# ---- wimax_mapper ----
==> config.mk <==
export PLATFORM = sky130hd
export DESIGN_NAME = wimax_mapper
export DESIGN_NICKNAME = d
export VERILOG_FILES = /design/src/rtl/wimax_mapper.sv
export SDC_FILE = /design/constraint.sdc
export NUM_CORES = 1
export LEC_CHECK = 0
export ABC_AREA = 1
export CORE_MARGIN = 3
export CORE_UTILIZATION = 45
export CTS_BUF_LIST = sky130_fd_sc_hd__clkbuf_16
export DETAILED_ROUTE_END_ITERATION = 10
export DONT_BUFFER_PORTS = 1
export GPL_TIMING_DRIVEN = 0
export PLACE_DENSITY = 0.63
export SYNTH_ARGS = -nofsm -noshare
export SYNTH_HDL_FRONTEND = slang
export SYNTH_SLANG_ARGS = --single-unit
==> constraint.sdc <==
create_clock -name clk_100 -period 4.4 [get_ports clk_100]
set_input_delay 0.88 -clock clk_100 [delete_from_list [all_inputs] [get_ports clk_100]]
set_output_delay 0.88 -clock clk_100 [all_outputs]
set_load 0.05 [all_outputs]
==> src/rtl/wimax_mapper.sv <==
// rtl/wimax_mapper.sv - serial-bit to BPSK/QPSK/16-QAM/64-QAM constellation mapper
// Bits are gathered LSB-first per symbol; the mapped I/Q pair sits in a one-deep output register.
module wimax_mapper #(
   parameter int OUT_W = 16,
   parameter int ACC_W = 6
) (
   input  logic                    clk_100,
   input  logic                    Reset,
   input  logic [1:0]              mode_in,
   input  logic                    data_in,
   input  logic                    valid_interleaver,
   output logic                    ready_interleaver,
   input  logic                    ready_TOP_TB,
   output logic                    valid_TOP_TB,
   output logic signed [OUT_W-1:0] I_comp,
   output logic signed [OUT_W-1:0] Q_comp,
   output logic [1:0]              mode_out
);

   localparam int CNT_W = $clog2(ACC_W + 1);

   localparam logic signed [15:0] A_BPSK = 16'sd32767;
   localparam logic signed [15:0] A_QPSK = 16'sd23170;
   localparam logic signed [15:0] A16_1  = 16'sd10362;
   localparam logic signed [15:0] A16_3  = 16'sd31086;
   localparam logic signed [15:0] A64_1  = 16'sd4681;
   localparam logic signed [15:0] A64_3  = 16'sd14043;
   localparam logic signed [15:0] A64_5  = 16'sd23405;
   localparam logic signed [15:0] A64_7  = 16'sd32767;

   logic [CNT_W-1:0]        cnt_q, cnt_d;
   logic [1:0]              mode_q, mode_d;
   logic [ACC_W-1:0]        acc_q, acc_d;
   logic                    valid_q, valid_d;
   logic signed [OUT_W-1:0] i_q, i_d;
   logic signed [OUT_W-1:0] q_q, q_d;
   logic [1:0]              mode_out_q, mode_out_d;

   logic                    accept;
   logic                    last;
   logic [1:0]              sym_mode;
   logic [CNT_W-1:0]        sym_len;
   logic [CNT_W-1:0]        cnt_inc;
   logic [ACC_W-1:0]        bits_w;
   logic signed [15:0]      i_map;
   logic signed [15:0]      q_map;

   function automatic logic [CNT_W-1:0] bits_per_sym(input logic [1:0] m);
      case (m)
         2'b00:   return CNT_W'(1);
         2'b01:   return CNT_W'(2);
         2'b10:   return CNT_W'(4);
         default: return CNT_W'(6);
      endcase
   endfunction

   // Gray-coded axis levels; the first-arriving bit of the axis is the MSB of g.
   function automatic logic signed [15:0] lvl16(input logic [1:0] g);
      case (g)
         2'b00:   return -A16_3;
         2'b01:   return -A16_1;
         2'b11:   return A16_1;
         default: return A16_3;
      endcase
   endfunction

   function automatic logic signed [15:0] lvl64(input logic [2:0] g);
      case (g)
         3'b000:  return -A64_7;
         3'b001:  return -A64_5;
         3'b011:  return -A64_3;
         3'b010:  return -A64_1;
         3'b110:  return A64_1;
         3'b111:  return A64_3;
         3'b101:  return A64_5;
         default: return A64_7;
      endcase
   endfunction

   // Downstream stall blocks input so a completing symbol always finds the output register free.
   assign ready_interleaver = !Reset && !(valid_q && !ready_TOP_TB);
   assign accept            = valid_interleaver && ready_interleaver;
   assign sym_mode          = (cnt_q == '0) ? mode_in : mode_q;
   assign sym_len           = bits_per_sym(sym_mode);
   assign cnt_inc           = cnt_q + CNT_W'(1);
   assign last              = (cnt_inc == sym_len);

   always_comb begin
      bits_w = acc_q;
      for (int k = 0; k < ACC_W; k++) begin
         if (cnt_q == CNT_W'(k)) begin
            bits_w[k] = data_in;
         end
      end
   end

   always_comb begin
      i_map = '0;
      q_map = '0;
      case (sym_mode)
         2'b00: begin
            i_map = bits_w[0] ? -A_BPSK : A_BPSK;
         end
         2'b01: begin
            i_map = bits_w[0] ? -A_QPSK : A_QPSK;
            q_map = bits_w[1] ? -A_QPSK : A_QPSK;
         end
         2'b10: begin
            i_map = lvl16({bits_w[0], bits_w[1]});
            q_map = lvl16({bits_w[2], bits_w[3]});
         end
         default: begin
            i_map = lvl64({bits_w[0], bits_w[1], bits_w[2]});
            q_map = lvl64({bits_w[3], bits_w[4], bits_w[5]});
         end
      endcase
   end

   always_comb begin
      cnt_d      = cnt_q;
      mode_d     = mode_q;
      acc_d      = acc_q;
      valid_d    = valid_q;
      i_d        = i_q;
      q_d        = q_q;
      mode_out_d = mode_out_q;
      if (valid_q && ready_TOP_TB) begin
         valid_d = 1'b0;
      end
      if (accept) begin
         if (last) begin
            cnt_d      = '0;
            acc_d      = '0;
            valid_d    = 1'b1;
            i_d        = i_map[15 -: OUT_W];
            q_d        = q_map[15 -: OUT_W];
            mode_out_d = sym_mode;
         end else begin
            cnt_d  = cnt_inc;
            acc_d  = bits_w;
            mode_d = sym_mode;
         end
      end
   end

   always_ff @(posedge clk_100) begin
      if (Reset) begin
         cnt_q      <= '0;
         mode_q     <= '0;
         acc_q      <= '0;
         valid_q    <= 1'b0;
         i_q        <= '0;
         q_q        <= '0;
         mode_out_q <= '0;
      end else begin
         cnt_q      <= cnt_d;
         mode_q     <= mode_d;
         acc_q      <= acc_d;
         valid_q    <= valid_d;
         i_q        <= i_d;
         q_q        <= q_d;
         mode_out_q <= mode_out_d;
      end
   end

   assign valid_TOP_TB = valid_q;
   assign I_comp       = i_q;
   assign Q_comp       = q_q;
   assign mode_out     = mode_out_q;

endmodule
# ---- wb_rfile ----
$ cat config.mk
export PLATFORM = sky130hd
export DESIGN_NAME = wb_rfile
export DESIGN_NICKNAME = d
export VERILOG_FILES = /design/src/rtl/wb_rfile.sv
export SDC_FILE = /design/constraint.sdc
export NUM_CORES = 2
export LEC_CHECK = 0
export CORE_AREA = 3 3 313 315
export DETAILED_ROUTE_END_ITERATION = 8
export DIE_AREA = 0 0 316 318
export PLACE_DENSITY = 0.78
export SLEW_MARGIN = 0
export SYNTH_ARGS = -nofsm -noshare
export SYNTH_HDL_FRONTEND = slang
export SYNTH_SLANG_ARGS = --single-unit
$ cat constraint.sdc
create_clock -name clk -period 2.46 [get_ports clk]
set_input_delay 0.246 -clock clk [delete_from_list [all_inputs] [get_ports clk]]
set_output_delay 0.246 -clock clk [all_outputs]
set_load 0.03 [all_outputs]
$ cat src/rtl/wb_rfile.sv
// Writeback stage: T2->T3 pipeline register, load-data extraction, and a
// 2^ADDR_RFILE-entry register file with two asynchronous read ports.
module wb_rfile #(
    parameter int WIDTH_D    = 32,
    parameter int ADDR_RFILE = 5
) (
    input  logic                  clk,
    input  logic                  rst_n,
    input  logic                  stall,
    input  logic                  flush,
    input  logic                  in_valid,
    input  logic                  in_rfile_w,
    input  logic [ADDR_RFILE-1:0] in_wb_addr,
    input  logic                  in_mem_to_reg,
    input  logic [WIDTH_D-1:0]    in_alu_result,
    input  logic [WIDTH_D-1:0]    in_mem_data,
    input  logic [2:0]            in_ld_type,
    input  logic [1:0]            in_byte_off,
    input  logic [ADDR_RFILE-1:0] ra_addr,
    input  logic [ADDR_RFILE-1:0] rb_addr,
    output logic [WIDTH_D-1:0]    ra_data,
    output logic [WIDTH_D-1:0]    rb_data,
    output logic                  rfile_w_t3,
    output logic [ADDR_RFILE-1:0] wb_addr,
    output logic [WIDTH_D-1:0]    wb_data,
    output logic [31:0]           retire_cnt
);

    localparam int unsigned N_REG = 2 ** ADDR_RFILE;

    logic [7:0]         ld_byte;
    logic [15:0]        ld_half;
    logic [WIDTH_D-1:0] load_data;
    logic [WIDTH_D-1:0] t2_data;
    logic               wb_valid;
    logic               wb_rfile_w;
    logic [WIDTH_D-1:0] rf [N_REG];

    // Little-endian lane select; halfword lane ignores byte_off[0].
    always_comb begin
        ld_byte = in_mem_data[{in_byte_off, 3'b000} +: 8];
        ld_half = in_byte_off[1] ? in_mem_data[31:16] : in_mem_data[15:0];
        case (in_ld_type)
            3'd1:    load_data = {{(WIDTH_D-16){ld_half[15]}}, ld_half};
            3'd2:    load_data = {{(WIDTH_D-16){1'b0}}, ld_half};
            3'd3:    load_data = {{(WIDTH_D-8){ld_byte[7]}}, ld_byte};
            3'd4:    load_data = {{(WIDTH_D-8){1'b0}}, ld_byte};
            default: load_data = in_mem_data;
        endcase
        t2_data = in_mem_to_reg ? load_data : in_alu_result;
    end

    // Flush wins over stall so a stalled, flushed stage still drops its instruction.
    always_ff @(posedge clk or negedge rst_n) begin
        if (!rst_n) begin
            wb_valid   <= 1'b0;
            wb_rfile_w <= 1'b0;
            wb_addr    <= '0;
            wb_data    <= '0;
        end else if (flush) begin
            wb_valid   <= 1'b0;
            wb_rfile_w <= 1'b0;
        end else if (!stall) begin
            wb_valid   <= in_valid;
            wb_rfile_w <= in_rfile_w;
            wb_addr    <= in_wb_addr;
            wb_data    <= t2_data;
        end
    end

    assign rfile_w_t3 = wb_valid & wb_rfile_w & (wb_addr != '0);

    always_ff @(posedge clk or negedge rst_n) begin
        if (!rst_n) begin
            for (int unsigned i = 0; i < N_REG; i++) begin
                rf[i] <= '0;
            end
        end else if (rfile_w_t3 && !stall) begin
            rf[wb_addr] <= wb_data;
        end
    end

    assign ra_data = (ra_addr == '0) ? '0 : rf[ra_addr];
    assign rb_data = (rb_addr == '0) ? '0 : rf[rb_addr];

    always_ff @(posedge clk or negedge rst_n) begin
        if (!rst_n) begin
            retire_cnt <= '0;
        end else if (wb_valid && !stall) begin
            retire_cnt <= retire_cnt + 32'd1;
        end
    end

endmodule

# ---- mem_lat_pipe ----
<file path="src/rtl/mem_lat_pipe.sv">
// Fixed-depth response delay line. The payload MSB is an error flag that
// advances every cycle; the remaining bits only advance with a valid token.
module mem_lat_pipe #(
   parameter int WIDTH  = 20,
   parameter int STAGES = 1
) (
   input  logic             clk,
   input  logic             reset,
   input  logic             in_valid,
   input  logic [WIDTH-1:0] in_data,
   output logic             out_valid,
   output logic [WIDTH-1:0] out_data
);

   logic             vld_reg  [STAGES];
   logic [WIDTH-1:0] pay_reg  [STAGES];
   logic             vld_next [STAGES];
   logic [WIDTH-1:0] pay_next [STAGES];

   generate
      for (genvar gi = 0; gi < STAGES; gi++) begin : g_stage
         if (gi == 0) begin : g_head
            assign vld_next[gi] = in_valid;
            assign pay_next[gi] = in_data;
         end else begin : g_link
            assign vld_next[gi] = vld_reg[gi-1];
            assign pay_next[gi] = pay_reg[gi-1];
         end
      end
   endgenerate

   // Data bits hold while no token passes, so the last stage keeps the
   // most recent valid response on the output.
   always_ff @(posedge clk or posedge reset) begin
      if (reset) begin
         for (int i = 0; i < STAGES; i++) begin
            vld_reg[i] <= 1'b0;
            pay_reg[i] <= '0;
         end
      end else begin
         for (int i = 0; i < STAGES; i++) begin
            vld_reg[i]          <= vld_next[i];
            pay_reg[i][WIDTH-1] <= pay_next[i][WIDTH-1];
            if (vld_next[i]) begin
               pay_reg[i][WIDTH-2:0] <= pay_next[i][WIDTH-2:0];
            end
         end
      end
   end

   assign out_valid = vld_reg[STAGES-1];
   assign out_data  = pay_reg[STAGES-1];

endmodule

</file>
<file path="config.mk">
export PLATFORM = sky130hd
export DESIGN_NAME = mem_lat_pipe
export DESIGN_NICKNAME = d
export VERILOG_FILES = /design/src/rtl/mem_lat_pipe.sv
export SDC_FILE = /design/constraint.sdc
export NUM_CORES = 1
export LEC_CHECK = 0
export CAP_MARGIN = 20
export CORE_MARGIN = 2
export CORE_UTILIZATION = 40
export CTS_BUF_LIST = sky130_fd_sc_hd__clkbuf_8
export DETAILED_ROUTE_END_ITERATION = 8
export GPL_ROUTABILITY_DRIVEN = 1
export PLACE_DENSITY = 0.82
export REMOVE_ABC_BUFFERS = 1
export SYNTH_ARGS = -nofsm -noshare
export SYNTH_HDL_FRONTEND = slang
export SYNTH_SLANG_ARGS = --single-unit
</file>
<file path="constraint.sdc">
create_clock -name clk -period 1.8 [get_ports clk]
set_clock_uncertainty 0.2 [all_clocks]
set_input_delay 0.18 -clock clk [delete_from_list [all_inputs] [get_ports clk]]
set_output_delay 0.18 -clock clk [all_outputs]
set_load 0.1 [all_outputs]
</file>
# ---- qpu_measure_unit_flat ----
**src/rtl/qpu_pkg.sv**
```systemverilog
// Shared constants, types and helpers for the QPU measurement readout path.
package qpu_pkg;

  localparam int          AMP_W        = 8;
  localparam int          NORM_AMP     = 10;
  localparam logic [15:0] DEFAULT_SEED = 16'hACE1;
  // Taps for x^16+x^14+x^13+x^11+1 on a left-shifting register: q[15],q[13],q[12],q[10]
  localparam logic [15:0] LFSR_TAPS    = 16'hB400;

  typedef logic [1:0] basis_t;

  typedef enum logic [2:0] {
    IDLE,
    SQUARE,
    DRAW,
    SCAN,
    DONE
  } state_e;

  function automatic logic [4*AMP_W-1:0] collapse_vec(input basis_t sel);
    logic [4*AMP_W-1:0] vec;
    vec = '0;
    vec[(3 - int'(sel))*AMP_W +: AMP_W] = AMP_W'(NORM_AMP);
    return vec;
  endfunction

endpackage

```
**src/rtl/qpu_measure_unit_if.sv**
```systemverilog
// Request/result bundle between the measurement unit and its controller.
interface qpu_measure_unit_if;
  import qpu_pkg::*;

  logic [4*AMP_W-1:0] state_flat;
  logic               meas_req;
  logic               meas_busy;
  logic               seed_load;
  logic [15:0]        seed;
  logic               result_valid;
  logic               result_ready;
  basis_t             result;
  logic               zero_norm_err;
  logic [4*AMP_W-1:0] collapsed_flat;

  modport master (
    output state_flat, meas_req, seed_load, seed, result_ready,
    input  meas_busy, result_valid, result, zero_norm_err, collapsed_flat
  );

  modport slave (
    input  state_flat, meas_req, seed_load, seed, result_ready,
    output meas_busy, result_valid, result, zero_norm_err, collapsed_flat
  );

endinterface

```
**src/rtl/qpu_lfsr16.sv**
```systemverilog
// Seedable 16-bit Fibonacci LFSR; a zero seed is replaced by the default seed.
module qpu_lfsr16
  import qpu_pkg::*;
#(
  parameter logic [15:0] SEED = DEFAULT_SEED
) (
  input  logic        clk,
  input  logic        reset,
  input  logic        load,
  input  logic [15:0] seed,
  input  logic        advance,
  output logic [15:0] q
);

  always_ff @(posedge clk or posedge reset) begin
    if (reset) begin
      q <= SEED;
    end else if (load) begin
      q <= (seed == '0) ? SEED : seed;
    end else if (advance) begin
      q <= {q[14:0], ^(q & LFSR_TAPS)};
    end
  end

endmodule

```
**src/rtl/qpu_measure_unit.sv**
```systemverilog
// Projective measurement of a 2-qubit real state vector: square, draw, scan, collapse.
module qpu_measure_unit
  import qpu_pkg::*;
#(
  parameter logic [15:0] LFSR_SEED = DEFAULT_SEED
) (
  input logic               clk,
  input logic               reset,
  qpu_measure_unit_if.slave bus
);

  localparam int PW = 2*AMP_W;
  localparam int TW = 2*AMP_W + 2;

  state_e                   state, state_next;
  logic signed [AMP_W-1:0]  amp  [4];
  logic        [PW-1:0]     prob [4];
  logic        [TW-1:0]     total, cum, thr;
  basis_t                   idx, sel;
  logic                     found;
  basis_t                   result_q;
  logic                     err_q;
  logic        [4*AMP_W-1:0] coll_q;
  logic        [15:0]       lfsr_q;
  logic                     lfsr_advance;

  logic signed [PW-1:0]     amp_ext;
  logic        [PW-1:0]     square;
  logic        [TW-1:0]     cum_sum;
  logic                     hit;
  logic        [TW+15:0]    draw_prod;
  basis_t                   final_sel;

  assign lfsr_advance = (state == DRAW);

  qpu_lfsr16 #(.SEED(LFSR_SEED)) u_lfsr (
    .clk     (clk),
    .reset   (reset),
    .load    (bus.seed_load),
    .seed    (bus.seed),
    .advance (lfsr_advance),
    .q       (lfsr_q)
  );

  always_comb begin
    state_next = state;
    case (state)
      IDLE:    if (bus.meas_req) state_next = SQUARE;
      SQUARE:  if (idx == 2'd3) state_next = DRAW;
      DRAW:    state_next = SCAN;
      SCAN:    if (idx == 2'd3) state_next = DONE;
      DONE:    if (bus.result_ready) state_next = IDLE;
      default: state_next = IDLE;
    endcase
  end

  // thr = (r*total)>>16 keeps thr < total, so the scan always finds a winner when total > 0
  always_comb begin
    amp_ext   = PW'(amp[idx]);
    square    = amp_ext * amp_ext;
    cum_sum   = cum + TW'(prob[idx]);
    hit       = cum_sum > thr;
    draw_prod = (TW+16)'(lfsr_q) * (TW+16)'(total);
    final_sel = found ? sel : idx;
  end

  always_ff @(posedge clk or posedge reset) begin
    if (reset) begin
      state <= IDLE;
      for (int unsigned i = 0; i < 4; i++) begin
        amp[i]  <= '0;
        prob[i] <= '0;
      end
      total    <= '0;
      cum      <= '0;
      thr      <= '0;
      idx      <= '0;
      sel      <= '0;
      found    <= 1'b0;
      result_q <= '0;
      err_q    <= 1'b0;
      coll_q   <= '0;
    end else begin
      state <= state_next;
      case (state)
        IDLE: begin
          if (bus.meas_req) begin
            for (int unsigned i = 0; i < 4; i++) begin
              amp[i] <= bus.state_flat[(3 - i)*AMP_W +: AMP_W];
            end
            total <= '0;
            idx   <= '0;
          end
        end
        SQUARE: begin
          prob[idx] <= square;
          total     <= total + TW'(square);
          idx       <= idx + 2'd1;
        end
        DRAW: begin
          thr   <= draw_prod[TW+15:16];
          cum   <= '0;
          found <= 1'b0;
          idx   <= '0;
        end
        SCAN: begin
          cum <= cum_sum;
          idx <= idx + 2'd1;
          if (!found && hit) begin
            found <= 1'b1;
            sel   <= idx;
          end
          if (idx == 2'd3) begin
            if (total == '0) begin
              result_q <= '0;
              err_q    <= 1'b1;
              coll_q   <= '0;
            end else begin
              result_q <= final_sel;
              err_q    <= 1'b0;
              coll_q   <= collapse_vec(final_sel);
            end
          end
        end
        default: ;
      endcase
    end
  end

  assign bus.meas_busy      = (state != IDLE);
  assign bus.result_valid   = (state == DONE);
  assign bus.result         = result_q;
  assign bus.zero_norm_err  = err_q;
  assign bus.collapsed_flat = coll_q;

endmodule

```
**src/flat_wrapper.sv**
```systemverilog
// flat-port wrapper written by rule: the top's interface ports become plain ports
module qpu_measure_unit_flat import qpu_pkg::*;
#(
  parameter logic [15:0] LFSR_SEED = DEFAULT_SEED
)
  (clk, reset, bus_state_flat, bus_meas_req, bus_seed_load, bus_seed, bus_result_ready, bus_meas_busy, bus_result_valid, bus_result, bus_zero_norm_err, bus_collapsed_flat);
  qpu_measure_unit_if bus_i ();
  input logic clk;
  input logic reset;
  input wire logic [$bits(bus_i.state_flat)-1:0] bus_state_flat;
  input wire logic [$bits(bus_i.meas_req)-1:0] bus_meas_req;
  input wire logic [$bits(bus_i.seed_load)-1:0] bus_seed_load;
  input wire logic [$bits(bus_i.seed)-1:0] bus_seed;
  input wire logic [$bits(bus_i.result_ready)-1:0] bus_result_ready;
  output wire logic [$bits(bus_i.meas_busy)-1:0] bus_meas_busy;
  output wire logic [$bits(bus_i.result_valid)-1:0] bus_result_valid;
  output wire logic [$bits(bus_i.result)-1:0] bus_result;
  output wire logic [$bits(bus_i.zero_norm_err)-1:0] bus_zero_norm_err;
  output wire logic [$bits(bus_i.collapsed_flat)-1:0] bus_collapsed_flat;
  assign bus_i.state_flat = bus_state_flat;
  assign bus_i.meas_req = bus_meas_req;
  assign bus_i.seed_load = bus_seed_load;
  assign bus_i.seed = bus_seed;
  assign bus_i.result_ready = bus_result_ready;
  assign bus_meas_busy = bus_i.meas_busy;
  assign bus_result_valid = bus_i.result_valid;
  assign bus_result = bus_i.result;
  assign bus_zero_norm_err = bus_i.zero_norm_err;
  assign bus_collapsed_flat = bus_i.collapsed_flat;
  qpu_measure_unit #(.LFSR_SEED(LFSR_SEED)) u_core (.clk(clk), .reset(reset), .bus(bus_i));
endmodule
```
**config.mk**
```make
export PLATFORM = sky130hd
export DESIGN_NAME = qpu_measure_unit_flat
export DESIGN_NICKNAME = d
export VERILOG_FILES = /design/src/rtl/qpu_pkg.sv /design/src/rtl/qpu_measure_unit_if.sv /design/src/rtl/qpu_lfsr16.sv /design/src/rtl/qpu_measure_unit.sv /design/src/flat_wrapper.sv
export SDC_FILE = /design/constraint.sdc
export NUM_CORES = 1
export LEC_CHECK = 0
export ABC_AREA = 1
export CAP_MARGIN = 20
export CORE_ASPECT_RATIO = 1.5
export CORE_UTILIZATION = 55
export CTS_CLUSTER_SIZE = 14
export DETAILED_ROUTE_END_ITERATION = 7
export PLACE_DENSITY = 0.69
export SETUP_SLACK_MARGIN = 0.2
export SLEW_MARGIN = 30
export SYNTH_ARGS = -nofsm -noshare
export SYNTH_HDL_FRONTEND = slang
export SYNTH_SLANG_ARGS = --single-unit
```
**constraint.sdc**
```tcl
create_clock -name clk -period 9.1 [get_ports clk]
set_input_delay 1.365 -clock clk [delete_from_list [all_inputs] [get_ports clk]]
set_output_delay 1.365 -clock clk [all_outputs]
set_load 0.02 [all_outputs]
```
qpu_measure_unit_flat, clock network drawn from the DEF:
Scale: 2 px per um.
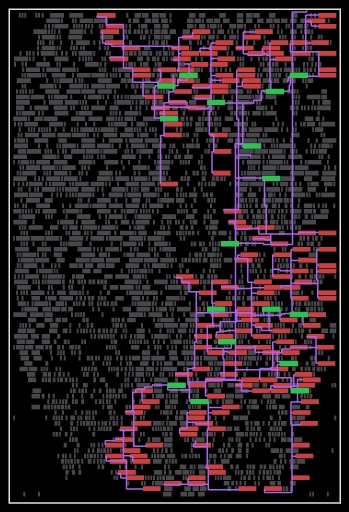
[red] flip-flops | count: 177
[green] clock-net drivers | count: 17
[purple] clock wires | length: 2360 um
routed clock nets: 18
Clock Skews: 12.0 ps
clock insertion delay at the later pin of the skew report: 450 ps

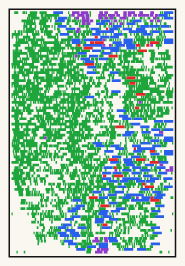
qpu_measure_unit_flat: placed cells, one color a class
Scale: 1 px per um.
| color | class | cells | share of their area |
|---|---|---|---|
| green | remaining logic cells | 2619 | 75% |
| red | clock drivers and dummy loads | 32 | 2.5% |
| blue | registers | 177 | 20% |
| purple | remaining buffers and delay cells | 75 | 3.2% |
number of placement rows: 89
Std-Cell Core Area: 39200 sq um
post-route standard cell area excluding fillers: 23200 sq um

==> report_table.html, qpu_measure_unit_flat <==
<!-- implementation run metrics -->
<table>
<tr><th>Metric</th><th>Value</th></tr>
<tr><th colspan="2">Critical path</th></tr>
<tr><td>Critical Path Stages</td><td>33</td></tr>
<tr><td>FF-to-FF path depth</td><td>33</td></tr>
<tr><td>Data arrival time of the critical path</td><td>7610 ps</td></tr>
<tr><td>Crit path launch</td><td>u_core.idx[0]$_DFFE_PP0P_</td></tr>
<tr><th colspan="2">Layout</th></tr>
<tr><td>Flip-flop count of the largest register, all copies and words added</td><td>60</td></tr>
<tr><th colspan="2">Synth</th></tr>
<tr><td>Top_reg_cell synth</td><td>dfrtp_1</td></tr>
<tr><td>Sequential share of the synthesized area</td><td>20.3%</td></tr>
<tr><td>Post-Syn Instances</td><td>2910</td></tr>
<tr><td>FFs w/ async S/R, synth</td><td>100%</td></tr>
<tr><th colspan="2">Final timing</th></tr>
<tr><td>Number of failing hold endpoints at the final stage</td><td>0</td></tr>
<tr><td>Normalized max-slew margin</td><td>about 30%</td></tr>
<tr><td>Slew of the pin with the lowest slew margin</td><td>1050 ps</td></tr>
<tr><td>Fmax</td><td>138 MHz</td></tr>
<tr><th colspan="2">Detailed routing</th></tr>
<tr><td>Initial DRC count</td><td>roughly 1100</td></tr>
<tr><td>ANT nets after route</td><td>0</td></tr>
<tr><td>DRC Markers</td><td>0</td></tr>
<tr><td>Via count</td><td>18270</td></tr>
<tr><th colspan="2">Clock tree</th></tr>
<tr><td>Number of clock sinks seen by CTS</td><td>177</td></tr>
<tr><th colspan="2">Status</th></tr>
<tr><td>Result of the run</td><td>finished clean</td></tr>
<tr><th colspan="2">Floorplan</th></tr>
<tr><td>Count of boundary I/O pins</td><td>roughly 90</td></tr>
<tr><th colspan="2">Global routing</th></tr>
<tr><td>All-layer global routing usage</td><td>a little over 30%</td></tr>
</table>
[qpu_measure_unit_flat: per-stage QoR]
step | setup slack [ps] | area (sq um) | hold slack, ps | std cells
2_1_floorplan | 2810 | 21900 | 434 | 2933
3_3_place_gp | 1980 | 22600 | 450 | 3371
3_5_place_dp | 1880 | 22600 | 451 | 3371
4_1_cts | 1870 | 23200 | 470 | 3403
5_1_grt | 1250 | 23200 | 493 | 3403
6_report | 1830 | 23200 | 467 | 3403
[qpu_measure_unit_flat: final cells by class]
cell class	count	area (sq um)	share of cell area, %
clock buffers	20	457	1.97
multi-input cells	2025	14600	62.9
clock inverters	12	114	0.491
well taps	500	626	2.70
flip-flops and latches	177	4440	19.1
repair buffers	75	729	3.14
inverters	594	2240	9.65
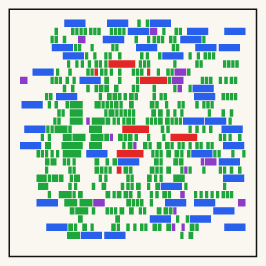
wimax_mapper: placed cells, one color a class
Scale: 3 px per um.
| color | class | cells | share of their area |
|---|---|---|---|
| purple | remaining buffers and delay cells | 18 | 4.2% |
| green | remaining logic cells | 365 | 60% |
| red | clock drivers and dummy loads | 8 | 5.0% |
| blue | registers | 42 | 31% |
sequential share of cell area: 29.8%
Std-Cell Core Area: 5540 sq um
post-route standard cell area excluding fillers: 2820 sq um
number of placement rows: 27

==> report_table.html, wimax_mapper <==
<!-- implementation run metrics -->
<table>
<tr><th>Metric</th><th>Value</th></tr>
<tr><th colspan="2">Clock tree</th></tr>
<tr><td>Hold buffer count at cts</td><td>0</td></tr>
<tr><td>Root buffer selected by CTS</td><td>clkbuf_16</td></tr>
<tr><th colspan="2">Layout</th></tr>
<tr><td>Final-layout fill cell count</td><td>609</td></tr>
<tr><th colspan="2">Detailed routing</th></tr>
<tr><td>First-pass iteration count of the detailed router</td><td>5</td></tr>
<tr><th colspan="2">Critical path</th></tr>
<tr><td>Crit path launch</td><td>cnt_q[0]$_SDFFE_PP0P_</td></tr>
<tr><th colspan="2">Final timing</th></tr>
<tr><td>Number of failing hold endpoints at the final stage</td><td>0</td></tr>
<tr><th colspan="2">Synth</th></tr>
<tr><td>Largest area contributor in the netlist</td><td>dfxtp_1</td></tr>
<tr><td>Post-synth EDFFs</td><td>0</td></tr>
<tr><th colspan="2">Global routing</th></tr>
<tr><td>Global-route congestion overflow total</td><td>0</td></tr>
<tr><th colspan="2">Placement</th></tr>
<tr><td>DP Worst Slack</td><td>roughly 1500 ps</td></tr>
<tr><th colspan="2">Status</th></tr>
<tr><td>Result of the run</td><td>finished clean</td></tr>
<tr><th colspan="2">Floorplan</th></tr>
<tr><td>FP Util</td><td>a little under half</td></tr>
</table>
-- wimax_mapper: state kept, by name (all words and copies together), names as in the netlist --
register,flops
I_comp,14
Q_comp,14
acc_q,6
cnt_q,3
mode_out,2
mode_q,2
valid_TOP_TB,1
-- wimax_mapper: worst max-delay path, stage by stage (launching register included) --
cell     delay (ps)
dfxtp_1         440
inv_1           110
ha_1            310
nand2_1         180
nand2_1         100
nand2_2         130
inv_1           110
ha_1            210
xor2_1          270
nand3_4         130
nor2_8          150
nand2_4         120
buf_2           200
a21oi_1         210
nor2_1           60
-- wimax_mapper: layer usage --
layer / GRT usage [%] / vias to the layer above / share of wire, %
li1: - / 1290 / -
met1: 24.1 / 1012 / 49
met2: 30.7 / 48 / 46
met3: 4.17 / 4 / 4.8
met4: 4.65 / 0 / 0.57
met5: 0 / - / 0
-- wimax_mapper: area by class of cell --
class | count | area, sq um | area share [%]
multi-input combinational | 310 | 1430 | 50.7
sequential | 42 | 841 | 29.8
inverter | 55 | 206 | 7.32
clock buffer | 5 | 125 | 4.43
buffer | 18 | 115 | 4.08
tap | 72 | 90.1 | 3.19
clock inverter | 3 | 12.5 | 0.443
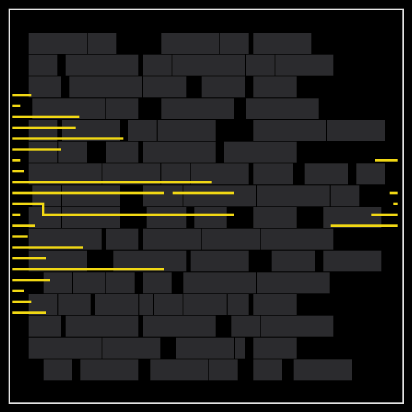
mem_lat_pipe: M3 wires
Scale: 8 px per um. Cells faint in the background.
share of all routed wire: 11%
main direction: horizontal
wire length on this layer: 181 um
longest straight run: 24.6 um
nets with wire on the layer: 27
total routed wirelength: 1720 um
via count: 535
GRT met3 Usage: 8.28%

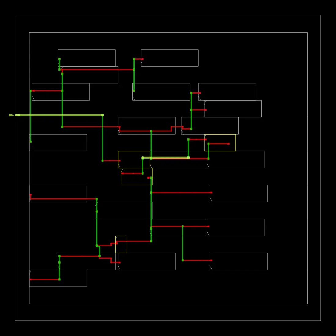
mem_lat_pipe: clock wiring as the flow saved it
number of buffers created by CTS: 3
number of clock sinks seen by CTS: 21

==> report_table.html, mem_lat_pipe <==
<!-- implementation run metrics -->
<table>
<tr><th>Metric</th><th>Value</th></tr>
<tr><th colspan="2">Clock tree</th></tr>
<tr><td>Root buffer selected by CTS</td><td>clkbuf_8</td></tr>
<tr><td>H-tree lvl count</td><td>1</td></tr>
<tr><th colspan="2">Floorplan</th></tr>
<tr><td>FP Util</td><td>41.8%</td></tr>
<tr><td>Std-Cell Core Area</td><td>1940 sq um</td></tr>
<tr><th colspan="2">Run</th></tr>
<tr><td>OpenROAD warning count</td><td>25</td></tr>
<tr><td>Maximum Capacitance Violations</td><td>0</td></tr>
<tr><th colspan="2">Synth</th></tr>
<tr><td>YS chip area</td><td>812 sq um</td></tr>
<tr><th colspan="2">Critical path</th></tr>
<tr><td>Slowest-stage cell, CP</td><td>clkdlybuf4s50_1</td></tr>
<tr><td>Required time at the endpoint of the critical path</td><td>1740 ps</td></tr>
<tr><td>Crit path launch</td><td>in_valid</td></tr>
<tr><td>Maximum fanout count along the critical path</td><td>20</td></tr>
<tr><th colspan="2">Global routing</th></tr>
<tr><td>Global-route congestion overflow total</td><td>0</td></tr>
<tr><td>Pin count of the biggest net entering global routing</td><td>22</td></tr>
<tr><th colspan="2">Detailed routing</th></tr>
<tr><td>Routed wl met3</td><td>180 um</td></tr>
<tr><th colspan="2">Status</th></tr>
<tr><td>Result of the run</td><td>finished clean</td></tr>
</table>
[mem_lat_pipe: layout make-up]
cell class                      instances  area (sq um)
Inverter                                1          3.75
Tap cell                               27          33.8
Multi-Input combinational cell         19           251
Sequential cell                        21           526
Fill cell                             108           413
Timing Repair Buffer                   45           668
Clock inverter                          1          5.00
Clock buffer                            3          41.3
[mem_lat_pipe: metrics by stage]
step	setup slack, ps	instances
after global routing	499	117
after floorplan	342	41
after global placement	263	113
after detailed placement	232	113
after CTS	509	117
final	512	117
[mem_lat_pipe: worst max path at each step]
stage                                     to  cells past startpoint
global placement     out_data[3]$_DFFE_PP0P_                      3
detailed placement  out_data[18]$_DFFE_PP0P_                      3
floorplan           out_data[10]$_DFFE_PP0P_                      1
finish              out_data[18]$_DFFE_PP0P_                      3
global route         out_data[0]$_DFFE_PP0P_                      3
CTS                 out_data[18]$_DFFE_PP0P_                      3
[mem_lat_pipe: Yosys cell counts]
master	n	area share, %
buf_6	1	1.4
inv_1	1	0.46
mux2_4	10	18
dfrtp_1	21	65
buf_12	1	2.5
mux2_2	9	12
[mem_lat_pipe: registers in the layout, indices dropped and copies added, names as in the netlist]
name / flops
out_data: 20
out_valid: 1
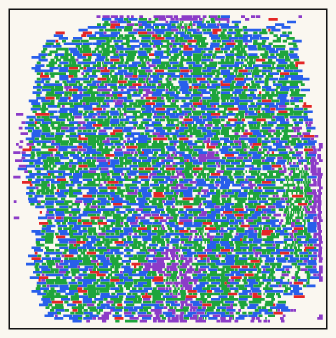
wb_rfile: placed cells, one color a class
Scale: 1 px per um.
| color | class | cells | share of their area |
|---|---|---|---|
| purple | remaining buffers and delay cells | 648 | 11% |
| green | remaining logic cells | 2400 | 44% |
| red | clock drivers and dummy loads | 208 | 5.8% |
| blue | registers | 1063 | 39% |
final core utilization: 73.0%
post-route standard cell area excluding fillers: 69400 sq um
sequential share of cell area: 38.3%
number of placement rows: 113
Std-Cell Core Area: 95200 sq um

==> report_table.html, wb_rfile <==
<!-- implementation run metrics -->
<table>
<tr><th>Metric</th><th>Value</th></tr>
<tr><th colspan="2">Status</th></tr>
<tr><td>Result of the run</td><td>finished with violations</td></tr>
<tr><td>Failing checks</td><td>negative setup slack</td></tr>
<tr><th colspan="2">Critical path</th></tr>
<tr><td>Buffer-and-inverter tally for the worst setup path</td><td>1</td></tr>
<tr><td>Critical Path Source Type</td><td>register</td></tr>
<tr><th colspan="2">Final timing</th></tr>
<tr><td>Part of the cycle the worst path needs</td><td>114%</td></tr>
<tr><td>Endpoints failing setup</td><td>approximately 65</td></tr>
<tr><td>Worst slack on hold paths</td><td>83.4 ps</td></tr>
<tr><td>Number of failing hold endpoints at the final stage</td><td>0</td></tr>
<tr><td>Fmax</td><td>356 MHz</td></tr>
<tr><td>Final WS setup</td><td>-348 ps</td></tr>
<tr><th colspan="2">Synth</th></tr>
<tr><td>Mean instance size in the synthesized netlist</td><td>14.7 sq um</td></tr>
<tr><td>FFs w/ async S/R, synth</td><td>100%</td></tr>
<tr><td>Top_reg_cell synth</td><td>dfrtp_1</td></tr>
<tr><td>Yosys cell count</td><td>3871</td></tr>
<tr><td>Number of flip-flops and latches in the synthesized netlist</td><td>1063</td></tr>
<tr><td>Ys Warns</td><td>0</td></tr>
<tr><td>Largest area contributor in the netlist</td><td>dfrtp_1</td></tr>
<tr><th colspan="2">Floorplan</th></tr>
<tr><td>Area of the chip</td><td>100000 sq um</td></tr>
<tr><th colspan="2">Detailed routing</th></tr>
<tr><td>ANT nets after route</td><td>0</td></tr>
<tr><th colspan="2">Layout</th></tr>
<tr><td>Flop Count</td><td>1063</td></tr>
</table>
-- wb_rfile: logic make-up (layout without fill, tap and decap cells) --
family,count (synthesis),in the layout,share of synthesized area [%]
compound gates,350,350,4.40
flops,1063,1063,46.6
fa+ha+maj,1,1,0.0219
mux,1715,1715,42.5
buf+inv,441,889,3.73
other cells,0,1,0
simple gates,269,269,2.23
xor+xnor,32,32,0.504
-- wb_rfile: metal layers --
layer | vias up | share of wire [%]
met5 | - | 0.0071
met4 | 2 | 6.0
met3 | 600 | 10
met2 | 2425 | 46
met1 | 20930 | 38
li1 | 15645 | -
-- wb_rfile: cell usage after synthesis (all sizes together), types with 20 or more instances --
cell	count
mux2i	148
a221o	27
inv	33
mux2	1112
nand2	101
buf	229
o21ai	38
nor2	76
a221oi	56
clkbuf	179
nand3	20
dfrtp	1063
xnor2	24
mux4	455
a21oi	60
a22oi	29
o22ai	52
-- wb_rfile: cell usage in the layout, fill, tap and decap left out, drive strengths merged, types with 27 or more instances in the layout --
master,count
a221oi,56
clkdlybuf4s50,148
mux2i,148
buf,497
a221o,27
inv,34
mux4,455
dfrtp,1063
mux2,1112
nand2,101
a21oi,60
o21ai,38
clkbuf,159
a22oi,29
o22ai,52
nor2,76

# ---- peak_extractor_flat ----
===== src/rtl/peak_extractor_if.sv =====
// Peak result handshake bundle between peak_extractor and its consumer.
interface peak_extractor_if #(
    parameter int WIDTH = 16
);
    logic             peak_valid;
    logic             peak_ready;
    logic [WIDTH-1:0] Vc_peak;
    logic [WIDTH-1:0] Ic_peak;

    modport master (
        output peak_valid,
        output Vc_peak,
        output Ic_peak,
        input  peak_ready
    );

    modport slave (
        input  peak_valid,
        input  Vc_peak,
        input  Ic_peak,
        output peak_ready
    );
endinterface


===== src/rtl/peak_extractor.sv =====
// Per-window |Vc| / |Ic| peak tracker with a one-entry valid/ready output slot.
// Define PEAK_ZC_SYNC_EN to align windows to rising Vc zero crossings.
module peak_extractor #(
    parameter int WIDTH   = 16,
    parameter int SPC     = 64,
    parameter int MAX_LEN = 128
) (
    input  logic                    clk,
    input  logic                    rst,
    input  logic                    en,
    input  logic                    sample_valid,
    input  logic signed [WIDTH-1:0] Vc_sample,
    input  logic signed [WIDTH-1:0] Ic_sample,
    output logic                    overrun,
    peak_extractor_if.master        pk
);
    localparam int LEN = (MAX_LEN > SPC) ? MAX_LEN : SPC;
    localparam int CW  = $clog2(LEN);

    localparam logic [0:0] IDLE  = 1'b0;
    localparam logic [0:0] ACCUM = 1'b1;

    localparam logic [WIDTH-1:0] POS_MAX = {1'b0, {(WIDTH-1){1'b1}}};
    localparam logic [WIDTH-1:0] NEG_MIN = {1'b1, {(WIDTH-1){1'b0}}};

    // Saturating magnitude: the most-negative code maps to the largest positive.
    function automatic logic [WIDTH-1:0] sat_abs(input logic [WIDTH-1:0] x);
        if (x == NEG_MIN)
            return POS_MAX;
        else if (x[WIDTH-1])
            return -x;
        else
            return x;
    endfunction

    function automatic logic [WIDTH-1:0] umax(input logic [WIDTH-1:0] a,
                                              input logic [WIDTH-1:0] b);
        return (a > b) ? a : b;
    endfunction

    logic [0:0]       state_q, state_d;
    logic [CW-1:0]    cnt_q, cnt_d;
    logic [WIDTH-1:0] vc_max_q, vc_max_d;
    logic [WIDTH-1:0] ic_max_q, ic_max_d;
    logic             pv_q, pv_d;
    logic [WIDTH-1:0] vc_pk_q, vc_pk_d;
    logic [WIDTH-1:0] ic_pk_q, ic_pk_d;
    logic             ovr_q, ovr_d;

    logic             accept;
    logic             close_c;
    logic [WIDTH-1:0] vc_abs, ic_abs;
    logic [WIDTH-1:0] vc_base, ic_base;
    logic [WIDTH-1:0] vc_new, ic_new;
    logic [WIDTH-1:0] res_vc, res_ic;

    assign accept  = en & sample_valid;
    assign vc_abs  = sat_abs(Vc_sample);
    assign ic_abs  = sat_abs(Ic_sample);
    assign vc_base = (state_q == ACCUM) ? vc_max_q : '0;
    assign ic_base = (state_q == ACCUM) ? ic_max_q : '0;
    assign vc_new  = umax(vc_base, vc_abs);
    assign ic_new  = umax(ic_base, ic_abs);

    assign state_d = en ? ACCUM : IDLE;

`ifdef PEAK_ZC_SYNC_EN
    logic have_prev_q, have_prev_d;
    logic prev_neg_q, prev_neg_d;
    logic started_q, started_d;
    logic crossing;

    assign crossing = have_prev_q & prev_neg_q & ~Vc_sample[WIDTH-1];

    always_comb begin
        cnt_d       = cnt_q;
        vc_max_d    = vc_max_q;
        ic_max_d    = ic_max_q;
        have_prev_d = have_prev_q;
        prev_neg_d  = prev_neg_q;
        started_d   = started_q;
        close_c     = 1'b0;
        res_vc      = vc_new;
        res_ic      = ic_new;
        if (!en) begin
            cnt_d       = '0;
            vc_max_d    = '0;
            ic_max_d    = '0;
            have_prev_d = 1'b0;
            started_d   = 1'b0;
        end else if (accept) begin
            have_prev_d = 1'b1;
            prev_neg_d  = Vc_sample[WIDTH-1];
            if (crossing) begin
                // Crossing sample ends the old window and seeds the new one.
                close_c   = started_q;
                res_vc    = vc_base;
                res_ic    = ic_base;
                started_d = 1'b1;
                cnt_d     = '0;
                vc_max_d  = vc_abs;
                ic_max_d  = ic_abs;
            end else if (started_q) begin
                if (cnt_q == CW'(MAX_LEN - 1)) begin
                    close_c  = 1'b1;
                    cnt_d    = '0;
                    vc_max_d = '0;
                    ic_max_d = '0;
                end else begin
                    cnt_d    = cnt_q + CW'(1);
                    vc_max_d = vc_new;
                    ic_max_d = ic_new;
                end
            end
        end
    end

    always_ff @(posedge clk) begin
        if (rst) begin
            have_prev_q <= 1'b0;
            prev_neg_q  <= 1'b0;
            started_q   <= 1'b0;
        end else begin
            have_prev_q <= have_prev_d;
            prev_neg_q  <= prev_neg_d;
            started_q   <= started_d;
        end
    end
`else
    always_comb begin
        cnt_d    = cnt_q;
        vc_max_d = vc_max_q;
        ic_max_d = ic_max_q;
        close_c  = 1'b0;
        res_vc   = vc_new;
        res_ic   = ic_new;
        if (!en) begin
            cnt_d    = '0;
            vc_max_d = '0;
            ic_max_d = '0;
        end else if (accept) begin
            if (cnt_q == CW'(SPC - 1)) begin
                close_c  = 1'b1;
                cnt_d    = '0;
                vc_max_d = '0;
                ic_max_d = '0;
            end else begin
                cnt_d    = cnt_q + CW'(1);
                vc_max_d = vc_new;
                ic_max_d = ic_new;
            end
        end
    end
`endif

    // Output slot: loads when free, otherwise the new result is dropped.
    always_comb begin
        pv_d    = pv_q;
        vc_pk_d = vc_pk_q;
        ic_pk_d = ic_pk_q;
        ovr_d   = ovr_q;
        if (close_c && (!pv_q || pk.peak_ready)) begin
            pv_d    = 1'b1;
            vc_pk_d = res_vc;
            ic_pk_d = res_ic;
        end else begin
            if (close_c)
                ovr_d = 1'b1;
            if (pv_q && pk.peak_ready)
                pv_d = 1'b0;
        end
    end

    always_ff @(posedge clk) begin
        if (rst) begin
            state_q  <= IDLE;
            cnt_q    <= '0;
            vc_max_q <= '0;
            ic_max_q <= '0;
            pv_q     <= 1'b0;
            vc_pk_q  <= '0;
            ic_pk_q  <= '0;
            ovr_q    <= 1'b0;
        end else begin
            state_q  <= state_d;
            cnt_q    <= cnt_d;
            vc_max_q <= vc_max_d;
            ic_max_q <= ic_max_d;
            pv_q     <= pv_d;
            vc_pk_q  <= vc_pk_d;
            ic_pk_q  <= ic_pk_d;
            ovr_q    <= ovr_d;
        end
    end

    assign pk.peak_valid = pv_q;
    assign pk.Vc_peak    = vc_pk_q;
    assign pk.Ic_peak    = ic_pk_q;
    assign overrun       = ovr_q;
endmodule


===== src/flat_wrapper.sv =====
// flat-port wrapper written by rule: the top's interface ports become plain ports
module peak_extractor_flat 
#(
    parameter int WIDTH   = 16,
    parameter int SPC     = 64,
    parameter int MAX_LEN = 128
)
  (clk, rst, en, sample_valid, Vc_sample, Ic_sample, overrun, pk_peak_valid, pk_Vc_peak, pk_Ic_peak, pk_peak_ready);
  peak_extractor_if #(.WIDTH(WIDTH)) pk_i ();
  input  logic clk;
  input  logic rst;
  input  logic en;
  input  logic sample_valid;
  input  logic signed [WIDTH-1:0] Vc_sample;
  input  logic signed [WIDTH-1:0] Ic_sample;
  output logic overrun;
  output wire logic [$bits(pk_i.peak_valid)-1:0] pk_peak_valid;
  output wire logic [$bits(pk_i.Vc_peak)-1:0] pk_Vc_peak;
  output wire logic [$bits(pk_i.Ic_peak)-1:0] pk_Ic_peak;
  input wire logic [$bits(pk_i.peak_ready)-1:0] pk_peak_ready;
  assign pk_peak_valid = pk_i.peak_valid;
  assign pk_Vc_peak = pk_i.Vc_peak;
  assign pk_Ic_peak = pk_i.Ic_peak;
  assign pk_i.peak_ready = pk_peak_ready;
  peak_extractor #(.WIDTH(WIDTH), .SPC(SPC), .MAX_LEN(MAX_LEN)) u_core (.clk(clk), .rst(rst), .en(en), .sample_valid(sample_valid), .Vc_sample(Vc_sample), .Ic_sample(Ic_sample), .overrun(overrun), .pk(pk_i));
endmodule

===== config.mk =====
export PLATFORM = sky130hd
export DESIGN_NAME = peak_extractor_flat
export DESIGN_NICKNAME = d
export VERILOG_FILES = /design/src/rtl/peak_extractor_if.sv /design/src/rtl/peak_extractor.sv /design/src/flat_wrapper.sv
export SDC_FILE = /design/constraint.sdc
export NUM_CORES = 1
export LEC_CHECK = 0
export ABC_AREA = 1
export CAP_MARGIN = 40
export CORE_ASPECT_RATIO = 1.5
export CORE_MARGIN = 2
export CORE_UTILIZATION = 50
export DETAILED_ROUTE_END_ITERATION = 10
export GPL_TIMING_DRIVEN = 0
export PLACE_DENSITY = 0.75
export SLEW_MARGIN = 20
export SYNTH_ARGS = -nofsm -noshare
export SYNTH_HDL_FRONTEND = slang
export SYNTH_SLANG_ARGS = --single-unit

===== constraint.sdc =====
create_clock -name clk -period 7.4 [get_ports clk]
set_input_delay 1.48 -clock clk [delete_from_list [all_inputs] [get_ports clk]]
set_output_delay 1.48 -clock clk [all_outputs]
set_load 0.005 [all_outputs]

# ---- oam_dma_arbiter_flat ----
==> config.mk <==
export PLATFORM = sky130hd
export DESIGN_NAME = oam_dma_arbiter_flat
export DESIGN_NICKNAME = d
export VERILOG_FILES = /design/src/rtl/nes_bus_pkg.sv /design/src/rtl/oam_dma_arbiter_if.sv /design/src/rtl/oam_dma_arbiter.sv /design/src/flat_wrapper.sv
export SDC_FILE = /design/constraint.sdc
export NUM_CORES = 1
export LEC_CHECK = 0
export CORE_ASPECT_RATIO = 1.5
export CORE_MARGIN = 2
export CORE_UTILIZATION = 34
export DETAILED_ROUTE_END_ITERATION = 8
export PLACE_DENSITY_LB_ADDON = 0.2
export SETUP_SLACK_MARGIN = 0.05
export SYNTH_ARGS = -nofsm -noshare
export SYNTH_HDL_FRONTEND = slang
export SYNTH_SLANG_ARGS = --single-unit
==> constraint.sdc <==
create_clock -name clk -period 1.7 [get_ports clk]
set_input_delay 0.255 -clock clk [delete_from_list [all_inputs] [get_ports clk]]
set_output_delay 0.255 -clock clk [all_outputs]
set_load 0.05 [all_outputs]
==> src/rtl/nes_bus_pkg.sv <==
// rtl/nes_bus_pkg.sv - shared bus widths, DMA addresses and FSM state encoding
package nes_bus_pkg;

    localparam int ADDR_W = 16;
    localparam int DATA_W = 8;

    localparam logic [ADDR_W-1:0] DMA_REG_ADDR_DEF  = 16'h4014;
    localparam logic [ADDR_W-1:0] OAM_DATA_ADDR_DEF = 16'h2004;

    typedef enum logic [2:0] {
        ST_IDLE,
        ST_HALT,
        ST_ALIGN,
        ST_READ,
        ST_WRITE
    } dma_state_e;

endpackage

==> src/rtl/oam_dma_arbiter_if.sv <==
// rtl/oam_dma_arbiter_if.sv - single-port RAM bus: master drives address/strobe, slave returns read data
interface oam_dma_arbiter_if;
    import nes_bus_pkg::*;

    logic [ADDR_W-1:0] addr;
    logic [DATA_W-1:0] wdata;
    logic              rw_n;
    logic              cs_n;
    logic [DATA_W-1:0] rdata;

    modport master (
        output addr,
        output wdata,
        output rw_n,
        output cs_n,
        input  rdata
    );

    modport slave (
        input  addr,
        input  wdata,
        input  rw_n,
        input  cs_n,
        output rdata
    );

endinterface

==> src/rtl/oam_dma_arbiter.sv <==
// rtl/oam_dma_arbiter.sv - shares the RAM bus between CPU and a 256-byte OAM DMA page copy
// Optional one-cycle parity alignment before the first read: OAM_DMA_ALIGN_EN.
module oam_dma_arbiter
    import nes_bus_pkg::*;
#(
    parameter logic [ADDR_W-1:0] DMA_REG_ADDR  = DMA_REG_ADDR_DEF,
    parameter logic [ADDR_W-1:0] OAM_DATA_ADDR = OAM_DATA_ADDR_DEF
) (
    input  logic              clk,
    input  logic              rst_n,
    oam_dma_arbiter_if.slave  cpu_bus,
    oam_dma_arbiter_if.master mem_bus,
    output logic              cpu_rdy,
    output logic              dma_busy
);

    dma_state_e        state_q, state_d;
    logic [7:0]        idx_q, idx_d;
    logic [DATA_W-1:0] page_q, page_d;
    logic              trigger;

    assign trigger = (cpu_bus.cs_n == 1'b0) && (cpu_bus.rw_n == 1'b0)
                  && (cpu_bus.addr == DMA_REG_ADDR);

    // Read data is never intercepted; the CPU simply ignores it while halted.
    assign cpu_bus.rdata = mem_bus.rdata;

    always_ff @(posedge clk or negedge rst_n) begin
        if (!rst_n) begin
            state_q <= ST_IDLE;
            idx_q   <= 8'h00;
            page_q  <= '0;
        end else begin
            state_q <= state_d;
            idx_q   <= idx_d;
            page_q  <= page_d;
        end
    end

`ifdef OAM_DMA_ALIGN_EN
    logic parity_q;

    always_ff @(posedge clk or negedge rst_n) begin
        if (!rst_n) begin
            parity_q <= 1'b0;
        end else begin
            parity_q <= ~parity_q;
        end
    end
`endif

    always_comb begin
        state_d       = state_q;
        idx_d         = idx_q;
        page_d        = page_q;
        mem_bus.addr  = cpu_bus.addr;
        mem_bus.wdata = cpu_bus.wdata;
        mem_bus.rw_n  = cpu_bus.rw_n;
        mem_bus.cs_n  = cpu_bus.cs_n;
        cpu_rdy       = 1'b0;
        dma_busy      = 1'b1;

        unique case (state_q)
            ST_IDLE: begin
                cpu_rdy  = 1'b1;
                dma_busy = 1'b0;
                if (trigger) begin
                    page_d  = cpu_bus.wdata;
                    state_d = ST_HALT;
                end
            end
            ST_HALT: begin
                mem_bus.addr  = {page_q, idx_q};
                mem_bus.wdata = '0;
                mem_bus.rw_n  = 1'b1;
                mem_bus.cs_n  = 1'b1;
`ifdef OAM_DMA_ALIGN_EN
                state_d = parity_q ? ST_ALIGN : ST_READ;
`else
                state_d = ST_READ;
`endif
            end
`ifdef OAM_DMA_ALIGN_EN
            ST_ALIGN: begin
                mem_bus.addr  = {page_q, idx_q};
                mem_bus.wdata = '0;
                mem_bus.rw_n  = 1'b1;
                mem_bus.cs_n  = 1'b1;
                state_d       = ST_READ;
            end
`endif
            ST_READ: begin
                mem_bus.addr  = {page_q, idx_q};
                mem_bus.wdata = '0;
                mem_bus.rw_n  = 1'b1;
                mem_bus.cs_n  = 1'b0;
                state_d       = ST_WRITE;
            end
            ST_WRITE: begin
                // RAM data from the READ cycle arrives now and goes straight out.
                mem_bus.addr  = OAM_DATA_ADDR;
                mem_bus.wdata = mem_bus.rdata;
                mem_bus.rw_n  = 1'b0;
                mem_bus.cs_n  = 1'b0;
                idx_d         = idx_q + 8'd1;
                state_d       = (idx_q == 8'hFF) ? ST_IDLE : ST_READ;
            end
            default: begin
                state_d = ST_IDLE;
            end
        endcase
    end

endmodule

==> src/flat_wrapper.sv <==
// flat-port wrapper written by rule: the top's interface ports become plain ports
module oam_dma_arbiter_flat import nes_bus_pkg::*;
#(
    parameter logic [ADDR_W-1:0] DMA_REG_ADDR  = DMA_REG_ADDR_DEF,
    parameter logic [ADDR_W-1:0] OAM_DATA_ADDR = OAM_DATA_ADDR_DEF
)
  (clk, rst_n, cpu_rdy, dma_busy, cpu_bus_addr, cpu_bus_wdata, cpu_bus_rw_n, cpu_bus_cs_n, cpu_bus_rdata, mem_bus_addr, mem_bus_wdata, mem_bus_rw_n, mem_bus_cs_n, mem_bus_rdata);
  oam_dma_arbiter_if cpu_bus_i ();
  oam_dma_arbiter_if mem_bus_i ();
  input  logic clk;
  input  logic rst_n;
  output logic cpu_rdy;
  output logic dma_busy;
  input wire logic [$bits(cpu_bus_i.addr)-1:0] cpu_bus_addr;
  input wire logic [$bits(cpu_bus_i.wdata)-1:0] cpu_bus_wdata;
  input wire logic [$bits(cpu_bus_i.rw_n)-1:0] cpu_bus_rw_n;
  input wire logic [$bits(cpu_bus_i.cs_n)-1:0] cpu_bus_cs_n;
  output wire logic [$bits(cpu_bus_i.rdata)-1:0] cpu_bus_rdata;
  output wire logic [$bits(mem_bus_i.addr)-1:0] mem_bus_addr;
  output wire logic [$bits(mem_bus_i.wdata)-1:0] mem_bus_wdata;
  output wire logic [$bits(mem_bus_i.rw_n)-1:0] mem_bus_rw_n;
  output wire logic [$bits(mem_bus_i.cs_n)-1:0] mem_bus_cs_n;
  input wire logic [$bits(mem_bus_i.rdata)-1:0] mem_bus_rdata;
  assign cpu_bus_i.addr = cpu_bus_addr;
  assign cpu_bus_i.wdata = cpu_bus_wdata;
  assign cpu_bus_i.rw_n = cpu_bus_rw_n;
  assign cpu_bus_i.cs_n = cpu_bus_cs_n;
  assign cpu_bus_rdata = cpu_bus_i.rdata;
  assign mem_bus_addr = mem_bus_i.addr;
  assign mem_bus_wdata = mem_bus_i.wdata;
  assign mem_bus_rw_n = mem_bus_i.rw_n;
  assign mem_bus_cs_n = mem_bus_i.cs_n;
  assign mem_bus_i.rdata = mem_bus_rdata;
  oam_dma_arbiter #(.DMA_REG_ADDR(DMA_REG_ADDR), .OAM_DATA_ADDR(OAM_DATA_ADDR)) u_core (.clk(clk), .rst_n(rst_n), .cpu_bus(cpu_bus_i), .mem_bus(mem_bus_i), .cpu_rdy(cpu_rdy), .dma_busy(dma_busy));
endmodule
# ---- mem_data_arbiter ----
`config.mk`:
```
export PLATFORM = sky130hd
export DESIGN_NAME = mem_data_arbiter
export DESIGN_NICKNAME = d
export VERILOG_FILES = /design/src/rtl/mem_arb_pkg.sv /design/src/rtl/mem_rd_tracker.sv /design/src/rtl/mem_data_arbiter.sv
export SDC_FILE = /design/constraint.sdc
export NUM_CORES = 1
export LEC_CHECK = 0
export CORE_UTILIZATION = 35
export DETAILED_ROUTE_END_ITERATION = 16
export DONT_BUFFER_PORTS = 1
export GPL_ROUTABILITY_DRIVEN = 0
export PLACE_DENSITY = 0.58
export SETUP_SLACK_MARGIN = 0.1
export SKIP_CTS_REPAIR_TIMING = 1
export SYNTH_ARGS = -nofsm -noshare
export SYNTH_HDL_FRONTEND = slang
export SYNTH_SLANG_ARGS = --single-unit
```
`constraint.sdc`:
```
create_clock -name clk -period 2.35 [get_ports clk]
set_clock_uncertainty 0.1 [all_clocks]
set_input_delay 0.47 -clock clk [delete_from_list [all_inputs] [get_ports clk]]
set_output_delay 0.47 -clock clk [all_outputs]
set_load 0.01 [all_outputs]
```
`src/rtl/mem_arb_pkg.sv`:
```
// Shared types for the two-core data-port arbiter.
// Owner tags travel through the read tracker; core FSM states live in the top.
package mem_arb_pkg;

    localparam int RD_LAT_MAX = 4;

    typedef enum logic [1:0] {
        OWN_NONE,
        OWN_C1,
        OWN_C2
    } owner_t;

    typedef enum logic {
        ST_IDLE,
        ST_WAIT_RD
    } core_st_t;

endpackage

```
`src/rtl/mem_rd_tracker.sv`:
```
// Delay line of read owners, aligned so the tag pops in the cycle
// that mem presents the matching read data.
module mem_rd_tracker
    import mem_arb_pkg::*;
#(
    parameter int RD_LAT = 1
) (
    input  logic   clk,
    input  logic   reset,
    input  logic   push,
    input  owner_t push_own,
    output owner_t pop_own
);

    localparam int DEPTH = (RD_LAT < 1) ? 1 :
                           (RD_LAT > RD_LAT_MAX) ? RD_LAT_MAX : RD_LAT;

    owner_t sr [DEPTH];

    always_ff @(posedge clk) begin
        if (reset) begin
            for (int i = 0; i < DEPTH; i++) begin
                sr[i] <= OWN_NONE;
            end
        end else begin
            sr[0] <= push ? push_own : OWN_NONE;
            for (int i = 1; i < DEPTH; i++) begin
                sr[i] <= sr[i-1];
            end
        end
    end

    assign pop_own = sr[DEPTH-1];

endmodule

```
`src/rtl/mem_data_arbiter.sv`:
```
// Two-core data-port arbiter in front of a single-ported data memory.
// Round-robin grant, one access per cycle, read returns routed by owner.
module mem_data_arbiter
    import mem_arb_pkg::*;
#(
    parameter int ADDR_W = 15,
    parameter int DATA_W = 16,
    parameter int RD_LAT = 1
) (
    input  logic              clk,
    input  logic              reset,
    input  logic              c1_ren,
    input  logic [ADDR_W-1:0] c1_raddr,
    output logic [DATA_W-1:0] c1_rdata,
    output logic              c1_rvalid,
    input  logic              c1_wen,
    input  logic [ADDR_W-1:0] c1_waddr,
    input  logic [DATA_W-1:0] c1_wdata,
    output logic              c1_stall,
    input  logic              c2_ren,
    input  logic [ADDR_W-1:0] c2_raddr,
    output logic [DATA_W-1:0] c2_rdata,
    output logic              c2_rvalid,
    input  logic              c2_wen,
    input  logic [ADDR_W-1:0] c2_waddr,
    input  logic [DATA_W-1:0] c2_wdata,
    output logic              c2_stall,
    output logic [ADDR_W-1:0] m_raddr,
    input  logic [DATA_W-1:0] m_rdata,
    output logic              m_wen,
    output logic [ADDR_W-1:0] m_waddr,
    output logic [DATA_W-1:0] m_wdata
);

    core_st_t          st1, st2;
    logic              wd1, wd2;
    logic              rr_c2;
    logic [ADDR_W-1:0] raddr_q;
    owner_t            pop_own;
    owner_t            push_own;

    logic wr1, wr2;
    logic el1, el2;
    logic g1, g2;
    logic gw1, gw2;
    logic gr1, gr2;

    // wdN marks that the write half of a held ren+wen already went out
    assign wr1 = c1_wen & ~wd1;
    assign wr2 = c2_wen & ~wd2;

    assign el1 = ~reset & (st1 == ST_IDLE) & (c1_ren | wr1);
    assign el2 = ~reset & (st2 == ST_IDLE) & (c2_ren | wr2);

    assign g1 = el1 & (~el2 | ~rr_c2);
    assign g2 = el2 & (~el1 | rr_c2);

    assign gw1 = g1 & wr1;
    assign gw2 = g2 & wr2;
    assign gr1 = g1 & ~wr1;
    assign gr2 = g2 & ~wr2;

    assign m_wen   = gw1 | gw2;
    assign m_waddr = gw2 ? c2_waddr : (gw1 ? c1_waddr : '0);
    assign m_wdata = gw2 ? c2_wdata : (gw1 ? c1_wdata : '0);
    assign m_raddr = gr2 ? c2_raddr : (gr1 ? c1_raddr : raddr_q);

    assign push_own = gr2 ? OWN_C2 : OWN_C1;

    assign c1_stall = ~reset & (c1_ren | c1_wen)
                    & ~((gw1 & ~c1_ren) | c1_rvalid);
    assign c2_stall = ~reset & (c2_ren | c2_wen)
                    & ~((gw2 & ~c2_ren) | c2_rvalid);

    mem_rd_tracker #(
        .RD_LAT (RD_LAT)
    ) u_trk (
        .clk      (clk),
        .reset    (reset),
        .push     (gr1 | gr2),
        .push_own (push_own),
        .pop_own  (pop_own)
    );

    always_ff @(posedge clk) begin
        if (reset) begin
            st1     <= ST_IDLE;
            st2     <= ST_IDLE;
            wd1     <= 1'b0;
            wd2     <= 1'b0;
            rr_c2   <= 1'b0;
            raddr_q <= '0;
        end else begin
            raddr_q <= m_raddr;
            if (g1 | g2) begin
                rr_c2 <= ~rr_c2;
            end
            case (st1)
                ST_IDLE:    if (gr1) st1 <= ST_WAIT_RD;
                ST_WAIT_RD: if (c1_rvalid) st1 <= ST_IDLE;
            endcase
            case (st2)
                ST_IDLE:    if (gr2) st2 <= ST_WAIT_RD;
                ST_WAIT_RD: if (c2_rvalid) st2 <= ST_IDLE;
            endcase
            if (gw1 & c1_ren) begin
                wd1 <= 1'b1;
            end else if (gr1) begin
                wd1 <= 1'b0;
            end
            if (gw2 & c2_ren) begin
                wd2 <= 1'b1;
            end else if (gr2) begin
                wd2 <= 1'b0;
            end
        end
    end

    always_ff @(posedge clk) begin
        if (reset) begin
            c1_rvalid <= 1'b0;
            c2_rvalid <= 1'b0;
            c1_rdata  <= '0;
            c2_rdata  <= '0;
        end else begin
            c1_rvalid <= (pop_own == OWN_C1);
            c2_rvalid <= (pop_own == OWN_C2);
            if (pop_own == OWN_C1) begin
                c1_rdata <= m_rdata;
            end
            if (pop_own == OWN_C2) begin
                c2_rdata <= m_rdata;
            end
        end
    end

endmodule
```
# ---- muldiv_unit ----
[config.mk]
export PLATFORM = sky130hd
export DESIGN_NAME = muldiv_unit
export DESIGN_NICKNAME = d
export VERILOG_FILES = /design/src/rtl/muldiv_unit.sv
export SDC_FILE = /design/constraint.sdc
export NUM_CORES = 1
export LEC_CHECK = 0
export CAP_MARGIN = 0
export CORE_MARGIN = 10
export CORE_UTILIZATION = 30
export DETAILED_ROUTE_END_ITERATION = 8
export PLACE_DENSITY_LB_ADDON = 0.3
export SYNTH_ARGS = -nofsm -noshare
export SYNTH_HDL_FRONTEND = slang
export SYNTH_SLANG_ARGS = --single-unit
[constraint.sdc]
create_clock -name clk -period 7.8 [get_ports clk]
set_clock_uncertainty 0.1 [all_clocks]
set_input_delay 1.17 -clock clk [delete_from_list [all_inputs] [get_ports clk]]
set_output_delay 1.17 -clock clk [all_outputs]
set_load 0.005 [all_outputs]
[src/rtl/muldiv_unit.sv]
// Iterative RV32M multiply/divide unit: one shift-add or restoring-divide step per cycle
// on operand magnitudes, a final sign fix-up, and a single-cycle path for divide corner cases.
module muldiv_unit #(
    parameter int unsigned DATA_WIDTH = 32,
    parameter int unsigned TAG_WIDTH  = 5
) (
    input  logic                  clk,
    input  logic                  rst,
    input  logic                  start,
    input  logic                  flush,
    input  logic [2:0]            funct3,
    input  logic [DATA_WIDTH-1:0] op_a,
    input  logic [DATA_WIDTH-1:0] op_b,
    input  logic [TAG_WIDTH-1:0]  tag_in,
    output logic                  busy,
    output logic                  done,
    output logic [DATA_WIDTH-1:0] result,
    output logic [TAG_WIDTH-1:0]  tag_out
);

    localparam int unsigned W  = DATA_WIDTH;
    localparam int unsigned W2 = 2 * DATA_WIDTH;
    localparam int unsigned CW = $clog2(DATA_WIDTH) + 1;

    localparam logic [1:0] S_IDLE = 2'd0;
    localparam logic [1:0] S_CALC = 2'd1;
    localparam logic [1:0] S_FIX  = 2'd2;

    localparam logic [2:0] F_MUL    = 3'b000;
    localparam logic [2:0] F_MULH   = 3'b001;
    localparam logic [2:0] F_MULHSU = 3'b010;
    localparam logic [2:0] F_MULHU  = 3'b011;
    localparam logic [2:0] F_DIV    = 3'b100;
    localparam logic [2:0] F_DIVU   = 3'b101;
    localparam logic [2:0] F_REM    = 3'b110;
    localparam logic [2:0] F_REMU   = 3'b111;

    localparam logic [W-1:0] MOST_NEG = {1'b1, {(W-1){1'b0}}};

    logic [1:0]           state_q, state_d;
    logic [CW-1:0]        cnt_q, cnt_d;
    logic [2:0]           f3_q, f3_d;
    logic [TAG_WIDTH-1:0] tag_q, tag_d;
    logic [W-1:0]         mcand_q, mcand_d;
    logic [W2-1:0]        acc_q, acc_d;
    logic                 neg_q, neg_d;
    logic [W-1:0]         result_q, result_d;
    logic [TAG_WIDTH-1:0] tag_out_q, tag_out_d;
    logic                 done_q, done_d;
    logic                 busy_q, busy_d;

    // Operand decode at acceptance: signedness, magnitudes and corner cases
    logic         sgn_a, sgn_b;
    logic [W-1:0] mag_a, mag_b;
    logic         b_zero, div_ovf;

    always_comb begin
        sgn_a   = (funct3 == F_MULH || funct3 == F_MULHSU || funct3 == F_DIV || funct3 == F_REM)
                  && op_a[W-1];
        sgn_b   = (funct3 == F_MULH || funct3 == F_DIV || funct3 == F_REM) && op_b[W-1];
        mag_a   = sgn_a ? (~op_a + W'(1)) : op_a;
        mag_b   = sgn_b ? (~op_b + W'(1)) : op_b;
        b_zero  = (op_b == '0);
        div_ovf = funct3[2] && !funct3[0] && (op_a == MOST_NEG) && (op_b == '1);
    end

    // One iteration of shift-add multiply and restoring divide
    logic [W:0]    mul_sum;
    logic [W2-1:0] mul_next;
    logic [W:0]    trial, diff;
    logic [W2-1:0] div_next;

    always_comb begin
        mul_sum  = {1'b0, acc_q[W2-1:W]} + (acc_q[0] ? {1'b0, mcand_q} : (W+1)'(0));
        mul_next = {mul_sum, acc_q[W-1:1]};
        trial    = acc_q[W2-1:W-1];
        diff     = trial - {1'b0, mcand_q};
        div_next = diff[W] ? {trial[W-1:0], acc_q[W-2:0], 1'b0}
                           : {diff[W-1:0], acc_q[W-2:0], 1'b1};
    end

    // Sign fix-up and output selection
    logic [W2-1:0] prod_fix;
    logic [W-1:0]  quo_fix, rem_fix, fix_res;

    always_comb begin
        prod_fix = neg_q ? (~acc_q + W2'(1)) : acc_q;
        quo_fix  = neg_q ? (~acc_q[W-1:0] + W'(1)) : acc_q[W-1:0];
        rem_fix  = neg_q ? (~acc_q[W2-1:W] + W'(1)) : acc_q[W2-1:W];
        case (f3_q)
            F_MUL:                      fix_res = prod_fix[W-1:0];
            F_MULH, F_MULHSU, F_MULHU:  fix_res = prod_fix[W2-1:W];
            F_DIV, F_DIVU:              fix_res = quo_fix;
            default:                    fix_res = rem_fix;
        endcase
    end

    always_comb begin
        state_d   = state_q;
        cnt_d     = cnt_q;
        f3_d      = f3_q;
        tag_d     = tag_q;
        mcand_d   = mcand_q;
        acc_d     = acc_q;
        neg_d     = neg_q;
        result_d  = result_q;
        tag_out_d = tag_out_q;
        done_d    = 1'b0;

        if (flush) begin
            state_d = S_IDLE;
        end else begin
            case (state_q)
                S_IDLE: begin
                    if (start) begin
                        f3_d  = funct3;
                        tag_d = tag_in;
                        if (funct3[2] && b_zero) begin
                            result_d  = funct3[1] ? op_a : '1;
                            tag_out_d = tag_in;
                            done_d    = 1'b1;
                        end else if (div_ovf) begin
                            result_d  = funct3[1] ? '0 : op_a;
                            tag_out_d = tag_in;
                            done_d    = 1'b1;
                        end else begin
                            state_d = S_CALC;
                            cnt_d   = '0;
                            if (funct3[2]) begin
                                mcand_d = mag_b;
                                acc_d   = {{W{1'b0}}, mag_a};
                                neg_d   = funct3[1] ? sgn_a : (sgn_a ^ sgn_b);
                            end else begin
                                mcand_d = mag_a;
                                acc_d   = {{W{1'b0}}, mag_b};
                                neg_d   = sgn_a ^ sgn_b;
                            end
                        end
                    end
                end
                S_CALC: begin
                    acc_d = f3_q[2] ? div_next : mul_next;
                    cnt_d = cnt_q + CW'(1);
                    if (cnt_q == CW'(W - 1)) begin
                        state_d = S_FIX;
                    end
                end
                S_FIX: begin
                    result_d  = fix_res;
                    tag_out_d = tag_q;
                    done_d    = 1'b1;
                    state_d   = S_IDLE;
                end
                default: begin
                    state_d = S_IDLE;
                end
            endcase
        end

        busy_d = (state_d != S_IDLE);
    end

    always_ff @(posedge clk or posedge rst) begin
        if (rst) begin
            state_q   <= S_IDLE;
            cnt_q     <= '0;
            f3_q      <= '0;
            tag_q     <= '0;
            mcand_q   <= '0;
            acc_q     <= '0;
            neg_q     <= 1'b0;
            result_q  <= '0;
            tag_out_q <= '0;
            done_q    <= 1'b0;
            busy_q    <= 1'b0;
        end else begin
            state_q   <= state_d;
            cnt_q     <= cnt_d;
            f3_q      <= f3_d;
            tag_q     <= tag_d;
            mcand_q   <= mcand_d;
            acc_q     <= acc_d;
            neg_q     <= neg_d;
            result_q  <= result_d;
            tag_out_q <= tag_out_d;
            done_q    <= done_d;
            busy_q    <= busy_d;
        end
    end

    assign busy    = busy_q;
    assign done    = done_q;
    assign result  = result_q;
    assign tag_out = tag_out_q;

endmodule

oam_dma_arbiter_flat, M3 wires:
Scale: 4 px per um. Cells faint in the background.
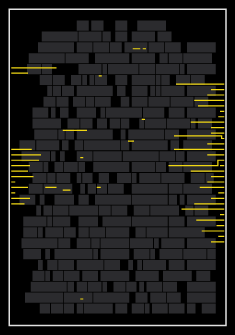
wire length on this layer: 233 um
longest straight run: 12.2 um
share of all routed wire: 4.8%
main direction: horizontal
nets with wire on the layer: 48
total routed wirelength: 4860 um
GRT met3 Usage: 1.50%
via count: 1502

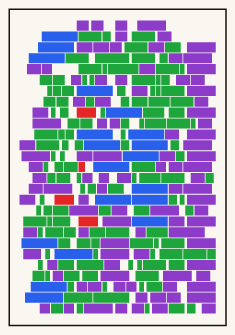
oam_dma_arbiter_flat: placed cells, one color a class
Scale: 4 px per um.
| color | class | cells | share of their area |
|---|---|---|---|
| red | clock drivers and dummy loads | 4 | 1.6% |
| purple | remaining buffers and delay cells | 99 | 43% |
| blue | registers | 19 | 16% |
| green | remaining logic cells | 126 | 39% |
number of placement rows: 27
post-route standard cell area excluding fillers: 3010 sq um
final core utilization: 83.2%
sequential share of cell area: 15.9%

==> report_table.html, oam_dma_arbiter_flat <==
<!-- implementation run metrics -->
<table>
<tr><th>Metric</th><th>Value</th></tr>
<tr><th colspan="2">Status</th></tr>
<tr><td>Result of the run</td><td>finished with violations</td></tr>
<tr><td>Failing checks</td><td>negative setup slack</td></tr>
<tr><th colspan="2">Synth</th></tr>
<tr><td>Post-Syn Instances</td><td>161</td></tr>
<tr><td>Synthesized cell area</td><td>1260 sq um</td></tr>
<tr><td>Synthesized net count</td><td>198</td></tr>
<tr><th colspan="2">Final timing</th></tr>
<tr><td>Final WS setup</td><td>-121 ps</td></tr>
<tr><td>Endpoints failing setup</td><td>35</td></tr>
<tr><td>Clock Skews</td><td>1.86 ps</td></tr>
<tr><td>Pins Over Slew Limit</td><td>0</td></tr>
<tr><th colspan="2">Layout</th></tr>
<tr><td>Final non-clock buffer share</td><td>around two fifths</td></tr>
<tr><td>Register area</td><td>478 sq um</td></tr>
<tr><td>Share of layout cells above drive strength 1</td><td>58.9%</td></tr>
<tr><th colspan="2">Clock tree</th></tr>
<tr><td>Number of clock sinks seen by CTS</td><td>19</td></tr>
<tr><th colspan="2">Floorplan</th></tr>
<tr><td>Vertical die size</td><td>78.7 um</td></tr>
<tr><td>Area of the chip</td><td>4230 sq um</td></tr>
<tr><td>Std-Cell Core Area</td><td>3610 sq um</td></tr>
<tr><td>Die outline width</td><td>53.8 um</td></tr>
<tr><th colspan="2">Pwr</th></tr>
<tr><td>Leakage power of the design</td><td>about 0.0013 uW</td></tr>
<tr><th colspan="2">Global routing</th></tr>
<tr><td>Antenna violations before repair</td><td>0</td></tr>
<tr><td>First-pass GRT wire length</td><td>7330 um</td></tr>
</table>
oam_dma_arbiter_flat: cells by family after synthesis:
group,share of synthesized area (%)
compound gates,10.5
mux,7.12
simple gates,31.6
xor+xnor,4.85
fa+ha+maj,0.989
buf+inv,7.42
flops,37.6
oam_dma_arbiter_flat: how the worst max path moves through the flow:
| stage | startpoint | end | slack [ps] | cells after the start |
|---|---|---|---|---|
| floorplan | u_core.state_q[2]$_DFFE_PN0P_ | u_core.page_q[0]$_DFFE_PN0P_ | -10 | 3 |
| global placement | cpu_bus_addr[10] | u_core.page_q[1]$_DFFE_PN0P_ | -560 | 7 |
| detailed placement | cpu_bus_addr[12] | u_core.page_q[0]$_DFFE_PN0P_ | -580 | 7 |
| CTS | u_core.state_q[0]$_DFFE_PN0P_ | mem_bus_wdata[1] | -100 | 5 |
| global route | u_core.state_q[0]$_DFFE_PN0P_ | mem_bus_wdata[3] | -180 | 6 |
| finish | u_core.state_q[0]$_DFFE_PN0P_ | mem_bus_wdata[3] | -120 | 6 |
oam_dma_arbiter_flat: critical path, cell delays in order (launching register included):
cell,delay [ps]
dfrtp_2,460
nor3b_4,250
buf_6,150
clkbuf_16,140
nand2_2,70
o21ai_4,80
buf_12,150
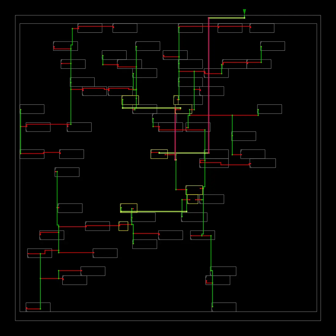
mem_data_arbiter: clock wiring as the flow saved it
count of clock buffers in the final design: 6
Flop Count: 56
power in the clock group: 542 uW
number of clock sinks seen by CTS: 56

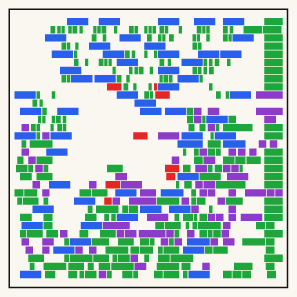
mem_data_arbiter: placed cells, one color a class
Scale: 3 px per um.
| color | class | cells | share of their area |
|---|---|---|---|
| blue | registers | 56 | 28% |
| purple | remaining buffers and delay cells | 73 | 19% |
| green | remaining logic cells | 246 | 51% |
| red | clock drivers and dummy loads | 8 | 2.2% |
final core utilization: 53.5%
number of placement rows: 32

==> report_table.html, mem_data_arbiter <==
<!-- implementation run metrics -->
<table>
<tr><th>Metric</th><th>Value</th></tr>
<tr><th colspan="2">Status</th></tr>
<tr><td>Result of the run</td><td>finished with violations</td></tr>
<tr><td>Failing checks</td><td>negative setup slack</td></tr>
<tr><th colspan="2">Global routing</th></tr>
<tr><td>First-pass GRT wire length</td><td>between 10000 and 15000 um</td></tr>
<tr><td>Pin count of the biggest net entering global routing</td><td>62</td></tr>
<tr><td>Met1 Track Usage GR</td><td>19.8%</td></tr>
<tr><td>Antenna violations before repair</td><td>0</td></tr>
<tr><td>Global-route congestion overflow total</td><td>0</td></tr>
<tr><th colspan="2">Placement</th></tr>
<tr><td>Half-perimeter wire length after detailed placement</td><td>6230 um</td></tr>
<tr><td>Number of buffers added on ports</td><td>0</td></tr>
<tr><th colspan="2">Floorplan</th></tr>
<tr><td>Count of boundary I/O pins</td><td>197</td></tr>
<tr><td>Vertical die size</td><td>92.3 um</td></tr>
<tr><th colspan="2">Detailed routing</th></tr>
<tr><td>Sum of routed wire segments on met1</td><td>3720 um</td></tr>
<tr><th colspan="2">Final timing</th></tr>
<tr><td>Final WS setup</td><td>-261 ps</td></tr>
<tr><td>Fmax</td><td>383 MHz</td></tr>
<tr><td>Setup repair after global routing missed its margin</td><td>yes</td></tr>
<tr><td>Endpoints failing setup</td><td>49</td></tr>
<tr><th colspan="2">Critical path</th></tr>
<tr><td>Critical R2R Capture</td><td>raddr_q[7]$_SDFF_PP0_</td></tr>
<tr><th colspan="2">Run</th></tr>
<tr><td>Maximum Capacitance Violations</td><td>0</td></tr>
<tr><th colspan="2">Layout</th></tr>
<tr><td>Number of nets in the layout</td><td>496</td></tr>
</table>
## mem_data_arbiter: cells in the mapped netlist (2+ instances only)
library cell  count
nand2_1          64
dfxtp_1          56
a21oi_1          37
a22o_1           31
nor3_1           17
a31oi_1          15
o21ai_0          15
a311oi_2         14
clkbuf_1         14
or3b_2           14
buf_2            10
nor2_1            6
buf_4             4
inv_1             4
clkbuf_2          3
nand2b_1          3
o31ai_1           3
nor2b_1           2
or2_1             2
or4_1             2
## mem_data_arbiter: flip-flops by register name, indices dropped and copies added (netlist names)
| name | count |
|---|---|
| raddr_q | 15 |
| st1 | 1 |
| wd2 | 1 |
| wd1 | 1 |
| rr_c2 | 1 |
| u_trk.sr | 2 |
| c1_rvalid | 1 |
| c2_rvalid | 1 |
| c1_rdata | 16 |
| st2 | 1 |
| c2_rdata | 16 |
## mem_data_arbiter: area by class of cell
type                            count  area, sq um
Clock inverter                      2         16.3
Sequential cell                    56         1130
Timing Repair Buffer               73          756
Inverter                            4         15.0
Tap cell                          102          128
Fill cell                         677         3630
Clock buffer                        6         72.6
Multi-Input combinational cell    242         2060
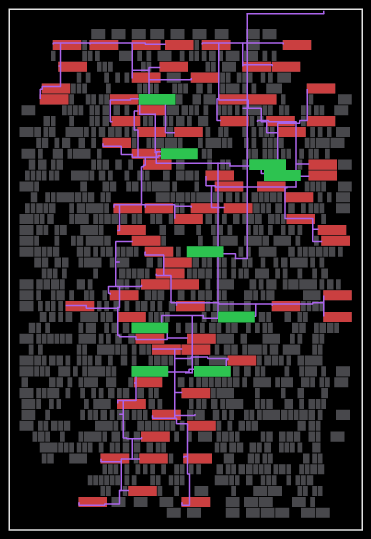
peak_extractor_flat: clock network drawn from the DEF
Scale: 4 px per um.
[green] clock-net drivers | count: 9
[red] flip-flops | count: 74
[purple] clock wires | length: 949 um
routed clock nets: 10
clock insertion delay at the later pin of the skew report: 330 ps
power in the clock group: 407 uW
clock network fraction of total power: 42.6%
Clock Skews: 5.18 ps

==> report_table.html, peak_extractor_flat <==
<!-- implementation run metrics -->
<table>
<tr><th>Metric</th><th>Value</th></tr>
<tr><th colspan="2">Status</th></tr>
<tr><td>Result of the run</td><td>finished clean</td></tr>
<tr><th colspan="2">Global routing</th></tr>
<tr><td>GRT met2 Usage</td><td>48.5%</td></tr>
<tr><td>Layer with the highest usage after global routing</td><td>met2</td></tr>
<tr><th colspan="2">Synth</th></tr>
<tr><td>Post-Syn Instances</td><td>889</td></tr>
<tr><td>Top_reg_cell synth</td><td>dfxtp_1</td></tr>
<tr><td>Synthesized cell area</td><td>5270 sq um</td></tr>
<tr><td>Synthesized net count</td><td>961</td></tr>
<tr><td>Area share of the largest cell type after synthesis</td><td>between 20% and 30%</td></tr>
<tr><th colspan="2">Critical path</th></tr>
<tr><td>Top Family by Delay on Critical Path</td><td>simple AND/OR/NAND/NOR gates</td></tr>
<tr><td>Crit path capture type</td><td>register</td></tr>
<tr><th colspan="2">Placement</th></tr>
<tr><td>DP Worst Slack</td><td>2590 ps</td></tr>
<tr><th colspan="2">Layout</th></tr>
<tr><td>Area growth, synth to finish</td><td>21.6%</td></tr>
<tr><td>Most common logic cell in the routed design</td><td>nand2_1</td></tr>
<tr><td>Flop Count</td><td>74</td></tr>
<tr><th colspan="2">Final timing</th></tr>
<tr><td>Post-route minimum period</td><td>4500 ps</td></tr>
<tr><td>Slew of the pin with the lowest slew margin</td><td>between 600 and 700 ps</td></tr>
<tr><th colspan="2">Clock tree</th></tr>
<tr><td>Root buffer selected by CTS</td><td>clkbuf_16</td></tr>
</table>
-- peak_extractor_flat: power by group --
group	switching, uW	total, uW	internal (uW)
registers	2.84	406	403
logic	89.0	142	53.4
clock network	171	407	236
-- peak_extractor_flat: final timing paths --
path,to,slack (ps),cells after the start
setup reg to reg,u_core.pk.Vc_peak[12]$_SDFFE_PP0P_,4600,15
hold / removal,u_core.overrun$_SDFFE_PP0P_,450,2
hold reg to reg,u_core.overrun$_SDFFE_PP0P_,450,2
setup / recovery,u_core.pk.Vc_peak[12]$_SDFFE_PP0P_,2900,19
-- peak_extractor_flat: cell families (layout without fill, tap and decap cells) --
kind of cell | after synthesis | in the layout | synth area share, %
DFF | 74 | 74 | 28.1
and+or+nand+nor | 525 | 525 | 41.3
adders and majority gates | 35 | 35 | 8.30
AOI/OAI and AO/OA | 92 | 92 | 9.06
buffers and inverters | 156 | 240 | 12.1
xor gates and xnor gates | 7 | 7 | 1.16
-- peak_extractor_flat: sequential cells by signal (all words and copies together), names as in the netlist --
register	count
u_core.cnt_q	7
u_core.ic_max_q	16
u_core.pk.peak_valid	1
u_core.overrun	1
u_core.pk.Vc_peak	16
u_core.vc_max_q	16
u_core.pk.Ic_peak	16
u_core.state_q	1
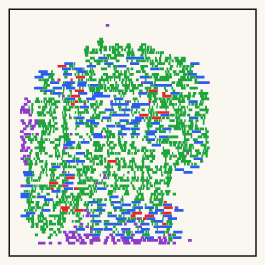
muldiv_unit: placed cells, one color a class
Scale: 1 px per um.
| color | class | cells | share of their area |
|---|---|---|---|
| blue | registers | 152 | 23% |
| red | clock drivers and dummy loads | 32 | 3.6% |
| green | remaining logic cells | 1716 | 66% |
| purple | remaining buffers and delay cells | 133 | 7.7% |
sequential share of cell area: 21.8%
Std-Cell Core Area: 50200 sq um
final core utilization: 34.7%
number of placement rows: 82

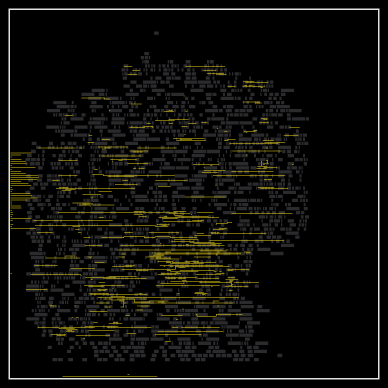
muldiv_unit: M3 wires
Scale: 1.5 px per um. Cells faint in the background.
longest straight run: 93.8 um
share of all routed wire: 6.7%
main direction: horizontal
wire length on this layer: 4040 um
nets with wire on the layer: 244
total routed wirelength: 60700 um
via count: 15560
GRT met3 Usage: 3.52%

==> report_table.html, muldiv_unit <==
<!-- implementation run metrics -->
<table>
<tr><th>Metric</th><th>Value</th></tr>
<tr><th colspan="2">Synth</th></tr>
<tr><td>Simple-Gate Area Share</td><td>between 10% and 20%</td></tr>
<tr><th colspan="2">Critical path</th></tr>
<tr><td>Critical R2R Capture</td><td>acc_q[58]$_DFFE_PP0P_</td></tr>
<tr><td>Top Family by Delay on Critical Path</td><td>simple AND/OR/NAND/NOR gates</td></tr>
<tr><td>Slowest-stage cell, CP</td><td>nor4b_1</td></tr>
<tr><td>Critical path, cell by cell</td><td>clkdlybuf4s50_1 &gt; inv_1 &gt; ha_1 &gt; or4b_2 &gt; nor4b_1 &gt; and2_0 &gt; nand3_1 &gt; and3_1 &gt; o21ai_4 &gt; inv_2 &gt; nand2_2 &gt; buf_4 &gt; mux2_2</td></tr>
<tr><th colspan="2">Final timing</th></tr>
<tr><td>Endpoints failing setup</td><td>0</td></tr>
<tr><td>Pins Over Slew Limit</td><td>0</td></tr>
<tr><td>Final sum of negative setup slack</td><td>0 ps</td></tr>
<tr><td>Post-route minimum period</td><td>about 5800 ps</td></tr>
<tr><th colspan="2">Pwr</th></tr>
<tr><td>Total internal power</td><td>2580 uW</td></tr>
<tr><th colspan="2">Status</th></tr>
<tr><td>Result of the run</td><td>finished clean</td></tr>
<tr><th colspan="2">Detailed routing</th></tr>
<tr><td>Initial DRC count</td><td>1505</td></tr>
<tr><th colspan="2">Layout</th></tr>
<tr><td>Logic gate fraction of the total cell area</td><td>61.1%</td></tr>
<tr><td>Area growth, synth to finish</td><td>14.5%</td></tr>
<tr><th colspan="2">Floorplan</th></tr>
<tr><td>Count of boundary I/O pins</td><td>115</td></tr>
<tr><th colspan="2">Hold path</th></tr>
<tr><td>Startpoint of the tightest hold check path</td><td>cnt_q[4]$_DFFE_PP0P_</td></tr>
</table>
-- muldiv_unit: synth_stat cells (21+ instances only) --
cell,number,area (sq um)
ha_1,70,876
clkbuf_1,98,368
a31oi_1,30,188
dfrtp_1,152,3800
xor2_1,78,683
mux2_2,22,248
or3_1,22,138
nand3_1,34,170
nand2_1,194,728
o31ai_1,41,308
nor3_1,42,210
inv_1,62,233
a21oi_1,178,891
o21ai_0,199,996
mux2i_1,78,781
xnor2_1,100,876
nor2_1,196,736
a21o_1,26,195
a22oi_1,21,158
-- muldiv_unit: registers in the layout, summed over array words and instances, names as in the netlist --
signal   flops
state_q      2
result      32
done         1
busy         1
tag_out      5
neg_q        1
acc_q       64
tag_q        5
mcand_q     32
cnt_q        6
f3_q         3
-- muldiv_unit: power groups by stage --
| stage | Clock [uW] | Sequential (uW) | Combinational, uW |
|---|---|---|---|
| final | 879 | 1270 | 3010 |
| after global routing | 920 | 1300 | 3300 |
| after CTS | 889 | 1270 | 2960 |
| after detailed placement | 0 | 1280 | 2930 |
| after global placement | 0 | 1280 | 2900 |
| after floorplan | 0 | 1070 | 2260 |


==> layout pictures side by side <==
Nets reached from selected ports.
(a)
Scale: 10 px per um.
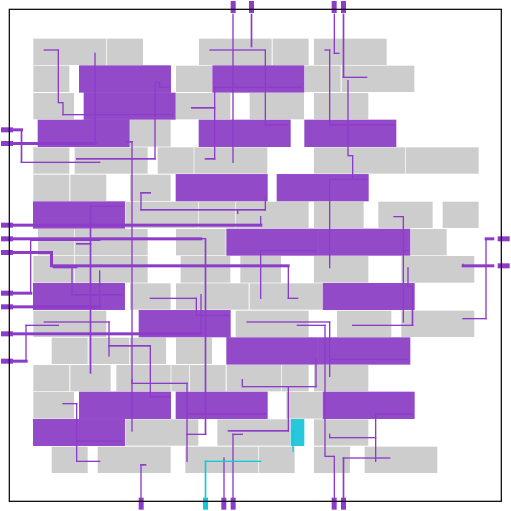
(b)
Scale: 1.5 px per um.
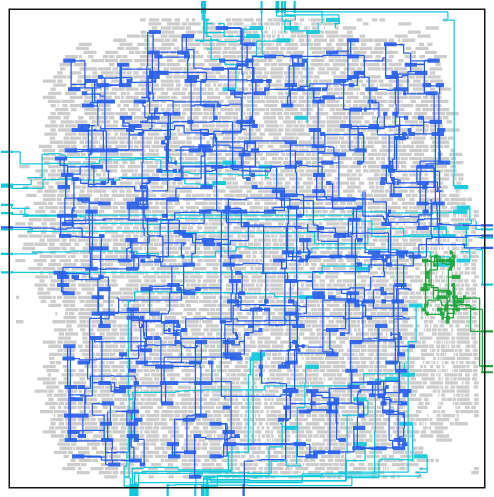
(c)
Scale: 6 px per um.
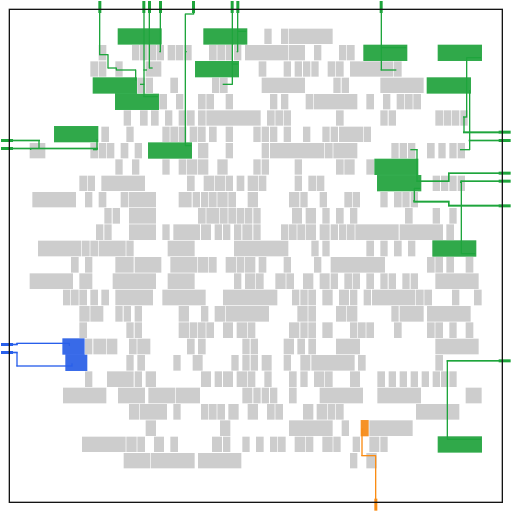
(d)
Scale: 6 px per um.
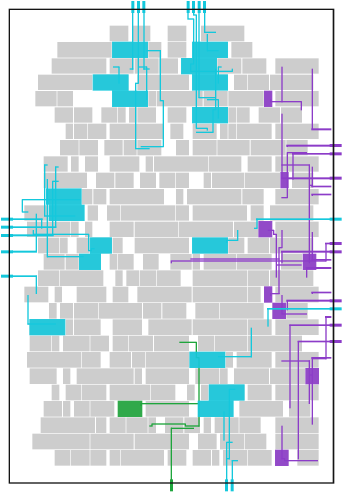
(e)
Scale: 4 px per um.
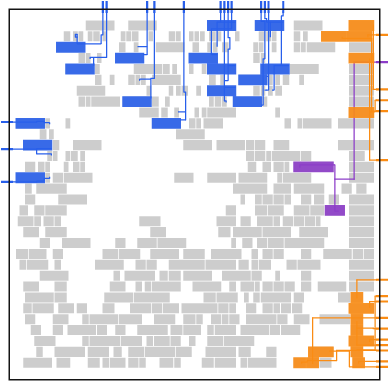
(f)
Scale: 4 px per um.
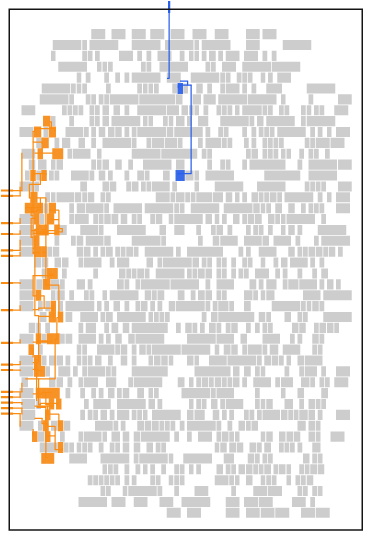
- smallest die: (a)
- most cells: (b)
wimax_mapper -> (c)
oam_dma_arbiter_flat -> (d)
mem_lat_pipe -> (a)
mem_data_arbiter -> (e)
wb_rfile -> (b)
peak_extractor_flat -> (f)

Key to (e):
| color | port | direction | edge | end cells | buffers | wire |
|---|---|---|---|---|---|---|
| orange | `c1_waddr` | input | east | 15 | 0 | 196 um |
| blue | `c1_rdata` | output | 13 north, 3 west | 16 | 0 | 304 um |
| purple | `c2_wen` | input | east | 2 | 0 | 61.5 um |


==> gallery <==
Clock network drawn from the DEF.
Plate I
Scale: 6 px per um.
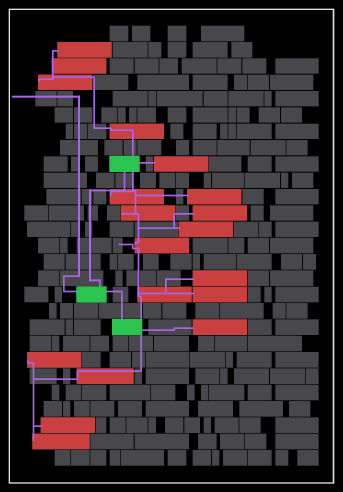
Plate II
Scale: 6 px per um.
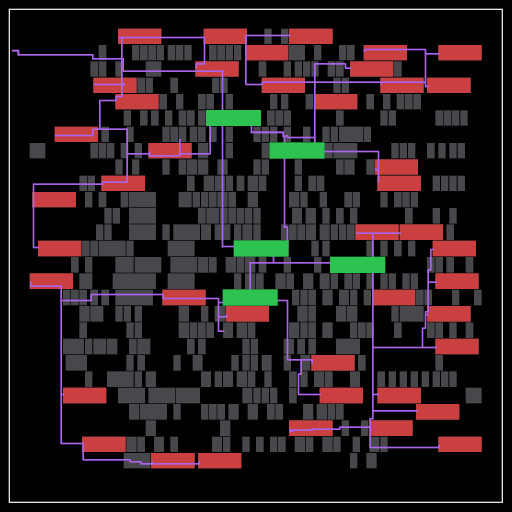
Plate III
Scale: 4 px per um.
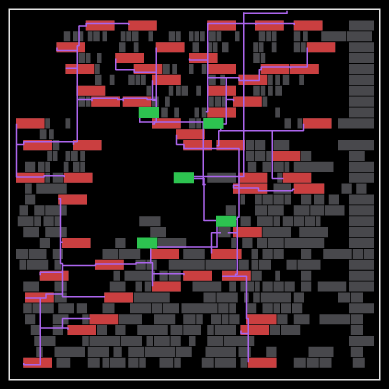
Plate IV
Scale: 2 px per um.
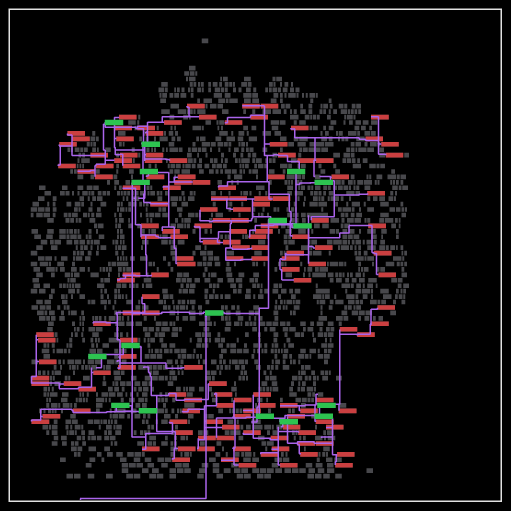
Plate V
Scale: 10 px per um.
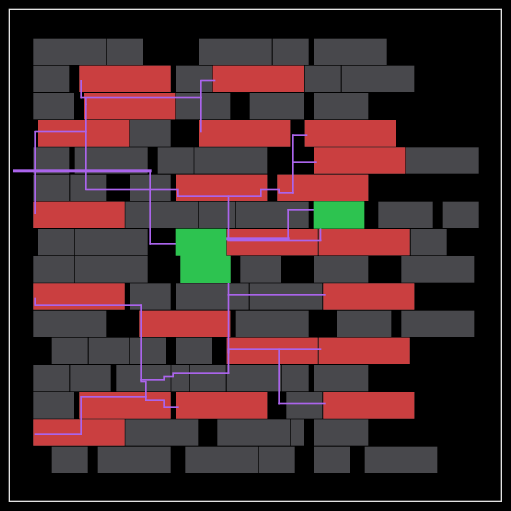
Plate VI
Scale: 1.5 px per um.
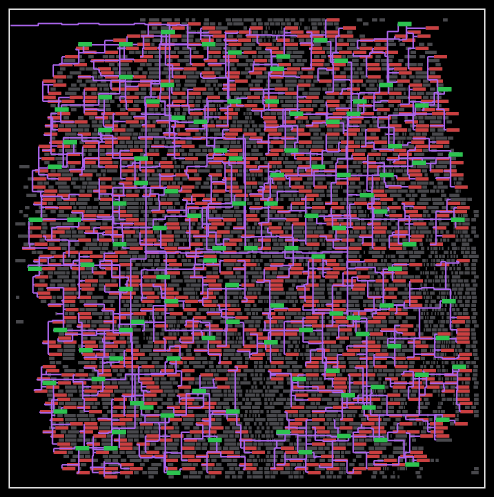
- smallest die: Plate V
- largest die: Plate VI
For wb_rfile, see Plate VI.
For mem_lat_pipe, see Plate V.
For muldiv_unit, see Plate IV.
For mem_data_arbiter, see Plate III.
For oam_dma_arbiter_flat, see Plate I.
For wimax_mapper, see Plate II.

Key to Plate II:
[purple] clock wires | length: 602 um
[red] flip-flops | count: 42
[green] clock-net drivers | count: 5
flops lie: spread over the die
routed clock nets: 6

Power is estimated from default activity; no workload was simulated.
